=== alu_mul_sequencer ===
alu_mul_sequencer/gate_families.png
Scale bar: 20 um.
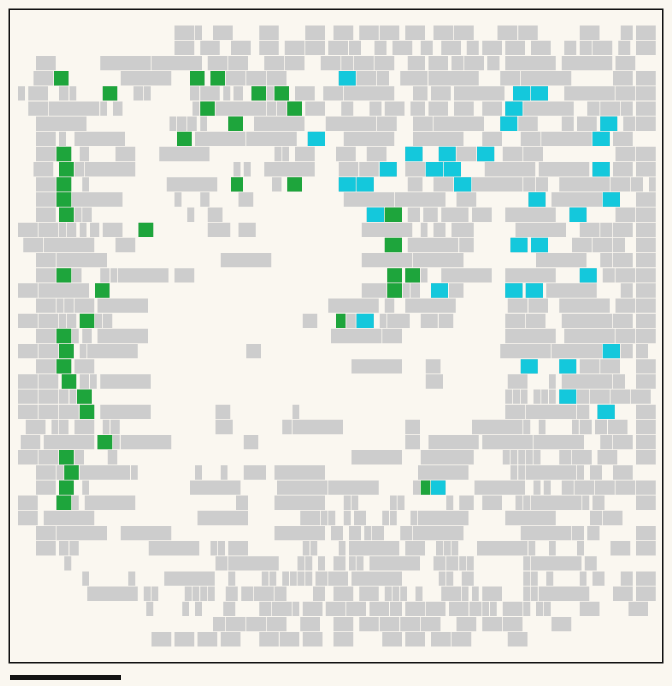

[src/rtl/alu_mul_sequencer.sv]
// Shift-add unsigned multiplier that borrows the shared ALU for one add per cycle.
// The full 2*WIDTH-bit product builds up in {hi, lo} while the multiplier bits shift out of lo.
module alu_mul_sequencer #(
    parameter int WIDTH = 32,
    parameter int CNT_W = 6
) (
    input  logic             clk,
    input  logic             rst,
    input  logic             start,
    input  logic [WIDTH-1:0] a_in,
    input  logic [WIDTH-1:0] b_in,
    output logic             ready,
    output logic             busy,
    output logic             done,
    output logic [WIDTH-1:0] product_hi,
    output logic [WIDTH-1:0] product_lo,
    output logic             alu_req,
    output logic [WIDTH-1:0] alu_a,
    output logic [WIDTH-1:0] alu_b,
    output logic [2:0]       alu_ctrl,
    input  logic [WIDTH-1:0] alu_result,
    input  logic             alu_carry
);

    typedef enum logic [1:0] {
        IDLE = 2'd0,
        CALC = 2'd1,
        DONE = 2'd2
    } state_t;

    localparam logic [CNT_W-1:0] LAST_STEP = CNT_W'(WIDTH - 1);

    state_t           state;
    logic [WIDTH-1:0] mcand;
    logic [WIDTH-1:0] hi;
    logic [WIDTH-1:0] lo;
    logic [CNT_W-1:0] cnt;
    logic             ready_r;
    logic             busy_r;
    logic             done_r;

    always_ff @(posedge clk or posedge rst) begin
        if (rst) begin
            state   <= IDLE;
            mcand   <= '0;
            hi      <= '0;
            lo      <= '0;
            cnt     <= '0;
            ready_r <= 1'b1;
            busy_r  <= 1'b0;
            done_r  <= 1'b0;
        end else begin
            case (state)
                IDLE, DONE: begin
                    if (start) begin
                        state   <= CALC;
                        mcand   <= a_in;
                        hi      <= '0;
                        lo      <= b_in;
                        cnt     <= '0;
                        ready_r <= 1'b0;
                        busy_r  <= 1'b1;
                        done_r  <= 1'b0;
                    end else begin
                        state   <= IDLE;
                        ready_r <= 1'b1;
                        busy_r  <= 1'b0;
                        done_r  <= 1'b0;
                    end
                end
                CALC: begin
                    // Carry, sum and the remaining multiplier bits shift right as one word.
                    {hi, lo} <= {alu_carry, alu_result, lo[WIDTH-1:1]};
                    cnt      <= cnt + 1'b1;
                    if (cnt == LAST_STEP) begin
                        state   <= DONE;
                        ready_r <= 1'b1;
                        busy_r  <= 1'b0;
                        done_r  <= 1'b1;
                    end
                end
                default: begin
                    state   <= IDLE;
                    ready_r <= 1'b1;
                    busy_r  <= 1'b0;
                    done_r  <= 1'b0;
                end
            endcase
        end
    end

    assign ready      = ready_r;
    assign busy       = busy_r;
    assign done       = done_r;
    assign alu_req    = busy_r;
    assign product_hi = hi;
    assign product_lo = lo;
    assign alu_ctrl   = 3'b000;
    assign alu_a      = busy_r ? hi : '0;
    assign alu_b      = (busy_r && lo[0]) ? mcand : '0;

endmodule

[config.mk]
export PLATFORM = sky130hd
export DESIGN_NAME = alu_mul_sequencer
export DESIGN_NICKNAME = d
export VERILOG_FILES = /design/src/rtl/alu_mul_sequencer.sv
export SDC_FILE = /design/constraint.sdc
export NUM_CORES = 1
export LEC_CHECK = 0
export ABC_CLOCK_PERIOD_IN_PS = 10500
export CAP_MARGIN = 10
export CORE_UTILIZATION = 35
export CTS_BUF_LIST = sky130_fd_sc_hd__clkbuf_4
export CTS_CLUSTER_DIAMETER = 150
export DETAILED_ROUTE_END_ITERATION = 6
export PLACE_DENSITY = 0.82
export SLEW_MARGIN = 20
export SYNTH_ARGS = -nofsm -noshare
export SYNTH_HDL_FRONTEND = slang
export SYNTH_SLANG_ARGS = --single-unit
[constraint.sdc]
create_clock -name clk -period 10.5 [get_ports clk]
set_clock_uncertainty 0.2 [all_clocks]
set_input_delay 2.1 -clock clk [delete_from_list [all_inputs] [get_ports clk]]
set_output_delay 2.1 -clock clk [all_outputs]
set_load 0.01 [all_outputs]
=== axis_maxpool_2x2_engine ===
==> config.mk <==
export PLATFORM = sky130hd
export DESIGN_NAME = axis_maxpool_2x2_engine
export DESIGN_NICKNAME = d
export VERILOG_FILES = /design/src/rtl/axis_maxpool_2x2_engine.sv
export SDC_FILE = /design/constraint.sdc
export NUM_CORES = 2
export LEC_CHECK = 0
export CAP_MARGIN = 20
export CORE_UTILIZATION = 40
export CTS_BUF_LIST = sky130_fd_sc_hd__clkbuf_8
export CTS_CLUSTER_DIAMETER = 60
export DETAILED_ROUTE_END_ITERATION = 8
export PLACE_DENSITY = 0.68
export SLEW_MARGIN = 20
export SYNTH_ARGS = -nofsm -noshare
export SYNTH_HDL_FRONTEND = slang
export SYNTH_SLANG_ARGS = --single-unit
==> constraint.sdc <==
create_clock -name aclk -period 5.3 [get_ports aclk]
set_input_delay 0.53 -clock aclk [delete_from_list [all_inputs] [get_ports aclk]]
set_output_delay 0.53 -clock aclk [all_outputs]
set_load 0.01 [all_outputs]
==> src/rtl/axis_maxpool_2x2_engine.sv <==
// AXI-Stream 2x2 stride-2 signed max-pool stage with per-packet pass-through; tuser picks the mode.
// Optional AXIS_MAXPOOL_DEBUG_EN adds a debug_counts port with handshake and packet counters.
module axis_maxpool_2x2_engine #(
  parameter int WORD_WIDTH   = 8,
  parameter int UNITS        = 8,
  parameter int GROUPS       = 2,
  parameter int COPIES       = 2,
  parameter int TUSER_WIDTH  = 5,
  parameter int I_IS_NOT_MAX = 0,
  parameter int I_IS_MAX     = 1
) (
  input  logic                                        aclk,
  input  logic                                        aresetn,
  input  logic                                        s_axis_tvalid,
  output logic                                        s_axis_tready,
  input  logic [COPIES*GROUPS*UNITS*WORD_WIDTH-1:0]   s_axis_tdata,
  input  logic [TUSER_WIDTH-1:0]                      s_axis_tuser,
  input  logic                                        s_axis_tlast,
  output logic                                        m_axis_tvalid,
  input  logic                                        m_axis_tready,
  output logic [COPIES*GROUPS*UNITS*WORD_WIDTH-1:0]   m_axis_tdata,
  output logic                                        m_axis_tlast
`ifdef AXIS_MAXPOOL_DEBUG_EN
  ,
  output logic [47:0]                                 debug_counts
`endif
);

  localparam int DW   = COPIES * GROUPS * UNITS * WORD_WIDTH;
  localparam int NCH  = COPIES * GROUPS;
  localparam int HALF = UNITS / 2;
  localparam int AW   = NCH * HALF * WORD_WIDTH;

  typedef enum logic [1:0] {P0, P1, P2, P3} phase_e;
  typedef enum logic {MODE_PASS, MODE_MAX} mode_e;

  function automatic logic [WORD_WIDTH-1:0] smax(input logic [WORD_WIDTH-1:0] a,
                                                 input logic [WORD_WIDTH-1:0] b);
    return ($signed(a) >= $signed(b)) ? a : b;
  endfunction

  logic            m_valid_q, m_valid_d;
  logic [DW-1:0]   m_data_q,  m_data_d;
  logic            m_last_q,  m_last_d;
  phase_e          phase_q,   phase_d;
  logic            first_q,   first_d;
  mode_e           mode_q,    mode_d;
  logic [AW-1:0]   acc_a_q,   acc_a_d;
  logic [AW-1:0]   acc_b_q,   acc_b_d;

  logic            in_hs;
  logic            is_max;
  logic [DW-1:0]   pool_data;
  logic [AW-1:0]   acc_a_nxt, acc_b_nxt;
  logic [WORD_WIDTH-1:0] v_w, m_w;
  logic            unused_tuser;

  assign s_axis_tready = !m_valid_q || m_axis_tready;
  assign in_hs         = s_axis_tvalid && s_axis_tready;
  // The first beat of a packet is processed in the mode it selects.
  assign is_max        = first_q ? s_axis_tuser[I_IS_MAX] : (mode_q == MODE_MAX);
  assign unused_tuser  = ^{s_axis_tuser[I_IS_NOT_MAX], s_axis_tuser};

  assign m_axis_tvalid = m_valid_q;
  assign m_axis_tdata  = m_data_q;
  assign m_axis_tlast  = m_last_q;

  // Pooled beat candidate and accumulator updates for the current phase; low half is A, high half B.
  always_comb begin
    // NOTE: every variable gets a default before any branch so no latch can be inferred.
    pool_data = '0;
    acc_a_nxt = acc_a_q;
    acc_b_nxt = acc_b_q;
    v_w       = '0;
    m_w       = '0;
    for (int c = 0; c < NCH; c++) begin
      for (int i = 0; i < HALF; i++) begin
        v_w = smax(s_axis_tdata[(c*UNITS + 2*i)*WORD_WIDTH +: WORD_WIDTH],
                   s_axis_tdata[(c*UNITS + 2*i + 1)*WORD_WIDTH +: WORD_WIDTH]);
        unique case (phase_q)
          P0: begin
            acc_a_nxt[(c*HALF + i)*WORD_WIDTH +: WORD_WIDTH] = v_w;
            pool_data[(c*UNITS + i)*WORD_WIDTH +: WORD_WIDTH] = v_w;
          end
          P1: begin
            m_w = smax(acc_a_q[(c*HALF + i)*WORD_WIDTH +: WORD_WIDTH], v_w);
            acc_a_nxt[(c*HALF + i)*WORD_WIDTH +: WORD_WIDTH] = m_w;
            pool_data[(c*UNITS + i)*WORD_WIDTH +: WORD_WIDTH] = m_w;
          end
          P2: begin
            acc_b_nxt[(c*HALF + i)*WORD_WIDTH +: WORD_WIDTH] = v_w;
            pool_data[(c*UNITS + i)*WORD_WIDTH +: WORD_WIDTH] =
              acc_a_q[(c*HALF + i)*WORD_WIDTH +: WORD_WIDTH];
            pool_data[(c*UNITS + HALF + i)*WORD_WIDTH +: WORD_WIDTH] = v_w;
          end
          default: begin
            pool_data[(c*UNITS + i)*WORD_WIDTH +: WORD_WIDTH] =
              acc_a_q[(c*HALF + i)*WORD_WIDTH +: WORD_WIDTH];
            pool_data[(c*UNITS + HALF + i)*WORD_WIDTH +: WORD_WIDTH] =
              smax(acc_b_q[(c*HALF + i)*WORD_WIDTH +: WORD_WIDTH], v_w);
          end
        endcase
      end
    end
  end

  always_comb begin
    m_valid_d = m_valid_q;
    m_data_d  = m_data_q;
    m_last_d  = m_last_q;
    phase_d   = phase_q;
    first_d   = first_q;
    mode_d    = mode_q;
    acc_a_d   = acc_a_q;
    acc_b_d   = acc_b_q;

    if (m_axis_tready) m_valid_d = 1'b0;

    if (in_hs) begin
      first_d = s_axis_tlast;
      if (first_q) mode_d = s_axis_tuser[I_IS_MAX] ? MODE_MAX : MODE_PASS;
      if (!is_max) begin
        m_valid_d = 1'b1;
        m_data_d  = s_axis_tdata;
        m_last_d  = s_axis_tlast;
        phase_d   = P0;
      end else begin
        acc_a_d = acc_a_nxt;
        acc_b_d = acc_b_nxt;
        // A short column group is flushed on tlast with the missing half zeroed.
        if (s_axis_tlast || phase_q == P3) begin
          m_valid_d = 1'b1;
          m_data_d  = pool_data;
          m_last_d  = s_axis_tlast;
          phase_d   = P0;
        end else begin
          unique case (phase_q)
            P0:      phase_d = P1;
            P1:      phase_d = P2;
            default: phase_d = P3;
          endcase
        end
      end
    end
  end

  always_ff @(posedge aclk) begin
    // NOTE: state registers use non-blocking assignments so every flop samples pre-edge values.
    if (!aresetn) begin
      m_valid_q <= 1'b0;
      m_data_q  <= '0;
      m_last_q  <= 1'b0;
      phase_q   <= P0;
      first_q   <= 1'b1;
      mode_q    <= MODE_PASS;
      acc_a_q   <= '0;
      acc_b_q   <= '0;
    end else begin
      m_valid_q <= m_valid_d;
      m_data_q  <= m_data_d;
      m_last_q  <= m_last_d;
      phase_q   <= phase_d;
      first_q   <= first_d;
      mode_q    <= mode_d;
      acc_a_q   <= acc_a_d;
      acc_b_q   <= acc_b_d;
    end
  end

`ifdef AXIS_MAXPOOL_DEBUG_EN
  logic [15:0] in_cnt_q, out_cnt_q, pkt_cnt_q;

  always_ff @(posedge aclk) begin
    if (!aresetn) begin
      in_cnt_q  <= '0;
      out_cnt_q <= '0;
      pkt_cnt_q <= '0;
    end else begin
      if (in_hs)                      in_cnt_q  <= in_cnt_q + 16'd1;
      if (m_valid_q && m_axis_tready) out_cnt_q <= out_cnt_q + 16'd1;
      if (in_hs && s_axis_tlast)      pkt_cnt_q <= pkt_cnt_q + 16'd1;
    end
  end

  assign debug_counts = {pkt_cnt_q, out_cnt_q, in_cnt_q};
`endif

endmodule
=== hilo_muldiv_unit ===
**config.mk**
```make
export PLATFORM = sky130hd
export DESIGN_NAME = hilo_muldiv_unit
export DESIGN_NICKNAME = d
export VERILOG_FILES = /design/src/rtl/hilo_muldiv_unit.sv
export SDC_FILE = /design/constraint.sdc
export NUM_CORES = 1
export LEC_CHECK = 0
export CAP_MARGIN = 20
export CORE_MARGIN = 2
export CORE_UTILIZATION = 35
export CTS_CLUSTER_SIZE = 12
export DETAILED_ROUTE_END_ITERATION = 6
export PLACE_DENSITY = 0.64
export SYNTH_ARGS = -nofsm -noshare
export SYNTH_HDL_FRONTEND = slang
export SYNTH_SLANG_ARGS = --single-unit
```
**constraint.sdc**
```tcl
create_clock -name clk -period 9.6 [get_ports clk]
set_input_delay 1.92 -clock clk [delete_from_list [all_inputs] [get_ports clk]]
set_output_delay 1.92 -clock clk [all_outputs]
set_load 0.1 [all_outputs]
```
**src/rtl/hilo_muldiv_unit.sv**
```systemverilog
// HI/LO multiply/divide unit: iterative MULT(U)/DIV(U) over WIDTH steps plus single-cycle MTHI/MTLO.
// Owns the architectural HI/LO registers and raises busy while an iterative op is in flight.
module hilo_muldiv_unit #(
    parameter int WIDTH = 32
) (
    input  logic             clk,
    input  logic             reset,
    input  logic             start,
    input  logic [4:0]       alucontrol,
    input  logic [WIDTH-1:0] srca,
    input  logic [WIDTH-1:0] srcb,
    output logic             busy,
    output logic             done,
    output logic [WIDTH-1:0] hi,
    output logic [WIDTH-1:0] lo
);
    localparam logic [4:0] OP_MULTU = 5'b00111;
    localparam logic [4:0] OP_MULT  = 5'b01000;
    localparam logic [4:0] OP_DIV   = 5'b01111;
    localparam logic [4:0] OP_DIVU  = 5'b10000;
    localparam logic [4:0] OP_MTHI  = 5'b10001;
    localparam logic [4:0] OP_MTLO  = 5'b10010;
    localparam int CW = $clog2(WIDTH + 1);

    typedef enum logic [1:0] {IDLE, CALC, FIX} state_t;

    state_t             state_reg, state_next;
    logic [CW-1:0]      count_reg;
    logic [2*WIDTH-1:0] work_reg;
    logic [WIDTH-1:0]   operand_reg;
    logic               is_div_reg;
    logic               neg_lo_reg;
    logic               neg_hi_reg;
    logic               div_zero_reg;

    logic               is_mul_op, is_div_op, is_signed_op, launch;
    logic               a_neg, b_neg;
    logic [WIDTH-1:0]   a_abs, b_abs;
    logic [WIDTH-1:0]   mul_addend;
    logic [WIDTH:0]     mul_sum;
    logic [WIDTH:0]     div_trial;
    logic [2*WIDTH-1:0] step_next;
    logic [2*WIDTH-1:0] prod_fixed;
    logic [WIDTH-1:0]   quot_fixed, rem_fixed;

    always_comb begin
        is_mul_op    = (alucontrol == OP_MULTU) || (alucontrol == OP_MULT);
        is_div_op    = (alucontrol == OP_DIVU) || (alucontrol == OP_DIV);
        is_signed_op = (alucontrol == OP_MULT) || (alucontrol == OP_DIV);
        launch       = start && (state_reg == IDLE) && (is_mul_op || is_div_op);
        a_neg        = is_signed_op && srca[WIDTH-1];
        b_neg        = is_signed_op && srcb[WIDTH-1];
        a_abs        = a_neg ? -srca : srca;
        b_abs        = b_neg ? -srcb : srcb;
    end

    // work_reg holds {accumulator, multiplier} for mul and {remainder, quotient} for div.
    always_comb begin
        mul_addend = work_reg[0] ? operand_reg : '0;
        mul_sum    = {1'b0, work_reg[2*WIDTH-1:WIDTH]} + {1'b0, mul_addend};
        div_trial  = work_reg[2*WIDTH-1:WIDTH-1] - {1'b0, operand_reg};
        if (!is_div_reg)
            step_next = {mul_sum, work_reg[WIDTH-1:1]};
        else if (div_trial[WIDTH])
            step_next = {work_reg[2*WIDTH-2:0], 1'b0};
        else
            step_next = {div_trial[WIDTH-1:0], work_reg[WIDTH-2:0], 1'b1};
    end

    // A zero divisor leaves |dividend| as remainder, so negating restores the raw dividend.
    always_comb begin
        prod_fixed = neg_lo_reg ? -work_reg : work_reg;
        quot_fixed = div_zero_reg ? '1 :
                     (neg_lo_reg ? -work_reg[WIDTH-1:0] : work_reg[WIDTH-1:0]);
        rem_fixed  = neg_hi_reg ? -work_reg[2*WIDTH-1:WIDTH] : work_reg[2*WIDTH-1:WIDTH];
    end

    always_comb begin
        state_next = state_reg;
        case (state_reg)
            IDLE:    if (launch) state_next = CALC;
            CALC:    if (count_reg == CW'(WIDTH)) state_next = FIX;
            FIX:     state_next = IDLE;
            default: state_next = IDLE;
        endcase
    end

    always_ff @(posedge clk or posedge reset) begin
        if (reset) state_reg <= IDLE;
        else       state_reg <= state_next;
    end

    always_ff @(posedge clk or posedge reset) begin
        if (reset) begin
            hi           <= '0;
            lo           <= '0;
            busy         <= 1'b0;
            done         <= 1'b0;
            count_reg    <= '0;
            work_reg     <= '0;
            operand_reg  <= '0;
            is_div_reg   <= 1'b0;
            neg_lo_reg   <= 1'b0;
            neg_hi_reg   <= 1'b0;
            div_zero_reg <= 1'b0;
        end else begin
            done <= 1'b0;
            case (state_reg)
                IDLE: begin
                    if (launch) begin
                        operand_reg  <= is_div_op ? b_abs : a_abs;
                        work_reg     <= {{WIDTH{1'b0}}, (is_div_op ? a_abs : b_abs)};
                        is_div_reg   <= is_div_op;
                        neg_lo_reg   <= a_neg ^ b_neg;
                        neg_hi_reg   <= is_div_op && a_neg;
                        div_zero_reg <= is_div_op && (srcb == '0);
                        count_reg    <= '0;
                        busy         <= 1'b1;
                    end else if (start && alucontrol == OP_MTHI) begin
                        hi <= srca;
                    end else if (start && alucontrol == OP_MTLO) begin
                        lo <= srca;
                    end
                end
                CALC: begin
                    if (count_reg != CW'(WIDTH)) begin
                        work_reg  <= step_next;
                        count_reg <= count_reg + 1'b1;
                    end
                end
                FIX: begin
                    if (is_div_reg) begin
                        hi <= rem_fixed;
                        lo <= quot_fixed;
                    end else begin
                        hi <= prod_fixed[2*WIDTH-1:WIDTH];
                        lo <= prod_fixed[WIDTH-1:0];
                    end
                    busy <= 1'b0;
                    done <= 1'b1;
                end
                default: ;
            endcase
        end
    end
endmodule
```
=== lilmem_seq ===
===== src/rtl/lilmem_seq.sv =====
// Block-transfer sequencer for one lilmem 4KB memory: fill, checksum or verify a
// word range through lilmem's ARM register port, striking only while the Unibus is quiet.
module lilmem_seq (
  input  logic        clk,
  input  logic        rst_n,
  input  logic        armwrite,
  input  logic [1:0]  armraddr,
  input  logic [1:0]  armwaddr,
  input  logic [31:0] armwdata,
  output logic [31:0] armrdata,
  input  logic        msyn_in_h,
  input  logic        lm_ssyn_h,
  output logic        lm_armwrite,
  output logic [1:0]  lm_armwaddr,
  output logic [31:0] lm_armwdata,
  output logic [1:0]  lm_armraddr,
  input  logic [31:0] lm_armrdata,
  output logic        lm_own
);

  typedef enum logic [2:0] {S_IDLE, S_PTR, S_DATA, S_SAMPLE, S_NEXT} state_e;

  localparam logic [1:0]  OP_FILL   = 2'd0;
  localparam logic [1:0]  OP_VERIFY = 2'd2;
  localparam logic [11:0] ERR_MAX   = 12'hFFF;

  state_e      state_q, state_d;
  logic [10:0] ptr_q, ptr_d;
  logic [11:0] rem_q, rem_d;
  logic [15:0] value_q, value_d;
  logic [15:0] step_q, step_d;
  logic [15:0] sum_q, sum_d;
  logic [11:0] err_q, err_d;
  logic [1:0]  op_q, op_d;
  logic        done_q, done_d;
  logic        aborted_q, aborted_d;

  logic        busy, quiet, wr1, wr2, wr3, start_req, abort_req;
  logic [15:0] word_in;
  logic        unused_rdata_hi;

  assign busy      = (state_q != S_IDLE);
  assign quiet     = ~msyn_in_h | lm_ssyn_h;
  assign wr1       = armwrite && (armwaddr == 2'd1);
  assign wr2       = armwrite && (armwaddr == 2'd2);
  assign wr3       = armwrite && (armwaddr == 2'd3);
  assign start_req = wr3 && armwdata[31] && !busy;
  assign abort_req = wr3 && armwdata[30] && busy;
  assign word_in   = lm_armrdata[15:0];
  assign unused_rdata_hi = ^lm_armrdata[31:16];

  assign lm_own      = busy;
  assign lm_armraddr = 2'd2;

  always_ff @(posedge clk or negedge rst_n) begin
    if (!rst_n) state_q <= S_IDLE;
    else        state_q <= state_d;
  end

  always_comb begin
    // NOTE: default assignment first so every path drives state_d; no latch is inferred.
    state_d = state_q;
    if (abort_req) begin
      state_d = S_IDLE;
    end else begin
      unique case (state_q)
        S_IDLE:   if (start_req && rem_q != 12'd0) state_d = S_PTR;
        S_PTR:    if (quiet) state_d = (op_q == OP_FILL) ? S_DATA : S_SAMPLE;
        S_DATA:   if (quiet) state_d = S_NEXT;
        S_SAMPLE: state_d = S_NEXT;
        S_NEXT:   state_d = (rem_q == 12'd1) ? S_IDLE : S_PTR;
        default:  state_d = S_IDLE;
      endcase
    end
  end

  // Strobes only while the Unibus is quiet, and never in the cycle an abort lands.
  always_comb begin
    lm_armwrite = 1'b0;
    lm_armwaddr = 2'd0;
    lm_armwdata = 32'd0;
    if (quiet && !abort_req) begin
      if (state_q == S_PTR) begin
        lm_armwrite = 1'b1;
        lm_armwaddr = 2'd1;
        lm_armwdata = {20'd0, ptr_q, 1'b0};
      end else if (state_q == S_DATA) begin
        lm_armwrite = 1'b1;
        lm_armwaddr = 2'd2;
        lm_armwdata = {16'd0, value_q};
      end
    end
  end

  always_comb begin
    ptr_d     = ptr_q;
    rem_d     = rem_q;
    value_d   = value_q;
    step_d    = step_q;
    sum_d     = sum_q;
    err_d     = err_q;
    op_d      = op_q;
    done_d    = done_q;
    aborted_d = aborted_q;
    if (!busy) begin
      if (wr1) begin
        ptr_d = armwdata[11:1];
        rem_d = armwdata[27:16];
      end
      if (wr2) begin
        value_d = armwdata[15:0];
        step_d  = armwdata[31:16];
      end
      if (start_req) begin
        op_d      = armwdata[1:0];
        sum_d     = 16'd0;
        err_d     = 12'd0;
        aborted_d = 1'b0;
        done_d    = (rem_q == 12'd0);
      end
    end else if (abort_req) begin
      aborted_d = 1'b1;
      done_d    = 1'b0;
    end else if (state_q == S_SAMPLE) begin
      sum_d = sum_q + word_in;
      if (op_q == OP_VERIFY && word_in != value_q && err_q != ERR_MAX) err_d = err_q + 12'd1;
    end else if (state_q == S_NEXT) begin
      ptr_d   = ptr_q + 11'd1;
      value_d = value_q + step_q;
      rem_d   = rem_q - 12'd1;
      if (rem_q == 12'd1) done_d = 1'b1;
    end
  end

  always_ff @(posedge clk or negedge rst_n) begin
    if (!rst_n) begin
      ptr_q     <= '0;
      rem_q     <= '0;
      value_q   <= '0;
      step_q    <= '0;
      sum_q     <= '0;
      err_q     <= '0;
      op_q      <= '0;
      done_q    <= 1'b0;
      aborted_q <= 1'b0;
    end else begin
      // NOTE: non-blocking assignments so every register samples pre-edge values.
      ptr_q     <= ptr_d;
      rem_q     <= rem_d;
      value_q   <= value_d;
      step_q    <= step_d;
      sum_q     <= sum_d;
      err_q     <= err_d;
      op_q      <= op_d;
      done_q    <= done_d;
      aborted_q <= aborted_d;
    end
  end

  always_comb begin
    unique case (armraddr)
      2'd0:    armrdata = 32'h4C53_1001;
      2'd1:    armrdata = {4'd0, rem_q, 4'd0, ptr_q, 1'b0};
      2'd2:    armrdata = {step_q, value_q};
      default: armrdata = {busy, done_q, aborted_q, 1'b0, err_q, sum_q};
    endcase
  end

endmodule


===== config.mk =====
export PLATFORM = sky130hd
export DESIGN_NAME = lilmem_seq
export DESIGN_NICKNAME = d
export VERILOG_FILES = /design/src/rtl/lilmem_seq.sv
export SDC_FILE = /design/constraint.sdc
export NUM_CORES = 1
export LEC_CHECK = 0
export CELL_PAD_IN_SITES_DETAIL_PLACEMENT = 1
export CELL_PAD_IN_SITES_GLOBAL_PLACEMENT = 2
export CORE_ASPECT_RATIO = 0.7
export CORE_UTILIZATION = 33
export CTS_CLUSTER_DIAMETER = 120
export DETAILED_ROUTE_END_ITERATION = 10
export MAX_ROUTING_LAYER = met4
export PLACE_DENSITY = 0.95
export SLEW_MARGIN = 20
export SYNTH_ARGS = -nofsm -noshare
export SYNTH_HDL_FRONTEND = slang
export SYNTH_SLANG_ARGS = --single-unit

===== constraint.sdc =====
create_clock -name clk -period 7.3 [get_ports clk]
set_input_delay 2.19 -clock clk [delete_from_list [all_inputs] [get_ports clk]]
set_output_delay 2.19 -clock clk [all_outputs]
set_load 0.02 [all_outputs]

lilmem_seq/final_congestion.png
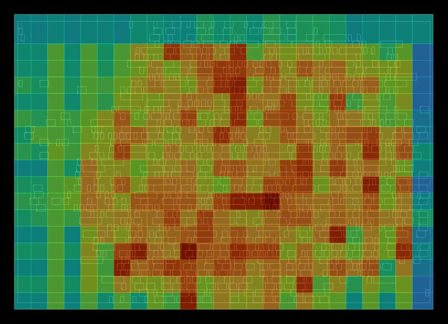
Routed WL per cell: 21.52 um
met2 Use GR: 0.3571
GR Util met1: 0.3627
met3 Usage GRT: 0.04771

lilmem_seq/registers.png
Scale bar: 50 um. Other sequential cells in the stronger grey, the rest of the logic in the fainter grey.
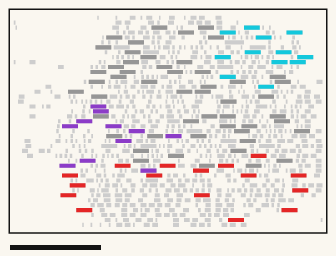
| colour | netlist name | sequential cells |
|---|---|---|
| purple | ptr_q | 11 |
| cyan | err_q | 12 |
| red | sum_q | 16 |
not coloured: 51
Reg area: 2252 um2
final core occ: 0.4208
P_seq: 0.00110 W

==> results.json, lilmem_seq <==
{
  "status": "completed",
  "power.density_nw_per_um2": 457.1,
  "p_clk_frac": 0.126,
  "dp_slack_ns": 0.6082,
  "fin_ws_ns": 0.5996,
  "post_cts_resized": 0,
  "adder_share": 0.06973,
  "mappedNetlistArea_um2": 6854,
  "top_power_group": "combinational logic",
  "grt-ovfl-total": 0,
  "syn_inst": 813,
  "top_cells_by_count": "dfrtp_1, nand2_1, a21oi_1",
  "cts_hold_buffers": 0,
  "mi_logic_area_um2": 4303,
  "clkLatencyLatePin_ns": 0.35,
  "cts_tree": "yes",
  "p_switching_w": 0.001871,
  "die_x_um": 174.3,
  "place_area_um2": 8137,
  "worstHoldEndpoint": "sum_q[15]",
  "met3_wirelength_um": 1434,
  "crit_path_cell_trace": "clkdlybuf4s50_1 -> nand4_1 -> nand2_1 -> nor4_2 -> buf_4 -> a22o_1 -> clkdlybuf4s50_1",
  "cp-start-kind": "input port",
  "top_cell": "dfrtp_1",
  "syn_to_final_growth_pct": 23.22,
  "vias": 6672,
  "cts.clk_slew.worst_paths_ns": 0.07,
  "seqAreaFraction": 0.2667,
  "io_pins": 143,
  "finalInstanceArea_um2": 8446,
  "drc": 0,
  "tightest_slew_ns": 1.013
}
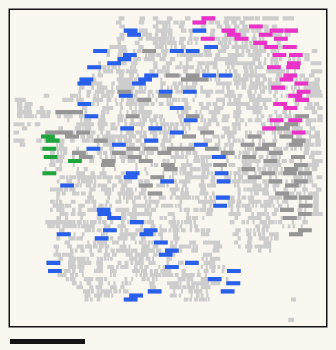
hilo_muldiv_unit/registers.png
Scale bar: 50 um. Other sequential cells in the stronger grey, the rest of the logic in the fainter grey.
| colour | netlist name | sequential cells |
|---|---|---|
| blue | work_reg | 64 |
| green | count_reg | 6 |
| magenta | lo | 32 |
final core occ: 0.4122
P_seq: 0.00160 W
Reg area: 4355 um2

==> results.json, hilo_muldiv_unit <==
{
  "crit_cells": 9,
  "h-tree-depth": 4,
  "mostFrequentLayoutCell": "nand2_1",
  "worstHoldEndpoint": "hi[1]",
  "ys_sh_simple": 0.2147,
  "status": "completed",
  "grtUsageTotal": 0.2595,
  "mappedNetlistArea_um2": 14990,
  "cts-root-buf": "clkbuf_16",
  "clk_share": 0.03595,
  "fin_ws_ns": 4.705,
  "cp-start-kind": "input port",
  "cts_tree": "yes",
  "seq_area_frac_synth": 0.2904,
  "dpl.hpwl_um": 43650,
  "fin_crit_ns": 4.895
}
alu_mul_sequencer/final_congestion.png
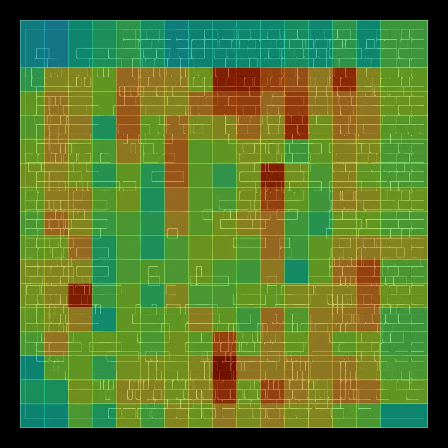
GRT Util Overall: 0.1924
met2 Use GR: 0.3479
gr busiest metal: met2
met3 Usage GRT: 0.04995
GR Util met1: 0.2245

About alu_mul_sequencer/gate_families.png:
| colour | family | cells | most used |
|---|---|---|---|
| green | inverting AOI/OAI gates | 39 | a22oi_1 |
| cyan | AND-OR and OR-AND gates | 35 | a22o_1 |
dominant logic cell type in the layout: clkdlybuf4s50_1
Layout Cells excl Fill: 852
combinational share of cell area: 0.2492

==> results.json, alu_mul_sequencer <==
{
  "top_cells_by_count": "nand2_1, dfrtp_1, a22o_1, nand3_1",
  "clk_share": 0.01838,
  "die_h_um": 117.0,
  "fillCellCount": 1117,
  "ys_sh_simple": 0.2413,
  "edf_count": 0,
  "wirelength_um": 13460,
  "r2r_setup_slack_ns": 8.43,
  "yosys_area_um2": 4626,
  "reg2reg_from": "state[0]",
  "synth.top_cell.area_share": 0.5680,
  "crit_arrival_ns": 2.33,
  "cp.required_ns": 8.20,
  "status": "completed",
  "synth_xor_xnor_area_share": 0.001893,
  "worstSetupPathType": "reg -> out",
  "rr_worst_depth": 4,
  "fp-row-count": 41,
  "ant_nets": 0,
  "p_leak_nw": 3.215,
  "path_buffers": 2,
  "dpl.hpwl_um": 9452,
  "yosys.cell_types.count": 30,
  "p_int_w": 0.0005715,
  "gp_congestion": 0.7783,
  "tightest_slew_ns": 0.9016,
  "rsz0062_at_grt": "no",
  "fp-utilization": 0.3621,
  "ff_latch_area_um2": 2654,
  "lay_top_cells": "clkdlybuf4s50_1, nand2_1, dfrtp_1",
  "antenna_found_initial": 0,
  "p_switching_w": 0.0002046,
  "nClkBuffers": 10,
  "ys_async_sr_fraction": 1.000,
  "mi_logic_area_um2": 1782,
  "nWellTaps": 172,
  "synthAoiAreaFrac": 0.1285,
  "ys.flop_type": "dfrtp_1",
  "seqAreaFraction": 0.3712,
  "p_clk_frac": 0.257,
  "synth.logic.top_family": "simple AND/OR/NAND/NOR gates",
  "portBuffers": 231,
  "dr.pass1.iters": 4,
  "place_area_um2": 7018,
  "viasPerCell": 5.029,
  "finalInstanceArea_um2": 7149,
  "cts_tree": "yes",
  "route.met2.wl_um": 6921,
  "syn_avg_cell_area_um2": 9.863,
  "syn_to_final_growth_pct": 54.56,
  "min_path_type": "reg -> reg",
  "crit_fanout": 46
}
axis_maxpool_2x2_engine/final_congestion.png
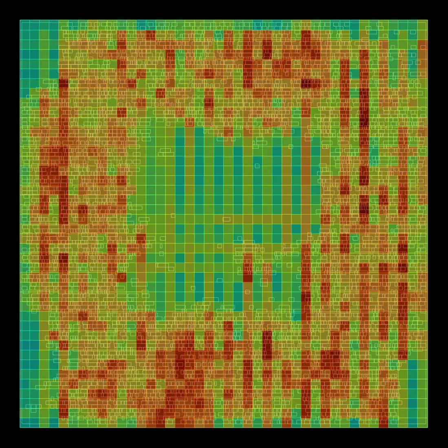
Routed WL per cell: 20.43 um
GR Util met1: 0.3661

axis_maxpool_2x2_engine/gate_families.png
Scale bar: 100 um.
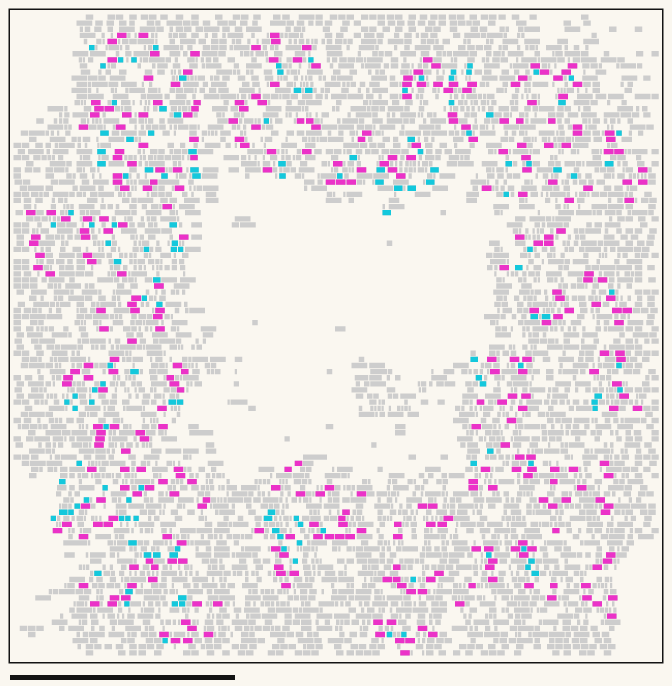
| colour | family | cells | most used | where |
|---|---|---|---|---|
| cyan | AND-OR and OR-AND gates | 143 | a21o_1 | widely spread |
| magenta | adder and majority cells | 347 | ha_1 | widely spread |
combinational share of cell area: 0.4938
dominant logic cell type in the layout: clkdlybuf4s50_1

==> results.json, axis_maxpool_2x2_engine <==
{
  "drive_above_1_share": 0.09388,
  "yosys_cells": 3903,
  "io_pins": 525,
  "largestClassByArea": "logic gates",
  "end_kind": "flip-flop",
  "grt-ovfl-total": 0,
  "tightest_slew_ns": 1.035,
  "combPwrFrac": 0.275,
  "cts_buffers": 94,
  "seq_power_w": 0.00433,
  "die_x_um": 290.1,
  "lay_top_cells": "clkdlybuf4s50_1, dfxtp_1, inv_1",
  "h-tree-depth": 3,
  "buffer_area_frac": 0.1513,
  "crit_cells": 19,
  "pg_clk_w": 0.00419,
  "dp.cells": 5420,
  "edf_count": 0,
  "clkLatencyLatePin_ns": 0.70,
  "worstHoldEndpoint": "acc_a_q[124]",
  "status": "completed",
  "ys_sh_mux": 0.1037,
  "slew_headroom": 0.3070,
  "synth_xor_xnor_area_share": 0.01082,
  "warnings": 48,
  "dr.pass1.iters": 6,
  "hp-start": "aresetn",
  "synth.logic.top_family": "AND-OR/OR-AND gates",
  "seq_area_frac_synth": 0.3124,
  "viasPerCell": 5.743,
  "antenna_cells": 5,
  "topCellsByArea": "dfxtp_1, ha_1, mux2i_1",
  "p_switching_w": 0.003911,
  "fp-row-count": 105,
  "worstSetupPathType": "in -> reg",
  "fin_crit_ns": 4.531,
  "synthAoiAreaFrac": 0.2750,
  "dp_slack_ns": 0.1126,
  "rr_worst_depth": 6,
  "post_cts_resized": 0,
  "seqPwrFrac": 0.369,
  "cp.required_ns": 5.87,
  "ys_sh_simple": 0.1079,
  "ys.flop_type": "dfxtp_1",
  "power.density_nw_per_um2": 278.2,
  "p_leak_nw": 17.35,
  "dieArea_um2": 84160,
  "cp-start-kind": "input port",
  "nWellTaps": 1070,
  "coreArea_um2": 82110,
  "top_power_group": "registers",
  "finalCritPeriodShare": 0.8549,
  "hold_path_depth": 3,
  "grt_pass1_vias": 30430,
  "top_cells_by_count": "dfxtp_1, o21ai_0, ha_1",
  "setup_violations": 0,
  "n_sequential_cell": 518,
  "sw_frac_of_total": 0.3328,
  "buffers": 664,
  "fmax_mhz": 220.7,
  "fin_util": 0.5145,
  "finalMaxSlewViolations": 0,
  "stdcell_count": 5602,
  "worstSetupEndpoint": "acc_a_q[63]",
  "yosys.cell_types.count": 93,
  "crit_fanout": 11,
  "route.met2.wl_um": 51820
}

## Gallery

Placement by cell class.
panel A
Scale bar: 100 um.
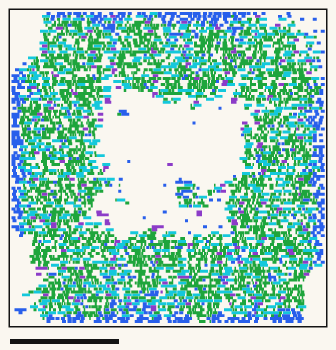
panel B
Scale bar: 20 um.
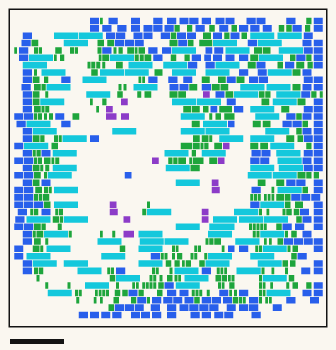
panel C
Scale bar: 50 um.
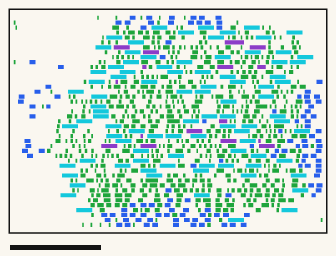
panel D
Scale bar: 50 um.
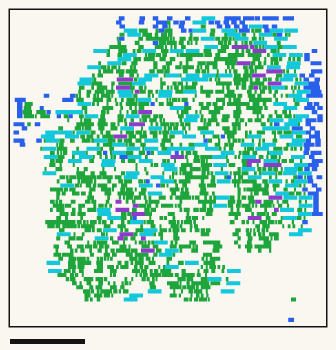
Of these, fewest cells: panel B
Of these, smallest die: panel B
| picture | from |
|---|---|
| panel A | axis_maxpool_2x2_engine |
| panel B | alu_mul_sequencer |
| panel C | lilmem_seq |
| panel D | hilo_muldiv_unit |


=== bus_priority_arbiter ===
bus_priority_arbiter/final_congestion.png
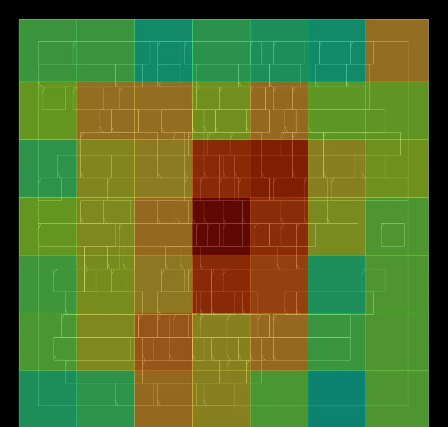

## src/rtl/bus_priority_arbiter.sv

```systemverilog
// bus_priority_arbiter: shares one resource among N requesters with bounded
// ownership. Each ownership is followed by a one-cycle GAP and one IDLE cycle.
// Optional build macro: ROUND_ROBIN_EN (rotating priority). When it is not
// defined, the arbiter uses fixed priority with the highest index winning.
module bus_priority_arbiter #(
    parameter int N        = 8,
    parameter int IDW      = $clog2(N),
    parameter int MAX_HOLD = 16
) (
    input  logic           clk,
    input  logic           rst,
    input  logic [N-1:0]   req,
    output logic [N-1:0]   grant,
    output logic [IDW-1:0] grant_id,
    output logic           grant_valid,
    output logic           timeout
);

    localparam int          HCW = $clog2(MAX_HOLD + 1);
    localparam int unsigned NU  = N;

    typedef enum logic [1:0] {IDLE, OWN, GAP} state_t;

    state_t           state;
    logic [HCW-1:0]   hold_cnt;
    logic [IDW-1:0]   pick_id;
    logic [N-1:0]     pick_oh;

`ifdef ROUND_ROBIN_EN
    logic [IDW-1:0]   last_id;
    int unsigned      rr_idx;

    // Rotating pick: scan from farthest to nearest below last_id so the
    // nearest requester (last_id-1, wrapping) is written last and wins.
    always_comb begin
        pick_id = '0;
        rr_idx  = 0;
        for (int unsigned k = NU; k >= 1; k--) begin
            rr_idx = (int unsigned'(last_id) + NU - k) % NU;
            if (req[rr_idx])
                pick_id = IDW'(rr_idx);
        end
    end
`else
    // Fixed pick: ascending scan, so the highest set index wins.
    always_comb begin
        pick_id = '0;
        for (int unsigned i = 0; i < NU; i++) begin
            if (req[i])
                pick_id = IDW'(i);
        end
    end
`endif

    // One-hot form of the winner, loaded directly into grant.
    always_comb begin
        pick_oh          = '0;
        pick_oh[pick_id] = 1'b1;
    end

    // Ownership FSM with registered outputs and hold timer.
    always_ff @(posedge clk or posedge rst) begin
        if (rst) begin
            state       <= IDLE;
            grant       <= '0;
            grant_id    <= '0;
            grant_valid <= 1'b0;
            timeout     <= 1'b0;
            hold_cnt    <= '0;
`ifdef ROUND_ROBIN_EN
            last_id     <= '0;
`endif
        end else begin
            case (state)
                IDLE: begin
                    timeout <= 1'b0;
                    if (|req) begin
                        state       <= OWN;
                        grant       <= pick_oh;
                        grant_id    <= pick_id;
                        grant_valid <= 1'b1;
                        hold_cnt    <= HCW'(1);
`ifdef ROUND_ROBIN_EN
                        last_id     <= pick_id;
`endif
                    end
                end
                OWN: begin
                    if (!req[grant_id] || hold_cnt == HCW'(MAX_HOLD)) begin
                        // Owner drop has priority: timeout only when still requesting.
                        state       <= GAP;
                        timeout     <= req[grant_id];
                        grant       <= '0;
                        grant_id    <= '0;
                        grant_valid <= 1'b0;
                        hold_cnt    <= '0;
                    end else begin
                        hold_cnt    <= hold_cnt + HCW'(1);
                    end
                end
                GAP: begin
                    state   <= IDLE;
                    timeout <= 1'b0;
                end
                default: begin
                    state       <= IDLE;
                    grant       <= '0;
                    grant_id    <= '0;
                    grant_valid <= 1'b0;
                    timeout     <= 1'b0;
                    hold_cnt    <= '0;
                end
            endcase
        end
    end

endmodule

```

## config.mk

```make
export PLATFORM = sky130hd
export DESIGN_NAME = bus_priority_arbiter
export DESIGN_NICKNAME = d
export VERILOG_FILES = /design/src/rtl/bus_priority_arbiter.sv
export SDC_FILE = /design/constraint.sdc
export NUM_CORES = 1
export LEC_CHECK = 0
export ABC_CLOCK_PERIOD_IN_PS = 2950
export CORE_MARGIN = 2
export CORE_UTILIZATION = 53
export DETAILED_ROUTE_END_ITERATION = 10
export PLACE_DENSITY = 0.83
export SYNTH_ARGS = -nofsm -noshare
export SYNTH_HDL_FRONTEND = slang
export SYNTH_SLANG_ARGS = --single-unit
```

## constraint.sdc

```tcl
create_clock -name clk -period 2.95 [get_ports clk]
set_input_delay 0.4425 -clock clk [delete_from_list [all_inputs] [get_ports clk]]
set_output_delay 0.4425 -clock clk [all_outputs]
set_load 0.1 [all_outputs]
```

=== plate_scheduler_flat ===
===== src/rtl/plate_scheduler_if.sv =====
// plate_scheduler_if: spawn handshake plus the plate sprite engine bus.
//
// Handshake rules: a spawn transfers on every rising clk edge where
// spawn_valid and spawn_ready are both high; spawn_x/spawn_y must be stable
// while spawn_valid is high, and spawn_ready is independent of spawn_valid.
// The sprite bus is a request/complete pair: spr_start pulses one cycle with
// spr_x/spr_y/spr_slot valid, which stay put until the engine pulses spr_done.
interface plate_scheduler_if #(
   parameter int SLOTS = 8,
   parameter int CORDW = 16
);
   localparam int SW = $clog2(SLOTS);

   logic                    spawn_valid;
   logic                    spawn_ready;
   logic [19:0]             spawn_x;
   logic [19:0]             spawn_y;
   logic                    spr_start;
   logic signed [CORDW-1:0] spr_x;
   logic signed [CORDW-1:0] spr_y;
   logic [SW-1:0]           spr_slot;
   logic                    spr_done;

   // scheduler side
   modport master (
      input  spawn_valid, spawn_x, spawn_y, spr_done,
      output spawn_ready, spr_start, spr_x, spr_y, spr_slot
   );

   // spawner / sprite engine side
   modport slave (
      output spawn_valid, spawn_x, spawn_y, spr_done,
      input  spawn_ready, spr_start, spr_x, spr_y, spr_slot
   );
endinterface


===== src/rtl/plate_scheduler.sv =====
// plate_scheduler: keeps a table of SLOTS world-space plates, retires the ones
// scrolled off the bottom at frame start, and per scanline grants the single
// plate sprite engine to the lowest-index plate whose top row is that line.
// Optional macro PLATE_SCHED_STATS_EN adds drop_cnt: matches lost while the
// engine was busy drawing.
module plate_scheduler #(
   parameter int SLOTS         = 8,
   parameter int CORDW         = 16,
   parameter int PLATE_W       = 64,
   parameter int PLATE_H       = 16,
   parameter int SCREEN_BOTTOM = 469,
   localparam int SW           = $clog2(SLOTS)
) (
   input  logic                    clk,
   input  logic                    i_rst_n,
   input  logic                    frame,
   input  logic                    line,
   input  logic signed [CORDW-1:0] sy,
   input  logic [19:0]             screen_height,
   plate_scheduler_if.master       bus,
   output logic                    busy,
   output logic [SLOTS-1:0]        active_mask,
   output logic [1:0]              fsm_state
`ifdef PLATE_SCHED_STATS_EN
   ,
   output logic [15:0]             drop_cnt
`endif
);

   localparam logic [1:0] IDLE  = 2'd0;
   localparam logic [1:0] SCAN  = 2'd1;
   localparam logic [1:0] ISSUE = 2'd2;
   localparam logic [1:0] DRAW  = 2'd3;

   // top screen row of a plate sitting exactly at the scroll height
   localparam logic signed [20:0] TOP_OFS    = 21'(SCREEN_BOTTOM - PLATE_H);
   localparam logic signed [20:0] RETIRE_LIM = 21'(-PLATE_H);

   // PLATE_W is carried only for collision users downstream
   if (PLATE_W > 0) begin : g_plate_w_present
   end

   logic [SLOTS-1:0]        valid;
   logic [SLOTS-1:0]        valid_nxt;
   logic [19:0]             slot_x [SLOTS];
   logic [19:0]             slot_y [SLOTS];
   logic signed [CORDW-1:0] scr_y  [SLOTS];
   logic [SLOTS-1:0]        retire;
   logic                    free_found;
   logic [SW-1:0]           free_idx;

   logic [1:0]              state;
   logic [SW-1:0]           idx;
   logic signed [CORDW-1:0] sy_l;
   logic signed [CORDW-1:0] spr_x_q;
   logic signed [CORDW-1:0] spr_y_q;
   logic [SW-1:0]           spr_slot_q;
   logic [20:0]             x21;

   // per-slot screen row and off-bottom test, all slots in parallel
   for (genvar i = 0; i < SLOTS; i++) begin : g_slot
      logic signed [20:0] rel;
      logic signed [20:0] scr21;
      assign rel       = $signed({1'b0, slot_y[i]}) - $signed({1'b0, screen_height});
      assign scr21     = TOP_OFS - rel;
      assign scr_y[i]  = scr21[CORDW-1:0];
      assign retire[i] = valid[i] && (rel < RETIRE_LIM);
   end

   // lowest-index free slot, searched on the pre-retire table
   always_comb begin
      free_found = 1'b0;
      free_idx   = '0;
      for (int i = SLOTS - 1; i >= 0; i--) begin
         if (!valid[i]) begin
            free_found = 1'b1;
            free_idx   = SW'(i);
         end
      end
   end

   // next valid vector: frame retirement, then the accepted spawn
   always_comb begin
      valid_nxt = valid;
      if (frame) valid_nxt = valid_nxt & ~retire;
      if (bus.spawn_valid && free_found) valid_nxt[free_idx] = 1'b1;
   end

   // slot valid bits
   always_ff @(posedge clk or negedge i_rst_n) begin
      if (!i_rst_n) valid <= '0;
      else          valid <= valid_nxt;
   end

   // slot payload; meaningless while the slot is invalid, so no reset
   always_ff @(posedge clk) begin
      if (bus.spawn_valid && free_found) begin
         slot_x[free_idx] <= bus.spawn_x;
         slot_y[free_idx] <= bus.spawn_y;
      end
   end

   assign x21 = {1'b0, slot_x[idx]};

   // grant FSM: IDLE -> SCAN (one slot per cycle) -> ISSUE -> DRAW
   always_ff @(posedge clk or negedge i_rst_n) begin
      if (!i_rst_n) begin
         state      <= IDLE;
         idx        <= '0;
         sy_l       <= '0;
         spr_x_q    <= '0;
         spr_y_q    <= '0;
         spr_slot_q <= '0;
      end else begin
         case (state)
            IDLE: begin
               if (line) begin
                  sy_l  <= sy;
                  idx   <= '0;
                  state <= SCAN;
               end
            end
            SCAN: begin
               if (valid[idx] && (scr_y[idx] == sy_l)) begin
                  spr_x_q    <= x21[CORDW-1:0];
                  spr_y_q    <= scr_y[idx];
                  spr_slot_q <= idx;
                  state      <= ISSUE;
               end else if (idx == SW'(SLOTS - 1)) begin
                  state <= IDLE;
               end else begin
                  idx <= idx + SW'(1);
               end
            end
            ISSUE:   state <= DRAW;
            DRAW:    if (bus.spr_done) state <= IDLE;
            default: state <= IDLE;
         endcase
      end
   end

   assign bus.spr_start   = (state == ISSUE);
   assign bus.spr_x       = spr_x_q;
   assign bus.spr_y       = spr_y_q;
   assign bus.spr_slot    = spr_slot_q;
   assign bus.spawn_ready = free_found;
   assign busy            = (state != IDLE);
   assign active_mask     = valid;
   assign fsm_state       = state;

`ifdef PLATE_SCHED_STATS_EN
   localparam int HW = $clog2(SLOTS + 1);

   logic [HW-1:0] hit_cnt;
   logic [16:0]   drop_sum;

   // number of valid plates whose top row is the current line
   always_comb begin
      hit_cnt = '0;
      for (int i = 0; i < SLOTS; i++) begin
         if (valid[i] && (scr_y[i] == sy)) hit_cnt = hit_cnt + HW'(1);
      end
   end

   assign drop_sum = {1'b0, drop_cnt} + 17'(hit_cnt);

   // saturating count of matches lost to a busy engine, cleared per frame
   always_ff @(posedge clk or negedge i_rst_n) begin
      if (!i_rst_n)                      drop_cnt <= '0;
      else if (frame)                    drop_cnt <= '0;
      else if (line && (state == DRAW))  drop_cnt <= drop_sum[16] ? 16'hFFFF : drop_sum[15:0];
   end
`endif

endmodule


===== src/flat_wrapper.sv =====
// flat-port wrapper written by rule: the top's interface ports become plain ports
module plate_scheduler_flat 
#(
   parameter int SLOTS         = 8,
   parameter int CORDW         = 16,
   parameter int PLATE_W       = 64,
   parameter int PLATE_H       = 16,
   parameter int SCREEN_BOTTOM = 469,
   localparam int SW           = $clog2(SLOTS)
)
  (clk, i_rst_n, frame, line, sy, screen_height, busy, active_mask, fsm_state, bus_spawn_valid, bus_spawn_x, bus_spawn_y, bus_spr_done, bus_spawn_ready, bus_spr_start, bus_spr_x, bus_spr_y, bus_spr_slot);
  plate_scheduler_if #(.SLOTS(SLOTS), .CORDW(CORDW)) bus_i ();
  input  logic clk;
  input  logic i_rst_n;
  input  logic frame;
  input  logic line;
  input  logic signed [CORDW-1:0] sy;
  input  logic [19:0] screen_height;
  output logic busy;
  output logic [SLOTS-1:0] active_mask;
  output logic [1:0] fsm_state;
  input wire logic [$bits(bus_i.spawn_valid)-1:0] bus_spawn_valid;
  input wire logic [$bits(bus_i.spawn_x)-1:0] bus_spawn_x;
  input wire logic [$bits(bus_i.spawn_y)-1:0] bus_spawn_y;
  input wire logic [$bits(bus_i.spr_done)-1:0] bus_spr_done;
  output wire logic [$bits(bus_i.spawn_ready)-1:0] bus_spawn_ready;
  output wire logic [$bits(bus_i.spr_start)-1:0] bus_spr_start;
  output wire logic [$bits(bus_i.spr_x)-1:0] bus_spr_x;
  output wire logic [$bits(bus_i.spr_y)-1:0] bus_spr_y;
  output wire logic [$bits(bus_i.spr_slot)-1:0] bus_spr_slot;
  assign bus_i.spawn_valid = bus_spawn_valid;
  assign bus_i.spawn_x = bus_spawn_x;
  assign bus_i.spawn_y = bus_spawn_y;
  assign bus_i.spr_done = bus_spr_done;
  assign bus_spawn_ready = bus_i.spawn_ready;
  assign bus_spr_start = bus_i.spr_start;
  assign bus_spr_x = bus_i.spr_x;
  assign bus_spr_y = bus_i.spr_y;
  assign bus_spr_slot = bus_i.spr_slot;
  plate_scheduler #(.SLOTS(SLOTS), .CORDW(CORDW), .PLATE_W(PLATE_W), .PLATE_H(PLATE_H), .SCREEN_BOTTOM(SCREEN_BOTTOM)) u_core (.clk(clk), .i_rst_n(i_rst_n), .frame(frame), .line(line), .sy(sy), .screen_height(screen_height), .bus(bus_i), .busy(busy), .active_mask(active_mask), .fsm_state(fsm_state));
endmodule

===== config.mk =====
export PLATFORM = sky130hd
export DESIGN_NAME = plate_scheduler_flat
export DESIGN_NICKNAME = d
export VERILOG_FILES = /design/src/rtl/plate_scheduler_if.sv /design/src/rtl/plate_scheduler.sv /design/src/flat_wrapper.sv
export SDC_FILE = /design/constraint.sdc
export NUM_CORES = 1
export LEC_CHECK = 0
export CORE_MARGIN = 2
export CORE_UTILIZATION = 45
export CTS_CLUSTER_DIAMETER = 50
export DETAILED_ROUTE_END_ITERATION = 10
export MAX_ROUTING_LAYER = met4
export REMOVE_ABC_BUFFERS = 1
export SETUP_SLACK_MARGIN = 0.02
export SYNTH_ARGS = -nofsm -noshare
export SYNTH_HDL_FRONTEND = slang
export SYNTH_SLANG_ARGS = --single-unit

===== constraint.sdc =====
create_clock -name clk -period 8.55 [get_ports clk]
set_input_delay 1.2825 -clock clk [delete_from_list [all_inputs] [get_ports clk]]
set_output_delay 1.2825 -clock clk [all_outputs]
set_load 0.02 [all_outputs]

=== fib_ref_gen ===
===== src/rtl/fib_pkg.sv =====
// Shared types and helpers for the 4-bit wrapping Fibonacci checker.
// Holds the sample width, wrap term, FSM state enum and model update rule.
package fib_pkg;

    localparam int FIB_W = 4;
    localparam logic [FIB_W-1:0] FIB_WRAP_TERM = 4'h8;

    typedef enum logic {
        HUNT  = 1'b0,
        CHECK = 1'b1
    } state_e;

    // One generator step: returns {a, b} after the advance.
    function automatic logic [2*FIB_W-1:0] fib_next(
        input logic [FIB_W-1:0] a,
        input logic [FIB_W-1:0] b
    );
        logic [FIB_W-1:0] one;
        one = {{(FIB_W-1){1'b0}}, 1'b1};
        if (b[FIB_W-1]) begin
            return {one, {FIB_W{1'b0}}};
        end
        return {a + b, a};
    endfunction

endpackage


===== src/rtl/fib_ref_gen.sv =====
// Reference model registers ma/mb for the Fibonacci checker.
// Ports: clk, rst (async active-low), load, adv in; mb out.
module fib_ref_gen
    import fib_pkg::*;
(
    input  logic             clk,
    input  logic             rst,
    input  logic             load,
    input  logic             adv,
    output logic [FIB_W-1:0] mb
);

    logic [FIB_W-1:0] ma_q;
    logic [FIB_W-1:0] ma_d;
    logic [FIB_W-1:0] mb_q;
    logic [FIB_W-1:0] mb_d;

    // Load puts the model in the state that follows an accepted 0.
    always_comb begin
        ma_d = ma_q;
        mb_d = mb_q;
        if (load) begin
            ma_d = {{(FIB_W-1){1'b0}}, 1'b1};
            mb_d = {{(FIB_W-1){1'b0}}, 1'b1};
        end else if (adv) begin
            {ma_d, mb_d} = fib_next(ma_q, mb_q);
        end
    end

    always_ff @(posedge clk or negedge rst) begin
        if (!rst) begin
            ma_q <= '0;
            mb_q <= '0;
        end else begin
            ma_q <= ma_d;
            mb_q <= mb_d;
        end
    end

    assign mb = mb_q;

endmodule


===== config.mk =====
export PLATFORM = sky130hd
export DESIGN_NAME = fib_ref_gen
export DESIGN_NICKNAME = d
export VERILOG_FILES = /design/src/rtl/fib_pkg.sv /design/src/rtl/fib_ref_gen.sv
export SDC_FILE = /design/constraint.sdc
export NUM_CORES = 1
export LEC_CHECK = 0
export CORE_AREA = 2 2 39 41
export DETAILED_ROUTE_END_ITERATION = 8
export DIE_AREA = 0 0 41 43
export SLEW_MARGIN = 0
export SYNTH_ARGS = -nofsm -noshare
export SYNTH_HDL_FRONTEND = slang
export SYNTH_SLANG_ARGS = --single-unit
export TNS_END_PERCENT = 5

===== constraint.sdc =====
create_clock -name clk -period 4.5 [get_ports clk]
set_clock_uncertainty 0.15 [all_clocks]
set_input_delay 1.125 -clock clk [delete_from_list [all_inputs] [get_ports clk]]
set_output_delay 1.125 -clock clk [all_outputs]
set_load 0.02 [all_outputs]

=== fib_stack_ctrl ===
### src/rtl/fib_pkg.sv
// -----------------------------------------------------------------------------
// fib_pkg
// Shared definitions for the Fibonacci stack sequencer: the controller state
// encoding, default parameter values and the recursion leaf threshold.
// -----------------------------------------------------------------------------
package fib_pkg;

    // Controller states. IDLE is zero so that the reset value decodes to "no
    // stack activity".
    typedef enum logic [2:0] {
        ST_IDLE   = 3'd0,
        ST_CLEAR  = 3'd1,
        ST_PUSH_N = 3'd2,
        ST_EVAL   = 3'd3,
        ST_PUSH1  = 3'd4,
        ST_PUSH2  = 3'd5,
        ST_DONE   = 3'd6
    } fib_state_t;

    // Default sizing. The stack word must be able to hold any accepted n, and
    // the stack (256 deep) must hold n+1 entries, hence N_MAX < 256.
    localparam int FIB_DATA_W = 8;
    localparam int FIB_N_W    = 5;
    localparam int FIB_RES_W  = 16;
    localparam int FIB_N_MAX  = 24;

    // Values below this are leaves of the recursion tree: Fib(0)=0, Fib(1)=1,
    // so the popped value itself is the leaf contribution.
    localparam int FIB_LEAF   = 2;

endpackage : fib_pkg

### src/rtl/fib_stack_ctrl.sv
// -----------------------------------------------------------------------------
// fib_stack_ctrl
// Computes Fibonacci(n) by depth-first expansion of the naive recursion tree
// using an external LIFO. Each popped value x >= 2 is replaced on the stack by
// x-1 and x-2; each popped leaf (0 or 1) is added to the result accumulator.
// The job ends when the stack runs empty.
//
// Ports
//   clk, rst_n        : clock (rising edge), asynchronous active-low reset
//   start, n          : request pulse and operand, sampled only in IDLE
//   busy              : high from the cycle after acceptance through the
//                       cycle in which done is high
//   done              : one-cycle completion pulse
//   err               : with done, operand was larger than N_MAX
//   ovf               : accumulator wrapped during the job (valid with done)
//   result            : Fibonacci(n) mod 2^RES_W, held until next acceptance
//   stk_push, stk_pop : stack controls, never both high
//   stk_din           : value pushed onto the stack
//   stk_dout          : combinational top-of-stack from the stack
//   stk_empty         : combinational empty flag from the stack
//
// The stack has no reset, so every job first drains whatever it holds.
// -----------------------------------------------------------------------------
module fib_stack_ctrl
    import fib_pkg::*;
#(
    parameter int DATA_W = FIB_DATA_W,
    parameter int N_W    = FIB_N_W,
    parameter int RES_W  = FIB_RES_W,
    parameter int N_MAX  = FIB_N_MAX
) (
    input  logic              clk,
    input  logic              rst_n,
    input  logic              start,
    input  logic [N_W-1:0]    n,
    output logic              busy,
    output logic              done,
    output logic              err,
    output logic              ovf,
    output logic [RES_W-1:0]  result,
    output logic              stk_push,
    output logic              stk_pop,
    output logic [DATA_W-1:0] stk_din,
    input  logic [DATA_W-1:0] stk_dout,
    input  logic              stk_empty
);

    // -------------------------------------------------------------------------
    // State and registered outputs
    // -------------------------------------------------------------------------
    fib_state_t        state_q,    state_d;
    logic [DATA_W-1:0] n_q,        n_d;
    logic [DATA_W-1:0] x_q,        x_d;
    logic [RES_W-1:0]  result_q,   result_d;
    logic              ovf_q,      ovf_d;
    logic              err_flag_q, err_flag_d;
    logic              err_q,      err_d;
    logic              done_q,     done_d;
    logic              busy_q,     busy_d;

    // Accumulator sum with carry; only consulted when the popped value is a
    // leaf, in which case bit 0 of the popped word is the whole value.
    logic [RES_W:0]    sum_s;
    logic              is_leaf_s;
    logic              n_too_big_s;

    // Leaf detection, accumulator adder and range check of the request.
    always_comb begin
        is_leaf_s   = (stk_dout < DATA_W'(FIB_LEAF));
        sum_s       = {1'b0, result_q} + {{RES_W{1'b0}}, stk_dout[0]};
        n_too_big_s = (32'(n) > 32'(N_MAX));
    end

    // Next-state and next-output computation for the sequencer.
    always_comb begin
        state_d    = state_q;
        n_d        = n_q;
        x_d        = x_q;
        result_d   = result_q;
        ovf_d      = ovf_q;
        err_flag_d = err_flag_q;
        err_d      = 1'b0;
        done_d     = 1'b0;
        busy_d     = busy_q;

        case (state_q)
            ST_IDLE: begin
                // busy stays high for the cycle in which done is shown and
                // drops afterwards unless a new job is accepted right away.
                if (start) begin
                    n_d      = DATA_W'(n);
                    result_d = {RES_W{1'b0}};
                    ovf_d    = 1'b0;
                    busy_d   = 1'b1;
                    if (n_too_big_s) begin
                        err_flag_d = 1'b1;
                        state_d    = ST_DONE;
                    end else begin
                        err_flag_d = 1'b0;
                        state_d    = ST_CLEAR;
                    end
                end else begin
                    busy_d = 1'b0;
                end
            end

            ST_CLEAR: begin
                // Pops are decoded combinationally while the stack is not
                // empty; this state just waits for the drain to finish.
                if (stk_empty) begin
                    state_d = ST_PUSH_N;
                end else begin
                    state_d = ST_CLEAR;
                end
            end

            ST_PUSH_N: begin
                state_d = ST_EVAL;
            end

            ST_EVAL: begin
                if (stk_empty) begin
                    state_d = ST_DONE;
                end else if (is_leaf_s) begin
                    result_d = sum_s[RES_W-1:0];
                    if (sum_s[RES_W]) begin
                        ovf_d = 1'b1;
                    end else begin
                        ovf_d = ovf_q;
                    end
                    state_d = ST_EVAL;
                end else begin
                    // Internal node: remember it so PUSH1/PUSH2 can push its
                    // two children.
                    x_d     = stk_dout;
                    state_d = ST_PUSH1;
                end
            end

            ST_PUSH1: begin
                state_d = ST_PUSH2;
            end

            ST_PUSH2: begin
                state_d = ST_EVAL;
            end

            ST_DONE: begin
                done_d  = 1'b1;
                err_d   = err_flag_q;
                state_d = ST_IDLE;
            end

            default: begin
                state_d = ST_IDLE;
                busy_d  = 1'b0;
            end
        endcase
    end

    // Sequencer state and registered outputs; the stack is not reset here.
    always_ff @(posedge clk or negedge rst_n) begin
        if (!rst_n) begin
            state_q    <= ST_IDLE;
            n_q        <= {DATA_W{1'b0}};
            x_q        <= {DATA_W{1'b0}};
            result_q   <= {RES_W{1'b0}};
            ovf_q      <= 1'b0;
            err_flag_q <= 1'b0;
            err_q      <= 1'b0;
            done_q     <= 1'b0;
            busy_q     <= 1'b0;
        end else begin
            state_q    <= state_d;
            n_q        <= n_d;
            x_q        <= x_d;
            result_q   <= result_d;
            ovf_q      <= ovf_d;
            err_flag_q <= err_flag_d;
            err_q      <= err_d;
            done_q     <= done_d;
            busy_q     <= busy_d;
        end
    end

    // Stack lane decode from the current state and the held node value.
    // Push states and pop states are disjoint, so push and pop are exclusive.
    always_comb begin
        stk_push = 1'b0;
        stk_pop  = 1'b0;
        stk_din  = {DATA_W{1'b0}};
        case (state_q)
            ST_CLEAR: begin
                stk_pop = ~stk_empty;
            end
            ST_PUSH_N: begin
                stk_push = 1'b1;
                stk_din  = n_q;
            end
            ST_EVAL: begin
                stk_pop = ~stk_empty;
            end
            ST_PUSH1: begin
                stk_push = 1'b1;
                stk_din  = x_q - DATA_W'(1);
            end
            ST_PUSH2: begin
                stk_push = 1'b1;
                stk_din  = x_q - DATA_W'(2);
            end
            default: begin
                stk_push = 1'b0;
                stk_pop  = 1'b0;
                stk_din  = {DATA_W{1'b0}};
            end
        endcase
    end

    assign busy   = busy_q;
    assign done   = done_q;
    assign err    = err_q;
    assign ovf    = ovf_q;
    assign result = result_q;

endmodule : fib_stack_ctrl

### config.mk
export PLATFORM = sky130hd
export DESIGN_NAME = fib_stack_ctrl
export DESIGN_NICKNAME = d
export VERILOG_FILES = /design/src/rtl/fib_pkg.sv /design/src/rtl/fib_stack_ctrl.sv
export SDC_FILE = /design/constraint.sdc
export NUM_CORES = 1
export LEC_CHECK = 0
export CAP_MARGIN = 20
export CELL_PAD_IN_SITES_DETAIL_PLACEMENT = 1
export CELL_PAD_IN_SITES_GLOBAL_PLACEMENT = 1
export CORE_UTILIZATION = 34
export CTS_BUF_LIST = sky130_fd_sc_hd__clkbuf_4 sky130_fd_sc_hd__clkbuf_8 sky130_fd_sc_hd__clkbuf_16
export CTS_CLUSTER_SIZE = 28
export DETAILED_ROUTE_END_ITERATION = 8
export MAX_ROUTING_LAYER = met4
export PLACE_DENSITY_LB_ADDON = 0.1
export SYNTH_ARGS = -nofsm -noshare
export SYNTH_HDL_FRONTEND = slang
export SYNTH_SLANG_ARGS = --single-unit
export TNS_END_PERCENT = 30
### constraint.sdc
create_clock -name clk -period 2 [get_ports clk]
set_clock_uncertainty 0.2 [all_clocks]
set_input_delay 0.4 -clock clk [delete_from_list [all_inputs] [get_ports clk]]
set_output_delay 0.4 -clock clk [all_outputs]
set_load 0.01 [all_outputs]

==> screenshots <==
Gate families picked out.
(a)
Scale bar: 10 um.
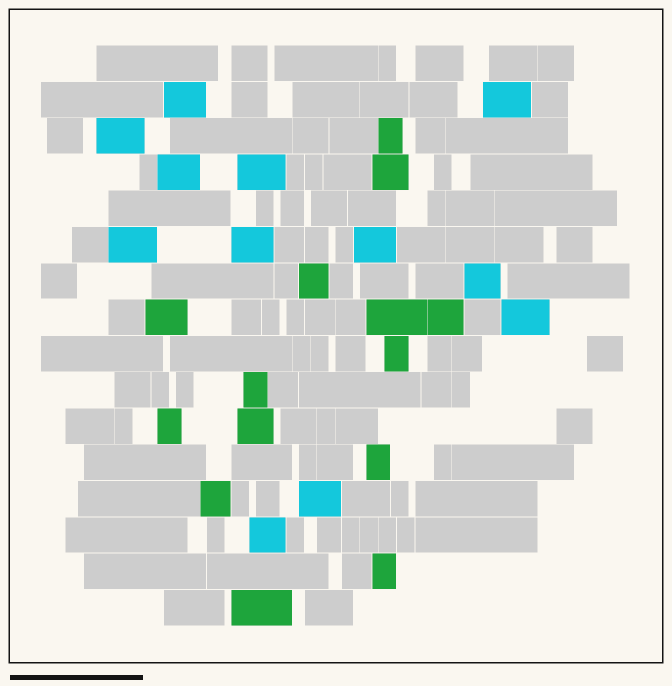
(b)
Scale bar: 10 um.
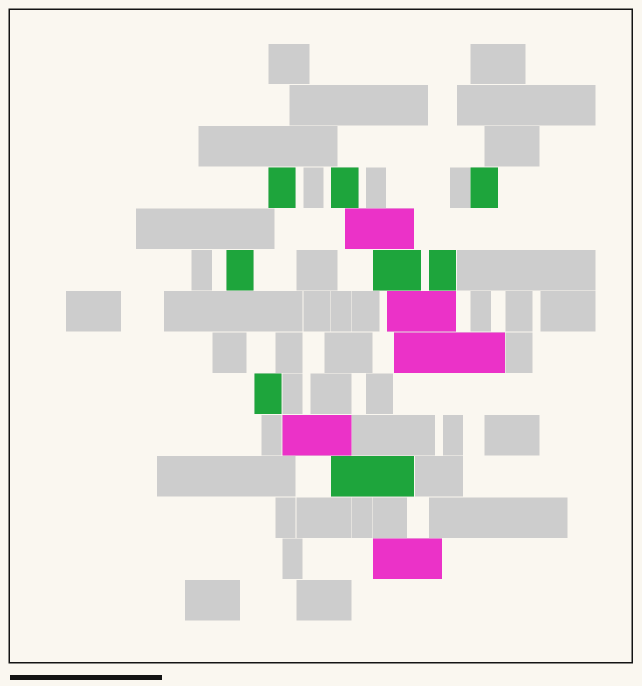
(c)
Scale bar: 50 um.
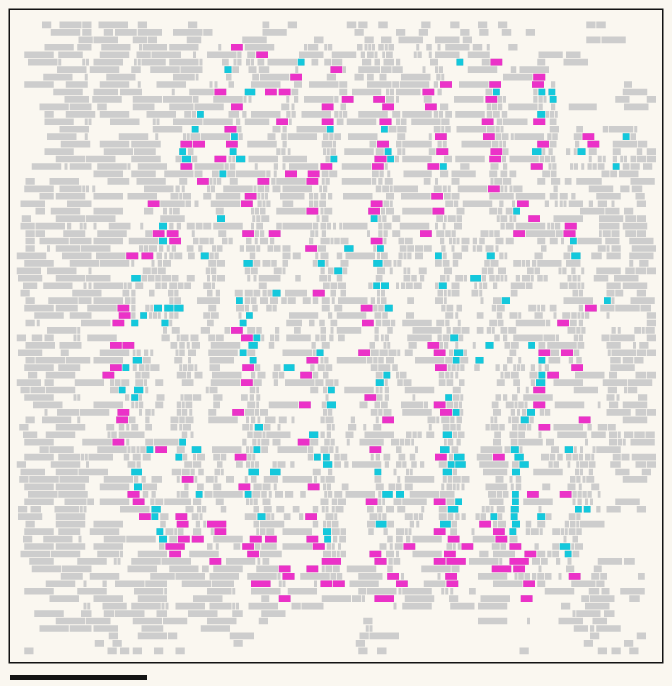
(d)
Scale bar: 20 um.
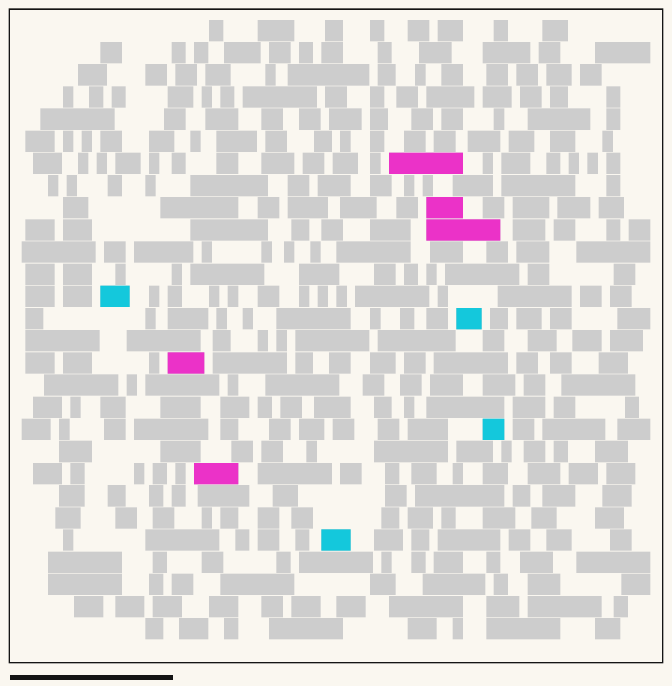
The one with the smallest die is (b).
(a): bus_priority_arbiter
(d): fib_stack_ctrl
(c): plate_scheduler_flat
(b): fib_ref_gen

plate_scheduler_flat/cell_classes.png
Scale bar: 50 um.
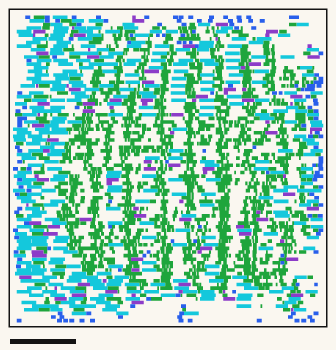
| colour | class | cells | share of their area |
|---|---|---|---|
| blue | other buffers and delay cells | 157 | 5.4% |
| cyan | flops | 352 | 37% |
| green | all other logic | 1,884 | 51% |
| purple | clock drivers and dummy loads | 96 | 6.3% |
flop share of the area: 0.3604
design area: 28,460 um2
Rows: 85
final core occ: 0.5268

plate_scheduler_flat/drive_strength.png
Scale bar: 50 um.
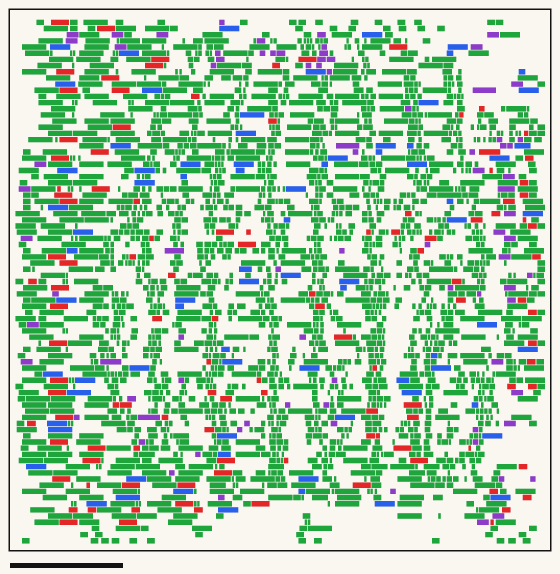
| colour | size | cells | share |
|---|---|---|---|
| red | drive 2 | 113 | 4.5% |
| blue | drive 6 and up | 76 | 3.1% |
| green | drive 1 or less | 2,218 | 89% |
| purple | drive 3 to 4 | 82 | 3.3% |
final setup margin: 1.316 ns
count of plain and timing-repair buffers: 157

==> results.json, plate_scheduler_flat <==
{
  "tightest_slew_ns": 1.228,
  "wl_per_cell_um": 23.65,
  "dpl.hpwl_um": 56080,
  "comb_share": 0.4804,
  "adder_share": 0.09282,
  "seq_power_w": 0.00223,
  "gp_congestion": 1.001,
  "drc": 0,
  "yosysWarnings": 0,
  "fillCellCount": 4760,
  "reg_top3": "u_core.slot_y: 160 flops, u_core.slot_x: 128 flops",
  "seqPwrFrac": 0.306,
  "yosys_area_um2": 24640,
  "topCellsByArea": "edfxtp_1, ha_1, dfrtp_1",
  "vdd_drop_max_uv": 188.0,
  "num-nets-final": 2706,
  "cts.clk_slew.worst_paths_ns": 0.06,
  "clock_path_buffers": 3,
  "status": "completed",
  "cp.required_ns": 9.04,
  "cts-root-buf": "clkbuf_16",
  "hold_path_depth": 1,
  "sw_frac_of_total": 0.3877,
  "min_path_type": "reg -> reg",
  "finalCritPeriodShare": 0.8461
}
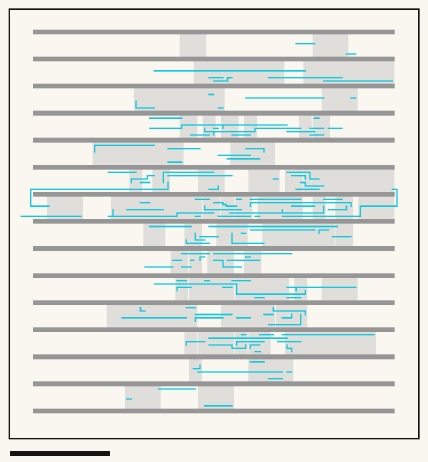
fib_ref_gen/met1.png
Scale bar: 10 um. Supply wires on this layer in grey. Cells faint in the background.
longest straight run: 15.2 um
share of all routed wire: 47%
vias: 369
Detailed Route WL: 877 um
GR Util met1: 0.1782

==> results.json, fib_ref_gen <==
{
  "buffer_area_frac": 0.1236,
  "stdcell_count": 71,
  "grt_pass1_vias": 363,
  "die_x_um": 41,
  "grt_max_degree": 13,
  "syn_avg_cell_area_um2": 10.01,
  "finalSetupTns_ns": 0,
  "synth_xor_xnor_area_share": 0.01862,
  "grt_util_met2": 0.1906,
  "edf_count": 0,
  "clock_path_buffers": 2,
  "comb-power_w": 0.0000322,
  "r2r_setup_slack_ns": 2.79,
  "lay_top_cells": "dfrtp_1, clkdlybuf4s50_1, nand3_1, a21oi_1, nand2_1",
  "dp_slack_ns": 1.799,
  "buffers": 7,
  "syn_inst": 47,
  "fp-row-count": 14,
  "nWellTaps": 16,
  "place_area_um2": 544.3,
  "fin_util": 0.4096,
  "ys_sh_mux": 0.02128,
  "fin_ws_ns": 1.882,
  "drc": 0,
  "route.met2.wl_um": 427,
  "ys_sh_simple": 0.2021,
  "mappedNetlistArea_um2": 470.5,
  "largestClassByArea": "logic gates",
  "top_cells_by_count": "dfrtp_1, a21oi_1, nand2_1, nand3_1",
  "cts.clk_slew.worst_paths_ns": 0.06,
  "logic_gate_count": 35,
  "timing.rr.end": "ma_q[3]",
  "worstSetupPathType": "reg -> out",
  "status": "completed",
  "dr.pass1.iters": 4,
  "fp_nets": 56,
  "drive_above_1_share": 0.1273,
  "p_switching_w": 0.00004818,
  "drt_iter0_markers": 17,
  "post_cts_resized": 0,
  "viasPerCell": 5.197,
  "grtUsageMet3": 0.01571,
  "top_power_group": "registers",
  "ys_async_sr_fraction": 1.000,
  "pg_clk_w": 0.0000569,
  "power.density_nw_per_um2": 300.9,
  "hold_path_depth": 1,
  "slowest_delay_ns": 0.64,
  "hp-start": "ma_q[3]",
  "antenna_found_initial": 0,
  "mostFrequentLayoutCell": "dfrtp_1",
  "finalCritPeriodShare": 0.5818,
  "fillCellCount": 142,
  "num-nets-final": 66,
  "yosys_cells": 47,
  "cp-start-kind": "flip-flop",
  "grtUsageTotal": 0.1346,
  "p_int_w": 0.0001224,
  "grt-ovfl-total": 0,
  "drv_cap": 0,
  "fp-utilization": 0.3400
}
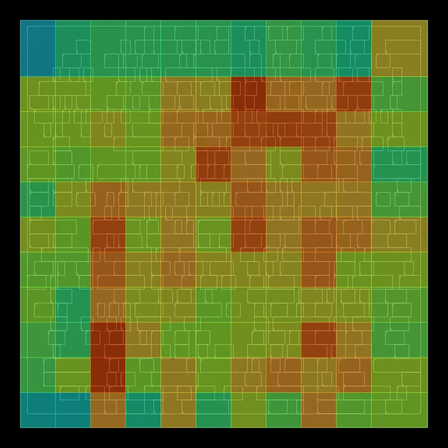
fib_stack_ctrl/final_congestion.png
Routed WL per cell: 17.55 um
GRT Util Overall: 0.2395
met2 Use GR: 0.4034
final core occ: 0.6016
GR Util met1: 0.3047

==> results.json, fib_stack_ctrl <==
{
  "slowest_delay_ns": 0.41,
  "mappedNetlistArea_um2": 2071,
  "logic_gate_count": 173,
  "power.density_nw_per_um2": 1098,
  "p_switching_w": 0.001444,
  "synth.top_cell.area_share": 0.4471,
  "wl_met1_um": 3461,
  "crit_path_cell_trace": "inv_2 -> ha_4 -> nor3b_4 -> xor2_2 -> a22oi_2 -> o22ai_1 -> buf_2",
  "finalMaxSlewViolations": 0,
  "buffer_area_frac": 0.2866,
  "antenna_cells": 0,
  "setup_violations": 20,
  "drc": 0,
  "drt_iter0_markers": 96,
  "fillCellCount": 663,
  "synthAoiAreaFrac": 0.1517,
  "hold_path_depth": 4,
  "yosys_area_um2": 2071,
  "fin_ws_ns": -0.3761,
  "path_buffers": 2,
  "ys.flop_type": "dfrtp_1",
  "status": "complete, but fails checks",
  "seq_power_w": 0.00116,
  "portBuffers": 46,
  "dr.pass1.iters": 4,
  "seq_area_frac_synth": 0.4471,
  "io_pins": 47,
  "violations": "negative setup slack",
  "comb_share": 0.3802,
  "lay_top_cells": "buf_4, nand2_1, dfrtp_1",
  "combPwrFrac": 0.523,
  "wirelength_um": 7425,
  "nClkBuffers": 7,
  "fp_nets": 253,
  "fin_hold_ws_ns": 0.2635,
  "hold_viol": 0,
  "stdcell_count": 423,
  "drv_cap": 0,
  "grt_max_degree": 38,
  "mi_logic_area_um2": 1346,
  "syn_to_final_growth_pct": 71.00,
  "worstSetupStartpoint": "x_q[1]",
  "coreArea_um2": 5886,
  "cp-start-kind": "flip-flop"
}
bus_priority_arbiter/drive_strength.png
Scale bar: 10 um.
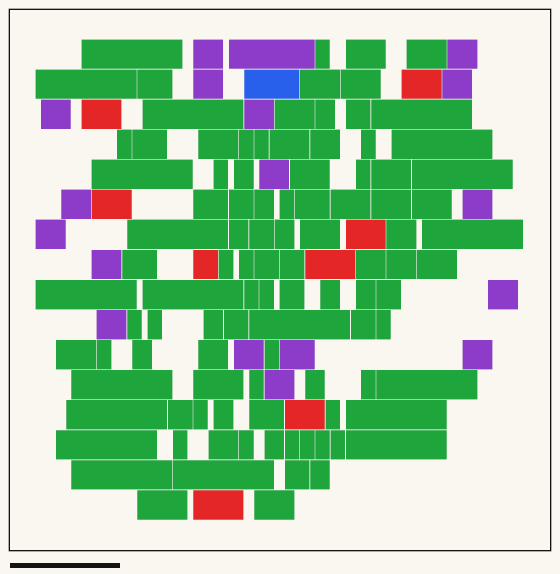
| colour | size | cells | share |
|---|---|---|---|
| blue | drive 6 and up | 1 | 0.78% |
| purple | drive 3 to 4 | 18 | 14% |
| green | drive 1 or less | 101 | 79% |
| red | drive 2 | 8 | 6.3% |
area delta synth->final: 21.57%
final setup margin: 0.6858 ns

About bus_priority_arbiter/final_congestion.png:
Routed WL per cell: 15.25 um
final core occ: 0.6751
met3 Usage GRT: 0.03374
met2 Use GR: 0.3721
GR Util met1: 0.2851

==> results.json, bus_priority_arbiter <==
{
  "wirelength_um": 2363,
  "fp_nets": 117,
  "p_switching_w": 0.0007166,
  "yosys.cell_types.count": 37,
  "grt_pass1_wl_um": 4050,
  "rr_worst_depth": 7,
  "crit_path_cell_trace": "clkdlybuf4s50_1 -> nor4_1 -> nand2_1 -> nor4_1 -> a22o_2",
  "crit_fanout": 7,
  "post_cts_resized": 0,
  "power.total_w": 0.001354,
  "n_all_inverters": 8,
  "cp-start-kind": "input port",
  "logic_gate_count": 74,
  "cts_setup_buffers": 0,
  "vias": 896,
  "comb-power_w": 0.000770,
  "dr.pass1.iters": 4,
  "buffer_area_frac": 0.1446,
  "warnings": 27,
  "syn_inst": 105,
  "cp.required_ns": 3.19,
  "fp-row-count": 16,
  "clk_share": 0.02797,
  "synthAoiAreaFrac": 0.1946,
  "largest_area_cell": "dfrtp_1",
  "crit_arrival_ns": 2.51,
  "buffers": 22,
  "worstSetupEndpoint": "grant[1]",
  "syn_avg_cell_area_um2": 10.16,
  "vdd_drop_max_uv": 836.9,
  "dpl.hpwl_um": 1746,
  "largest-register": "grant",
  "synth.logic.top_family": "simple AND/OR/NAND/NOR gates",
  "die_x_um": 48.88,
  "fmax_mhz": 441.7,
  "seq_area_frac_synth": 0.4689,
  "pg_clk_w": 0.000156,
  "wl_met1_um": 1046,
  "nClkBuffers": 4,
  "met3_wirelength_um": 99,
  "fillCellCount": 156,
  "fp-utilization": 0.5553,
  "end_kind": "flip-flop",
  "yosys_cells": 105,
  "seq_power_w": 0.000428,
  "mappedNetlistArea_um2": 1067,
  "h-tree-depth": 1,
  "mostFrequentLayoutCell": "dfrtp_1",
  "crit_path_top_delay_cell": "nor4_1",
  "status": "completed",
  "edf_count": 0,
  "io_pins": 23,
  "rsz0062_at_grt": "no",
  "yosysWarnings": 0,
  "path_buffers": 1,
  "hold_path_depth": 1,
  "tightest_slew_ns": 0.7322,
  "slowest_delay_ns": 0.66,
  "portBuffers": 22,
  "viasPerCell": 5.781,
  "lay_top_cells": "dfrtp_1, nor2_1, buf_4",
  "dp.cells": 151,
  "antenna_cells": 0,
  "gp_congestion": 0.8585,
  "nWellTaps": 27,
  "cts.clk_slew.worst_paths_ns": 0.11,
  "top_cell": "dfrtp_1",
  "grtUsageTotal": 0.2226,
  "combPwrFrac": 0.569,
  "reg_top3": "grant: 8 flops, hold_cnt: 5 flops, grant_id: 3 flops"
}

=== param_updown_counter ===
param_updown_counter/met1.png
Scale bar: 20 um. Supply wires on this layer in grey. Cells faint in the background.
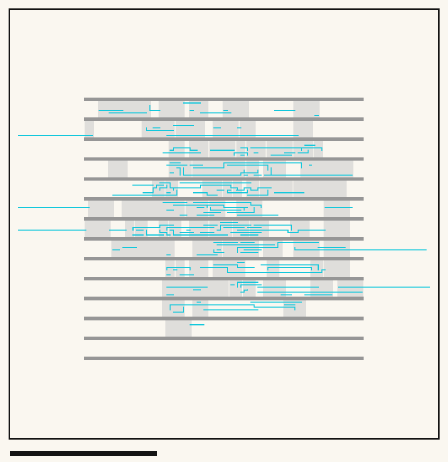

<file path="config.mk">
export PLATFORM = sky130hd
export DESIGN_NAME = param_updown_counter
export DESIGN_NICKNAME = d
export VERILOG_FILES = /design/src/rtl/param_updown_counter.sv
export SDC_FILE = /design/constraint.sdc
export NUM_CORES = 1
export LEC_CHECK = 0
export CAP_MARGIN = 10
export CORE_MARGIN = 10
export CORE_UTILIZATION = 30
export DETAILED_ROUTE_END_ITERATION = 8
export REMOVE_ABC_BUFFERS = 1
export SETUP_SLACK_MARGIN = 0.1
export SLEW_MARGIN = 15
export SYNTH_ARGS = -nofsm -noshare
export SYNTH_HDL_FRONTEND = slang
export SYNTH_SLANG_ARGS = --single-unit
export TNS_END_PERCENT = 100
</file>
<file path="constraint.sdc">
create_clock -name Clk -period 2.3 [get_ports Clk]
set_clock_uncertainty 0.2 [all_clocks]
set_input_delay 0.23 -clock Clk [delete_from_list [all_inputs] [get_ports Clk]]
set_output_delay 0.23 -clock Clk [all_outputs]
set_load 0.03 [all_outputs]
</file>
<file path="src/rtl/param_updown_counter.sv">
// Parameterised modulo up/down counter with optional saturation.
// Counts in 0..MODULUS-1. tc is combinational so that a following stage's
// en can be tied straight to it; out, ovf and sat are registered.
module param_updown_counter #(
  parameter int WIDTH    = 4,
  parameter int MODULUS  = 16,
  parameter int SATURATE = 0
) (
  input  logic             Clk,
  input  logic             rst,
  input  logic             clear,
  input  logic             load,
  input  logic [WIDTH-1:0] load_val,
  input  logic             en,
  input  logic             up,
  output logic [WIDTH-1:0] out,
  output logic             tc,
  output logic             ovf,
  output logic             sat
);

  // Reject parameter sets that cannot describe a valid counter.
  generate
    if ((WIDTH < 1) || (MODULUS < 2) || (SATURATE < 0) || (SATURATE > 1) ||
        ((WIDTH < 31) && (MODULUS > (1 << WIDTH)))) begin : g_bad_params
      $error("param_updown_counter: illegal WIDTH/MODULUS/SATURATE combination");
    end
  endgenerate

  // The count is kept one bit wider than out so that increment, decrement
  // and the load clamp never alias a value >= MODULUS back into range.
  localparam logic [WIDTH:0] MAX_VAL      = (WIDTH+1)'(MODULUS - 1);
  localparam logic [WIDTH:0] ONE          = (WIDTH+1)'(1);
  localparam bit             HOLD_AT_ENDS = (SATURATE == 1);

  logic [WIDTH:0] cnt_reg;
  logic [WIDTH:0] cnt_next;
  logic [WIDTH:0] load_ext;
  logic           ovf_reg;
  logic           ovf_next;
  logic           sat_reg;
  logic           sat_next;
  logic           at_top;
  logic           at_bottom;

  assign load_ext  = {1'b0, load_val};
  assign at_top    = (cnt_reg == MAX_VAL);
  assign at_bottom = (cnt_reg == '0);

  // Terminal count looks only at en/up/count so cascaded stages see no clear/load path.
  assign tc = en & ((up & at_top) | (~up & at_bottom));

  // Next-state selection: clear beats load beats count; idle holds count and sat.
  always_comb begin
    cnt_next = cnt_reg;
    ovf_next = 1'b0;
    sat_next = sat_reg;
    if (clear) begin
      cnt_next = '0;
      sat_next = 1'b0;
    end else if (load) begin
      cnt_next = (load_ext > MAX_VAL) ? MAX_VAL : load_ext;
      sat_next = 1'b0;
    end else if (en) begin
      if (up) begin
        if (!at_top) begin
          cnt_next = cnt_reg + ONE;
          sat_next = 1'b0;
        end else if (HOLD_AT_ENDS) begin
          sat_next = 1'b1;
        end else begin
          cnt_next = '0;
          ovf_next = 1'b1;
        end
      end else begin
        if (!at_bottom) begin
          cnt_next = cnt_reg - ONE;
          sat_next = 1'b0;
        end else if (HOLD_AT_ENDS) begin
          sat_next = 1'b1;
        end else begin
          cnt_next = MAX_VAL;
          ovf_next = 1'b1;
        end
      end
    end
  end

  // State registers; rst overrides everything, including a pending ovf pulse.
  always_ff @(posedge Clk) begin
    if (rst) begin
      cnt_reg <= '0;
      ovf_reg <= 1'b0;
      sat_reg <= 1'b0;
    end else begin
      cnt_reg <= cnt_next;
      ovf_reg <= ovf_next;
      sat_reg <= sat_next;
    end
  end

  assign out = cnt_reg[WIDTH-1:0];
  assign ovf = ovf_reg;
  assign sat = sat_reg;

endmodule

</file>
=== regfile_wb_arbiter_flat ===
[src/rtl/regfile_wb_arbiter_if.sv]
// Writeback bus between the three producers and the register file write port.
// The slave side is the arbiter; the master side is the producers and register file.
interface regfile_wb_arbiter_if #(
    parameter int NREQ  = 3,
    parameter int CNT_W = 16
);
    logic [NREQ-1:0]      req_valid;
    logic [5*NREQ-1:0]    req_dest;
    logic [32*NREQ-1:0]   req_data;
    logic [NREQ-1:0]      req_ready;
    logic                 wb_stall;
    logic                 regWrite;
    logic [4:0]           regMemWrite;
    logic [31:0]          writeBack;
    logic [CNT_W-1:0]     wb_count;

    modport slave (
        input  req_valid,
        input  req_dest,
        input  req_data,
        input  wb_stall,
        output req_ready,
        output regWrite,
        output regMemWrite,
        output writeBack,
        output wb_count
    );

    modport master (
        output req_valid,
        output req_dest,
        output req_data,
        output wb_stall,
        input  req_ready,
        input  regWrite,
        input  regMemWrite,
        input  writeBack,
        input  wb_count
    );
endinterface

[src/rtl/regfile_wb_arbiter.sv]
// Shares the register file write port among ALU/load/muldiv; round-robin when WB_RR_ARB_EN, else fixed 0>1>2.
// Latency: handshake edge to regWrite is 1 cycle; 1 write/cycle sustained.
// Backpressure: req_ready is combinational and drops to zero with wb_stall or while rst is low.
module regfile_wb_arbiter #(
    parameter int NREQ  = 3,
    parameter int CNT_W = 16
) (
    input  logic                  clk,
    input  logic                  rst,
    regfile_wb_arbiter_if.slave   wb
);

    localparam int IDX_W = (NREQ > 1) ? $clog2(NREQ) : 1;

    logic             gnt_any;
    logic [IDX_W-1:0] gnt_idx;
    logic             arb_ok;
    logic             xfer;
    logic [4:0]       sel_dest;
    logic [31:0]      sel_data;

`ifdef WB_RR_ARB_EN
    logic [IDX_W-1:0] ptr;

    // (base + off) mod NREQ without a divider; off never exceeds NREQ.
    function automatic logic [IDX_W-1:0] rr_idx(input logic [IDX_W-1:0] base, input int off);
        int s;
        s = int'(base) + off;
        if (s >= NREQ) s = s - NREQ;
        return IDX_W'(s);
    endfunction

    always_comb begin
        gnt_any = 1'b0;
        gnt_idx = '0;
        for (int k = 0; k < NREQ; k++) begin
            if (!gnt_any && wb.req_valid[rr_idx(ptr, k)]) begin
                gnt_any = 1'b1;
                gnt_idx = rr_idx(ptr, k);
            end
        end
    end

    always_ff @(posedge clk or negedge rst) begin
        if (!rst) begin
            ptr <= '0;
        end else if (xfer) begin
            ptr <= rr_idx(gnt_idx, 1);
        end
    end
`else
    always_comb begin
        gnt_any = 1'b0;
        gnt_idx = '0;
        for (int k = 0; k < NREQ; k++) begin
            if (!gnt_any && wb.req_valid[k]) begin
                gnt_any = 1'b1;
                gnt_idx = IDX_W'(k);
            end
        end
    end
`endif

    // Reset gates the grant so nothing handshakes while the outputs are held cleared.
    assign arb_ok = rst && !wb.wb_stall;
    assign xfer   = gnt_any && arb_ok;

    always_comb begin
        wb.req_ready = '0;
        if (xfer) begin
            wb.req_ready[gnt_idx] = 1'b1;
        end
    end

    always_comb begin
        int b5;
        int b32;
        b5       = int'(gnt_idx) * 5;
        b32      = int'(gnt_idx) * 32;
        sel_dest = wb.req_dest[b5 +: 5];
        sel_data = wb.req_data[b32 +: 32];
    end

    // Dest 0 is consumed and latched but never enables the write or the counter.
    always_ff @(posedge clk or negedge rst) begin
        if (!rst) begin
            wb.regWrite    <= 1'b0;
            wb.regMemWrite <= '0;
            wb.writeBack   <= '0;
            wb.wb_count    <= '0;
        end else begin
            wb.regWrite <= 1'b0;
            if (xfer) begin
                wb.regMemWrite <= sel_dest;
                wb.writeBack   <= sel_data;
                wb.regWrite    <= |sel_dest;
                if (|sel_dest) begin
                    wb.wb_count <= wb.wb_count + CNT_W'(1);
                end
            end
        end
    end

endmodule
[src/flat_wrapper.sv]
// flat-port wrapper written by rule: the top's interface ports become plain ports
module regfile_wb_arbiter_flat 
#(
    parameter int NREQ  = 3,
    parameter int CNT_W = 16
)
  (clk, rst, wb_req_valid, wb_req_dest, wb_req_data, wb_wb_stall, wb_req_ready, wb_regWrite, wb_regMemWrite, wb_writeBack, wb_wb_count);
  regfile_wb_arbiter_if #(.NREQ(NREQ), .CNT_W(CNT_W)) wb_i ();
  input  logic clk;
  input  logic rst;
  input wire logic [$bits(wb_i.req_valid)-1:0] wb_req_valid;
  input wire logic [$bits(wb_i.req_dest)-1:0] wb_req_dest;
  input wire logic [$bits(wb_i.req_data)-1:0] wb_req_data;
  input wire logic [$bits(wb_i.wb_stall)-1:0] wb_wb_stall;
  output wire logic [$bits(wb_i.req_ready)-1:0] wb_req_ready;
  output wire logic [$bits(wb_i.regWrite)-1:0] wb_regWrite;
  output wire logic [$bits(wb_i.regMemWrite)-1:0] wb_regMemWrite;
  output wire logic [$bits(wb_i.writeBack)-1:0] wb_writeBack;
  output wire logic [$bits(wb_i.wb_count)-1:0] wb_wb_count;
  assign wb_i.req_valid = wb_req_valid;
  assign wb_i.req_dest = wb_req_dest;
  assign wb_i.req_data = wb_req_data;
  assign wb_i.wb_stall = wb_wb_stall;
  assign wb_req_ready = wb_i.req_ready;
  assign wb_regWrite = wb_i.regWrite;
  assign wb_regMemWrite = wb_i.regMemWrite;
  assign wb_writeBack = wb_i.writeBack;
  assign wb_wb_count = wb_i.wb_count;
  regfile_wb_arbiter #(.NREQ(NREQ), .CNT_W(CNT_W)) u_core (.clk(clk), .rst(rst), .wb(wb_i));
endmodule
[config.mk]
export PLATFORM = sky130hd
export DESIGN_NAME = regfile_wb_arbiter_flat
export DESIGN_NICKNAME = d
export VERILOG_FILES = /design/src/rtl/regfile_wb_arbiter_if.sv /design/src/rtl/regfile_wb_arbiter.sv /design/src/flat_wrapper.sv
export SDC_FILE = /design/constraint.sdc
export NUM_CORES = 1
export LEC_CHECK = 0
export CORE_ASPECT_RATIO = 0.9
export CORE_MARGIN = 4
export CORE_UTILIZATION = 30
export CTS_CLUSTER_SIZE = 28
export DETAILED_ROUTE_END_ITERATION = 16
export PLACE_DENSITY = 0.67
export SLEW_MARGIN = 20
export SYNTH_ARGS = -nofsm -noshare
export SYNTH_HDL_FRONTEND = slang
export SYNTH_SLANG_ARGS = --single-unit
[constraint.sdc]
create_clock -name clk -period 2.9 [get_ports clk]
set_input_delay 0.58 -clock clk [delete_from_list [all_inputs] [get_ports clk]]
set_output_delay 0.58 -clock clk [all_outputs]
set_load 0.005 [all_outputs]
param_updown_counter/gate_families.png
Scale bar: 20 um.
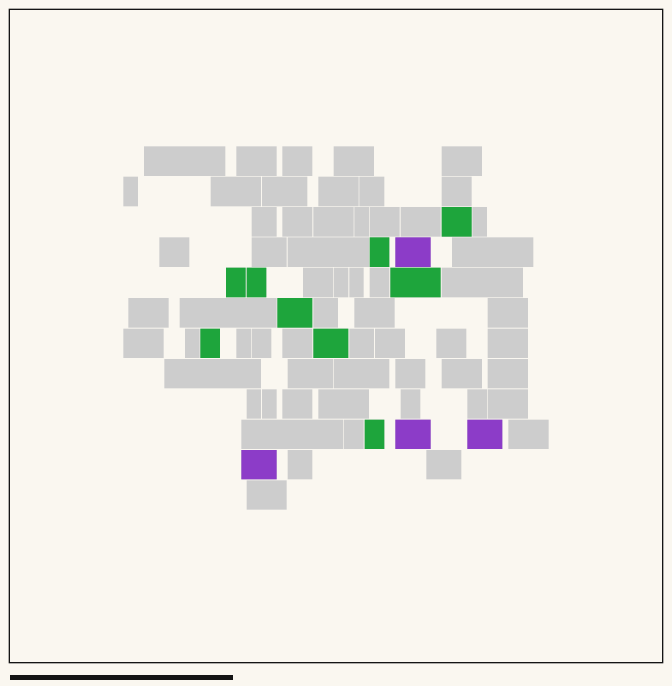
| colour | family | cells | most used |
|---|---|---|---|
| green | inverting AOI/OAI gates | 9 | a21oi_1 |
| purple | XOR/XNOR gates | 4 | xor2_1 |
Layout Cells excl Fill: 88
combinational share of cell area: 0.4246
dominant logic cell type in the layout: clkdlybuf4s50_1

param_updown_counter/drive_strength.png
Scale bar: 20 um.
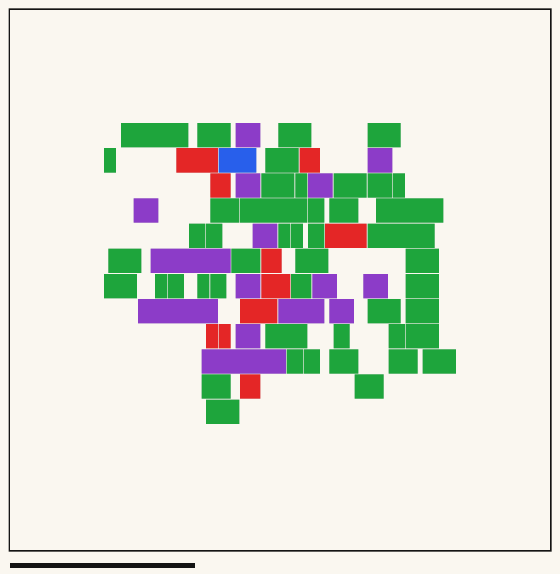
| colour | size | cells | share |
|---|---|---|---|
| green | drive 1 or less | 47 | 64% |
| blue | drive 6 and up | 1 | 1.4% |
| purple | drive 3 to 4 | 15 | 21% |
| red | drive 2 | 10 | 14% |
count of plain and timing-repair buffers: 23
area delta synth->final: 53.67%

Notes on param_updown_counter/met1.png above:
longest straight run: 17.9 um
nets with wire on the layer: 74
main direction: horizontal
share of all routed wire: 45%
wire length on this layer: 555 um
GR Util met1: 0.07572
vias: 434

==> results.json, param_updown_counter <==
{
  "min_path_type": "in -> reg",
  "wl_met1_um": 554,
  "met3_wirelength_um": 87,
  "largest_area_cell": "dfxtp_1",
  "cp-start-kind": "flip-flop",
  "ff_latch_area_um2": 127.6,
  "status": "completed",
  "grt_pass1_vias": 420,
  "power.total_w": 0.0003103,
  "yosys_cells": 53,
  "cts_tree": "yes",
  "lay_top_cells": "clkdlybuf4s50_1, buf_4, dfxtp_1",
  "seqAreaFraction": 0.1875,
  "rsz0062_at_grt": "no",
  "h-tree-depth": 1,
  "gp_congestion": 0.7490,
  "fin_hold_ws_ns": 0.3291,
  "finalInstanceArea_um2": 680.7,
  "synth_xor_xnor_area_share": 0.07910,
  "end_kind": "output pin",
  "synth.top_cell.area_share": 0.2712
}
regfile_wb_arbiter_flat/drive_strength.png
Scale bar: 20 um.
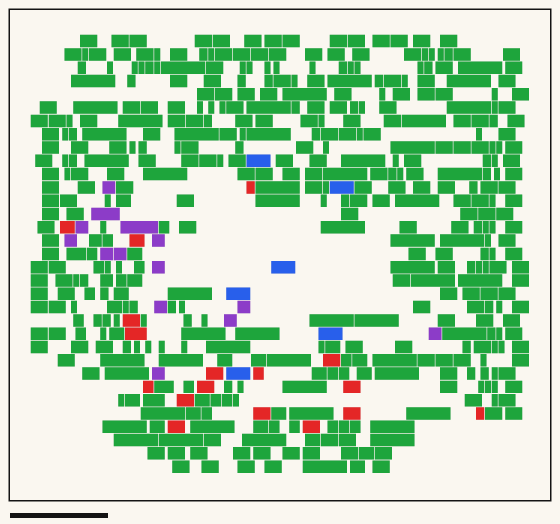
| colour | size | cells | share |
|---|---|---|---|
| red | drive 2 | 17 | 3.6% |
| blue | drive 6 and up | 6 | 1.3% |
| purple | drive 3 to 4 | 14 | 3.0% |
| green | drive 1 or less | 430 | 92% |
design area: 4795 um2
area delta synth->final: 69.18%
final setup margin: 0.3226 ns
count of plain and timing-repair buffers: 185

==> results.json, regfile_wb_arbiter_flat <==
{
  "status": "completed",
  "buffer_area_frac": 0.3789,
  "yosys.cell_types.count": 34,
  "p_switching_w": 0.0005808,
  "reg2reg_from": "u_core.wb.wb_count[0]",
  "ys_sh_simple": 0.2199,
  "cts_tree": "yes",
  "fp-utilization": 0.3092,
  "clk_share": 0.01905,
  "ys_sh_mux": 0.003974,
  "grtUsageMet3": 0.04219,
  "setup_violations": 0,
  "clock_path_buffers": 2,
  "seq_power_w": 0.000968,
  "largestClassByArea": "buffers",
  "grtUsageTotal": 0.1666,
  "hold_viol": 0,
  "finalMaxSlewViolations": 0,
  "rr_worst_depth": 6,
  "ff_latch_area_um2": 1351,
  "grt_pass1_vias": 2883,
  "end_kind": "output pin",
  "comb-power_w": 0.000718,
  "num-nets-final": 584,
  "drv_cap": 0,
  "fp_nets": 415,
  "top_cell": "nand2_1",
  "antenna_cells": 0,
  "syn_inst": 297,
  "crit_top_cell": "clkdlybuf4s50_1",
  "mostFrequentLayoutCell": "clkdlybuf4s50_1",
  "gp_congestion": 0.8693
}

=== fetch_buffer ===
fetch_buffer/registers.png
Scale bar: 50 um. Other sequential cells in the stronger grey, the rest of the logic in the fainter grey.
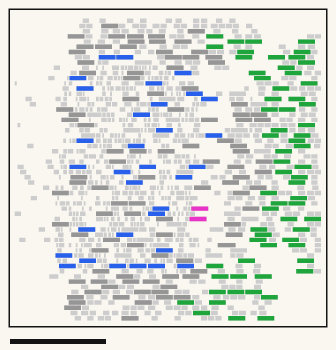

==> config.mk <==
export PLATFORM = sky130hd
export DESIGN_NAME = fetch_buffer
export DESIGN_NICKNAME = d
export VERILOG_FILES = /design/src/rtl/fetch_buffer.sv
export SDC_FILE = /design/constraint.sdc
export NUM_CORES = 1
export LEC_CHECK = 0
export CAP_MARGIN = 20
export CORE_MARGIN = 2
export CORE_UTILIZATION = 40
export DETAILED_ROUTE_END_ITERATION = 7
export GPL_TIMING_DRIVEN = 1
export PLACE_DENSITY = 0.69
export SKIP_LAST_GASP = 1
export SLEW_MARGIN = 20
export SYNTH_ARGS = -nofsm -noshare
export SYNTH_HDL_FRONTEND = slang
export SYNTH_SLANG_ARGS = --single-unit
==> constraint.sdc <==
create_clock -name clk -period 4.4 [get_ports clk]
set_input_delay 0.44 -clock clk [delete_from_list [all_inputs] [get_ports clk]]
set_output_delay 0.44 -clock clk [all_outputs]
set_load 0.01 [all_outputs]
==> src/rtl/fetch_buffer.sv <==
// fetch_buffer: instruction fetch unit feeding a 2-entry {pc, instr} buffer.
// One instruction-memory request may be outstanding. A branch flush clears
// the buffer and redirects fetch. A request that is still outstanding when
// the flush arrives is completed and its data discarded.
// Optional build macro FETCH_ALIGN_CHECK_EN: a redirect to a target that is
// not word aligned sets the sticky misalign_err flag and halts fetching.
// Without the macro, the low two target bits are forced to zero.
//
// Handshakes:
// - imem_req/imem_ack: imem_req stays high with a stable imem_addr until a
//   cycle with imem_ack=1, which completes the transfer. imem_rdata is valid
//   in that same cycle. An ack while imem_req=0 has no effect.
// - instr_valid/instr_ready: the head entry transfers to decode in any cycle
//   where both are high. Once instr_valid is high it stays high until the
//   entry is taken or a flush occurs.
module fetch_buffer #(
    parameter logic [31:0] RESET_PC = 32'h0000_0000
) (
    input  logic        clk,
    input  logic        reset,
    output logic        imem_req,
    output logic [31:0] imem_addr,
    input  logic        imem_ack,
    input  logic [31:0] imem_rdata,
    input  logic        branch_taken,
    input  logic [31:0] branch_target,
    output logic        instr_valid,
    input  logic        instr_ready,
    output logic [31:0] instr_pc,
    output logic [31:0] instr_data,
    output logic        misalign_err,
    output logic [1:0]  dbg_state
);

    typedef enum logic [1:0] {
        S_IDLE = 2'd0,
        S_WAIT = 2'd1,
        S_DROP = 2'd2
    } state_e;

    state_e      state_q, state_d;
    logic [31:0] fetch_pc_q, fetch_pc_d;
    logic [31:0] addr_q, addr_d;
    logic [31:0] pc_mem_q [2];
    logic [31:0] pc_mem_d [2];
    logic [31:0] data_mem_q [2];
    logic [31:0] data_mem_d [2];
    logic        rd_ptr_q, rd_ptr_d;
    logic [1:0]  count_q, count_d;
    logic        misalign_q, misalign_d;

    logic [31:0] target_pc;
    logic        bad_target;
    logic        halt_next;
    logic        push;
    logic        pop;
    logic        wr_idx;
    logic [1:0]  cnt_after;

`ifdef FETCH_ALIGN_CHECK_EN
    assign target_pc    = branch_target;
    assign bad_target   = branch_taken && (branch_target[1:0] != 2'b00);
    assign misalign_err = misalign_q;
`else
    assign target_pc    = branch_target & 32'hFFFF_FFFC;
    assign bad_target   = 1'b0;
    assign misalign_err = 1'b0;
`endif

    // A misaligned redirect halts fetching from the flush cycle onward.
    assign halt_next = misalign_q | bad_target;

    assign imem_req    = (state_q != S_IDLE);
    assign imem_addr   = addr_q;
    assign instr_valid = (count_q != 2'd0);
    assign instr_pc    = pc_mem_q[rd_ptr_q];
    assign instr_data  = data_mem_q[rd_ptr_q];
    assign dbg_state   = state_q;

    // Write slot is head + count (mod 2). When the buffer is full, this is the
    // head slot, which the same-cycle pop frees.
    assign pop       = instr_valid && instr_ready;
    assign push      = (state_q == S_WAIT) && imem_ack && !branch_taken;
    assign wr_idx    = rd_ptr_q ^ count_q[0];
    assign cnt_after = count_q + {1'b0, push} - {1'b0, pop};

    // Buffer update, fetch-PC tracking and next-state selection.
    always_comb begin
        state_d    = state_q;
        fetch_pc_d = fetch_pc_q;
        addr_d     = addr_q;
        rd_ptr_d   = rd_ptr_q;
        count_d    = count_q;
        pc_mem_d   = pc_mem_q;
        data_mem_d = data_mem_q;
        misalign_d = misalign_q;

        if (branch_taken) begin
            count_d    = 2'd0;
            rd_ptr_d   = 1'b0;
            fetch_pc_d = target_pc;
            misalign_d = misalign_q | bad_target;
        end else begin
            if (push) begin
                pc_mem_d[wr_idx]   = addr_q;
                data_mem_d[wr_idx] = imem_rdata;
                fetch_pc_d         = fetch_pc_q + 32'd4;
            end
            if (pop) begin
                rd_ptr_d = ~rd_ptr_q;
            end
            count_d = cnt_after;
        end

        case (state_q)
            S_IDLE: begin
                if (branch_taken) begin
                    if (!halt_next) begin
                        state_d = S_WAIT;
                        addr_d  = target_pc;
                    end
                end else if (!misalign_q && (count_q < 2'd2)) begin
                    state_d = S_WAIT;
                    addr_d  = fetch_pc_q;
                end
            end
            S_WAIT: begin
                if (branch_taken) begin
                    if (!imem_ack) begin
                        state_d = S_DROP;
                    end else if (halt_next) begin
                        state_d = S_IDLE;
                    end else begin
                        state_d = S_WAIT;
                        addr_d  = target_pc;
                    end
                end else if (imem_ack) begin
                    if ((cnt_after < 2'd2) && !misalign_q) begin
                        state_d = S_WAIT;
                        addr_d  = fetch_pc_q + 32'd4;
                    end else begin
                        state_d = S_IDLE;
                    end
                end
            end
            S_DROP: begin
                if (imem_ack) begin
                    if (branch_taken && !halt_next) begin
                        state_d = S_WAIT;
                        addr_d  = target_pc;
                    end else begin
                        state_d = S_IDLE;
                    end
                end
            end
            default: state_d = S_IDLE;
        endcase
    end

    // State registers with asynchronous active-low reset.
    always_ff @(posedge clk or negedge reset) begin
        if (!reset) begin
            state_q       <= S_IDLE;
            fetch_pc_q    <= RESET_PC;
            addr_q        <= RESET_PC;
            pc_mem_q[0]   <= '0;
            pc_mem_q[1]   <= '0;
            data_mem_q[0] <= '0;
            data_mem_q[1] <= '0;
            rd_ptr_q      <= 1'b0;
            count_q       <= 2'd0;
            misalign_q    <= 1'b0;
        end else begin
            state_q    <= state_d;
            fetch_pc_q <= fetch_pc_d;
            addr_q     <= addr_d;
            pc_mem_q   <= pc_mem_d;
            data_mem_q <= data_mem_d;
            rd_ptr_q   <= rd_ptr_d;
            count_q    <= count_d;
            misalign_q <= misalign_d;
        end
    end

endmodule
=== ddcb_delay_calib_ctrl ===
===== src/rtl/ddcb_delay_calib_ctrl.sv =====
// ddcb_delay_calib_ctrl: closed-loop delay-line calibration (acquire by sweep, then track) driving the stage bypass bus
// ports: clk, rst_n (sync, active-low) | start, stop pulses | pd_valid, pd_late phase-detector samples
//        select (1 = stage bypassed), code (inserted stages), busy, locked, err
module ddcb_delay_calib_ctrl #(
  parameter int NMBR_CASCADES = 4,
  parameter int SETTLE_CYCLES = 4,
  parameter int AVG_WIN = 8,
  parameter int CW = $clog2(NMBR_CASCADES + 1)
) (
  input  logic                     clk,
  input  logic                     rst_n,
  input  logic                     start,
  input  logic                     stop,
  input  logic                     pd_valid,
  input  logic                     pd_late,
  output logic [NMBR_CASCADES-1:0] select,
  output logic [CW-1:0]            code,
  output logic                     busy,
  output logic                     locked,
  output logic                     err
);
  typedef enum logic [2:0] {S_IDLE, S_SETTLE, S_MEASURE, S_DECIDE, S_ERROR} state_t;
  typedef enum logic [1:0] {D_NONE, D_UP, D_DN, D_HOLD} dir_t;
  localparam logic [7:0] HALF = 8'(AVG_WIN / 2);
  localparam logic [CW-1:0] CMAX = CW'(NMBR_CASCADES);
  state_t state_q, state_d;
  dir_t last_q, last_d, dir;
  logic [CW-1:0] code_q, code_d, step;
  logic [NMBR_CASCADES-1:0] sel_q, sel_d;
  logic acq_q, acq_d, lock_q, lock_d, sat, rev;
  logic [7:0] set_q, set_d, smp_q, smp_d, vot_q, vot_d;
  assign dir  = vot_q > HALF ? D_DN : vot_q < HALF ? D_UP : D_HOLD;
  assign sat  = (dir == D_DN && code_q == '0) || (dir == D_UP && code_q == CMAX);
  assign step = dir == D_UP ? code_q + CW'(1) : dir == D_DN ? code_q - CW'(1) : code_q;
  // a decision against the previous step direction means the edge was straddled
  assign rev  = last_q != D_NONE && dir != D_HOLD && dir != last_q;
  always_comb begin
    state_d = state_q;
    code_d  = code_q;
    acq_d   = acq_q;
    lock_d  = lock_q;
    last_d  = last_q;
    set_d   = set_q;
    smp_d   = smp_q;
    vot_d   = vot_q;
    if (stop) begin
      state_d = S_IDLE;
      acq_d   = 1'b0;
      lock_d  = 1'b0;
      set_d   = '0;
      smp_d   = '0;
      vot_d   = '0;
    end else if (start && !acq_q) begin
      state_d = S_SETTLE;
      code_d  = '0;
      acq_d   = 1'b1;
      lock_d  = 1'b0;
      last_d  = D_NONE;
      set_d   = '0;
      smp_d   = '0;
      vot_d   = '0;
    end else begin
      case (state_q)
        S_SETTLE: begin
          set_d   = set_q == 8'(SETTLE_CYCLES - 1) ? '0 : set_q + 8'd1;
          state_d = set_q == 8'(SETTLE_CYCLES - 1) ? S_MEASURE : S_SETTLE;
        end
        S_MEASURE: if (pd_valid) begin
          smp_d   = smp_q + 8'd1;
          vot_d   = vot_q + 8'(pd_late);
          state_d = smp_q == 8'(AVG_WIN - 1) ? S_DECIDE : S_MEASURE;
        end
        S_DECIDE: begin
          smp_d   = '0;
          vot_d   = '0;
          state_d = S_SETTLE;
          if (sat) begin
            if (acq_q) begin
              state_d = S_ERROR;
              acq_d   = 1'b0;
            end
          end else begin
            code_d = step;
            if (acq_q && (dir == D_HOLD || rev)) begin
              acq_d  = 1'b0;
              lock_d = 1'b1;
            end else if (acq_q) begin
              last_d = dir;
            end
          end
        end
        default: ;
      endcase
    end
    sel_d = '1;
    for (int i = 0; i < NMBR_CASCADES; i++) sel_d[i] = i >= int'(code_d);
  end
  always_ff @(posedge clk) begin
    if (!rst_n) begin
      state_q <= S_IDLE;
      code_q  <= '0;
      sel_q   <= '1;
      acq_q   <= 1'b0;
      lock_q  <= 1'b0;
      last_q  <= D_NONE;
      set_q   <= '0;
      smp_q   <= '0;
      vot_q   <= '0;
    end else begin
      state_q <= state_d;
      code_q  <= code_d;
      sel_q   <= sel_d;
      acq_q   <= acq_d;
      lock_q  <= lock_d;
      last_q  <= last_d;
      set_q   <= set_d;
      smp_q   <= smp_d;
      vot_q   <= vot_d;
    end
  end
  assign select = sel_q;
  assign code   = code_q;
  assign busy   = acq_q && (state_q == S_SETTLE || state_q == S_MEASURE || state_q == S_DECIDE);
  assign locked = lock_q;
  assign err    = state_q == S_ERROR;
endmodule


===== config.mk =====
export PLATFORM = sky130hd
export DESIGN_NAME = ddcb_delay_calib_ctrl
export DESIGN_NICKNAME = d
export VERILOG_FILES = /design/src/rtl/ddcb_delay_calib_ctrl.sv
export SDC_FILE = /design/constraint.sdc
export NUM_CORES = 1
export LEC_CHECK = 0
export CAP_MARGIN = 20
export CORE_AREA = 2 2 60 62
export CTS_BUF_LIST = sky130_fd_sc_hd__clkbuf_16
export CTS_CLUSTER_DIAMETER = 50
export DETAILED_ROUTE_END_ITERATION = 8
export DIE_AREA = 0 0 62 64
export GPL_ROUTABILITY_DRIVEN = 0
export PLACE_DENSITY = 0.92
export SLEW_MARGIN = 20
export SYNTH_ARGS = -nofsm -noshare
export SYNTH_HDL_FRONTEND = slang
export SYNTH_SLANG_ARGS = --single-unit

===== constraint.sdc =====
create_clock -name clk -period 2.9 [get_ports clk]
set_input_delay 0.29 -clock clk [delete_from_list [all_inputs] [get_ports clk]]
set_output_delay 0.29 -clock clk [all_outputs]
set_load 0.01 [all_outputs]

ddcb_delay_calib_ctrl/drive_strength.png
Scale bar: 20 um.
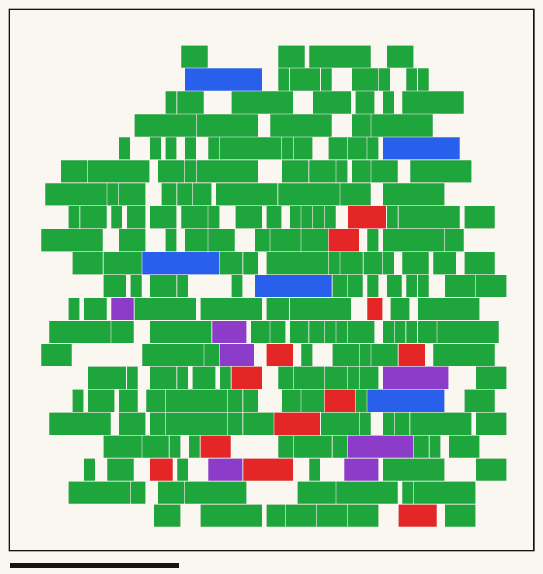
| colour | size | cells | share |
|---|---|---|---|
| blue | drive 6 and up | 5 | 2.2% |
| green | drive 1 or less | 204 | 89% |
| red | drive 2 | 12 | 5.3% |
| purple | drive 3 to 4 | 7 | 3.1% |
area delta synth->final: 16.16%
count of plain and timing-repair buffers: 16
final setup margin: 0.8796 ns
design area: 2240 um2

ddcb_delay_calib_ctrl/gate_families.png
Scale bar: 20 um.
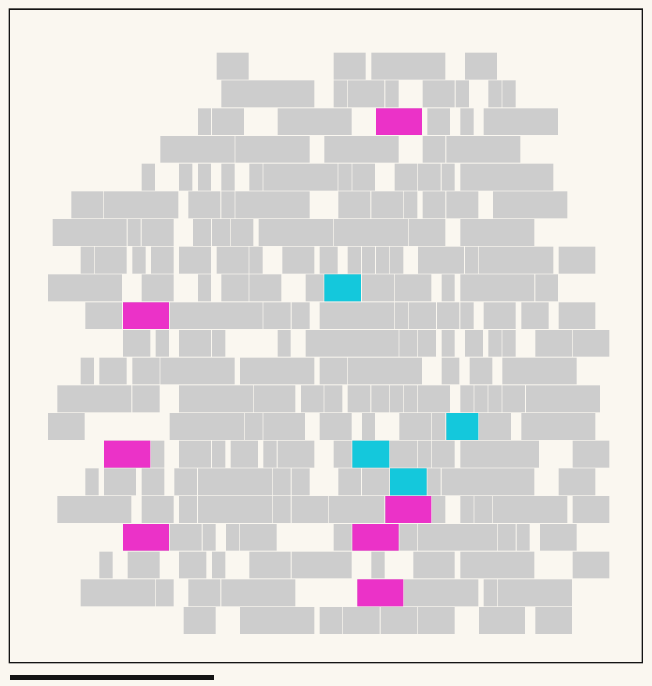
| colour | family | cells |
|---|---|---|
| cyan | AND-OR and OR-AND gates | 4 |
| magenta | adder and majority cells | 7 |
Layout Cells excl Fill: 274
dominant logic cell type in the layout: dfxtp_1
combinational share of cell area: 0.4911

==> results.json, ddcb_delay_calib_ctrl <==
{
  "status": "completed",
  "synth.top_cell.area_share": 0.3945,
  "crit_path_top_delay_cell": "dfxtp_1",
  "edf_count": 0,
  "dr.pass1.iters": 5,
  "reg2reg_from": "code[0]",
  "crit_top_cell": "a21oi_1",
  "clock_skew_ns": 0.003867,
  "dieArea_um2": 3968,
  "crit_arrival_ns": 2.18,
  "grt_util_met2": 0.3216,
  "top_cell": "dfxtp_1",
  "grt-ovfl-total": 0,
  "comb-power_w": 0.0000349,
  "crit_family": "simple AND/OR/NAND/NOR gates"
}
fetch_buffer/drive_strength.png
Scale bar: 50 um.
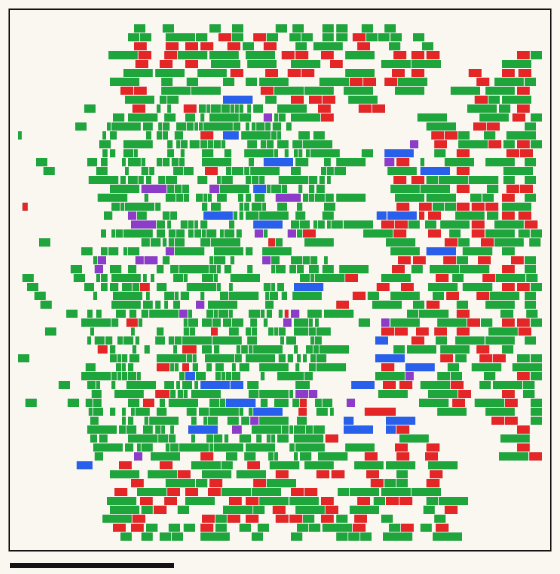
| colour | size | cells | share |
|---|---|---|---|
| red | drive 2 | 208 | 19% |
| purple | drive 3 to 4 | 28 | 2.6% |
| blue | drive 6 and up | 27 | 2.5% |
| green | drive 1 or less | 804 | 75% |
area delta synth->final: 24.01%
final setup margin: 0.9028 ns
design area: 12,810 um2
count of plain and timing-repair buffers: 185

Notes on fetch_buffer/registers.png above:
| colour | netlist name | sequential cells |
|---|---|---|
| magenta | dbg_state | 2 |
| blue | imem_addr | 32 |
| green | data_mem_q | 64 |
final core occ: 0.5074
flop share of the area: 0.3848
P_seq: 0.00310 W
Reg area: 4931 um2

==> results.json, fetch_buffer <==
{
  "status": "completed",
  "drt_iter0_markers": 687,
  "hold_viol": 0,
  "crit_top_cell": "ha_1",
  "nClkBuffers": 19,
  "cts.clk_slew.worst_paths_ns": 0.08,
  "n_sequential_cell": 197,
  "use_met1": 0.2634,
  "synthAoiAreaFrac": 0.09651,
  "fin_crit_ns": 3.497,
  "largestClassByArea": "logic gates",
  "path_buffers": 3,
  "syn_avg_cell_area_um2": 11.24,
  "finalSetupTns_ns": 0,
  "grt_busiest_layer": "met2",
  "warnings": 31,
  "synth.top_cell.area_share": 0.4771,
  "ys.flop_type": "dfrtp_1",
  "r2r_setup_slack_ns": 0.90,
  "crit_fanout": 34,
  "seq_area_frac_synth": 0.4771,
  "antenna_found_initial": 0
}

==> layout pictures side by side <==
Placement by cell class.
Plate I
Scale bar: 50 um.
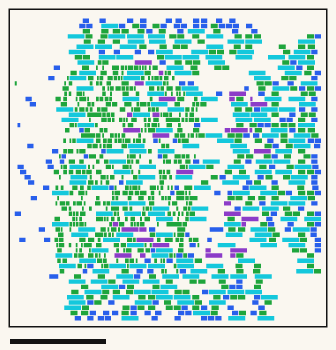
Plate II
Scale bar: 20 um.
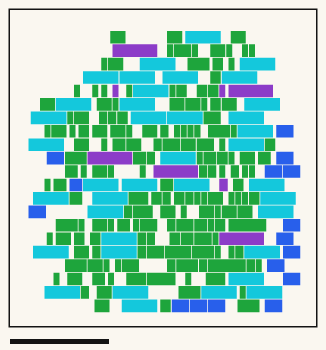
- largest die: Plate I
- most cells: Plate I
- Plate II = ddcb_delay_calib_ctrl
- Plate I = fetch_buffer



## Gallery

Gate families picked out.
picture 1
Scale bar: 50 um.
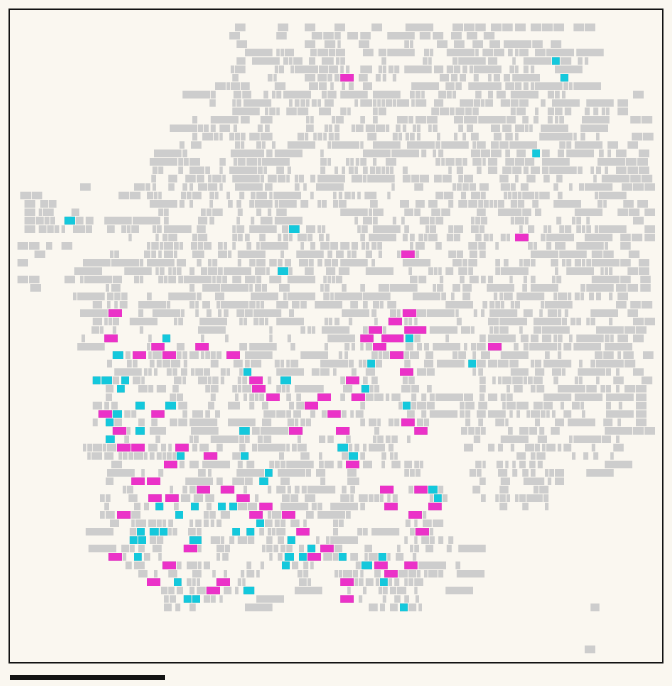
picture 2
Scale bar: 50 um.
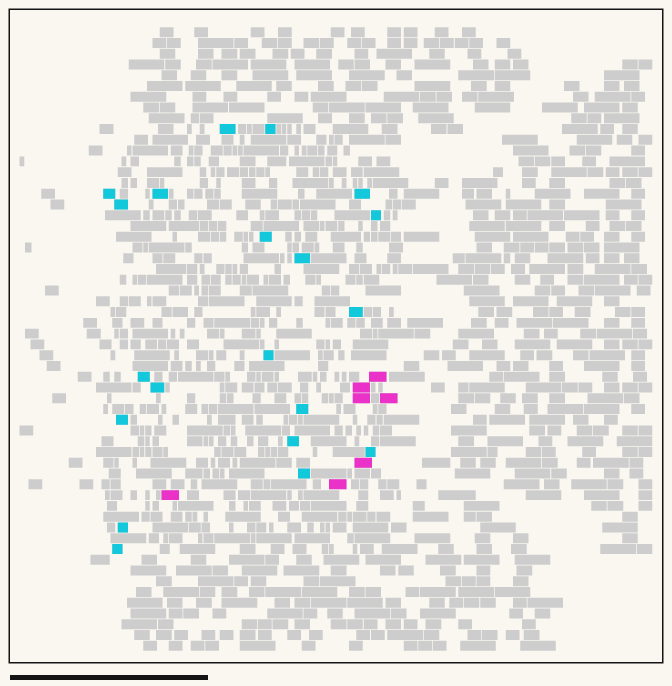
picture 3
Scale bar: 50 um.
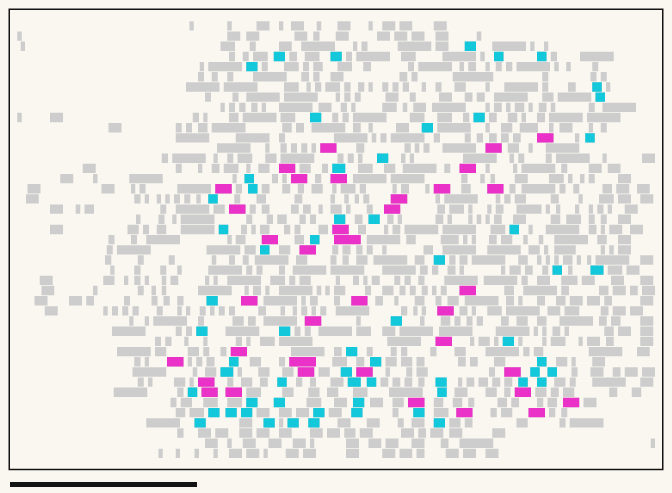
picture 4
Scale bar: 20 um.
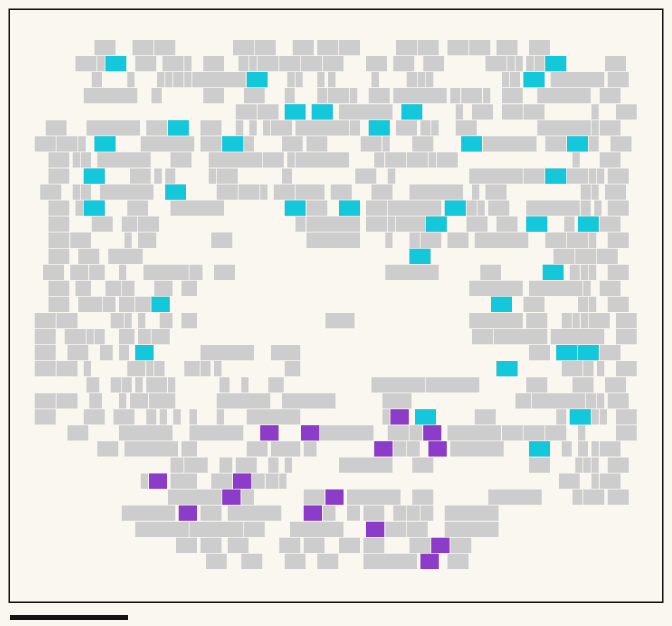
- lilmem_seq = picture 3
- hilo_muldiv_unit = picture 1
- regfile_wb_arbiter_flat = picture 4
- fetch_buffer = picture 2
Of these, largest die: picture 1
Of these, fewest cells: picture 4


==> layout pictures side by side <==
Register map, names as in the netlist.
shot_01.png
Scale bar: 50 um. Other sequential cells in the stronger grey, the rest of the logic in the fainter grey.
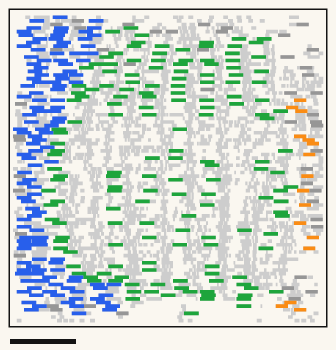
shot_02.png
Scale bar: 20 um. Other sequential cells in the stronger grey, the rest of the logic in the fainter grey.
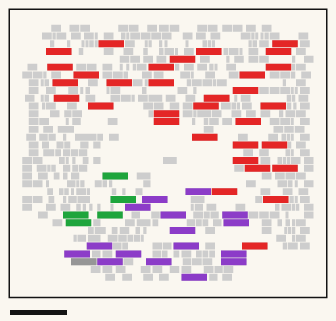
shot_03.png
Scale bar: 20 um. Other sequential cells in the stronger grey, the rest of the logic in the fainter grey.
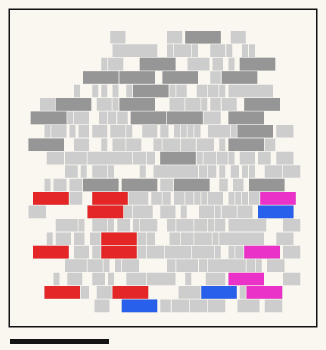
shot_04.png
Scale bar: 20 um. Other sequential cells in the stronger grey, the rest of the logic in the fainter grey.
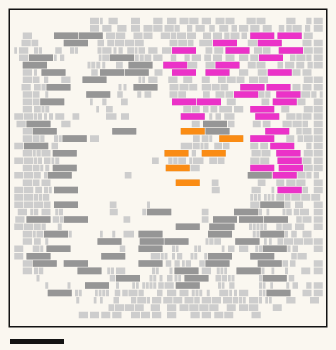
shot_05.png
Scale bar: 100 um. Other sequential cells in the stronger grey, the rest of the logic in the fainter grey.
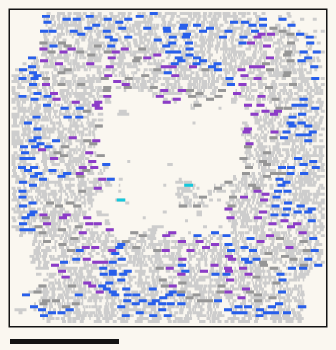
shot_06.png
Scale bar: 20 um. Other sequential cells in the stronger grey, the rest of the logic in the fainter grey.
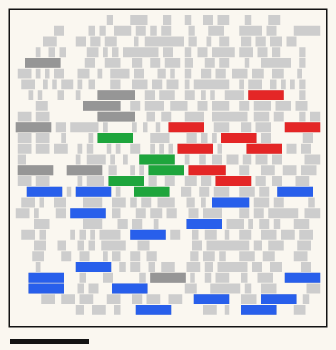
For plate_scheduler_flat, see shot_01.png.
For ddcb_delay_calib_ctrl, see shot_03.png.
For alu_mul_sequencer, see shot_04.png.
For fib_stack_ctrl, see shot_06.png.
For axis_maxpool_2x2_engine, see shot_05.png.
For regfile_wb_arbiter_flat, see shot_02.png.
The one with the smallest die is shot_03.png.
The one with the most cells is shot_05.png.

Key to shot_01.png:
| colour | netlist name | sequential cells |
|---|---|---|
| blue | u_core.slot_x | 128 |
| green | u_core.slot_y | 160 |
| orange | u_core.bus.spr_y | 16 |
not coloured: 48

Power figures rest on the tool's default switching activity, not on a simulated workload.
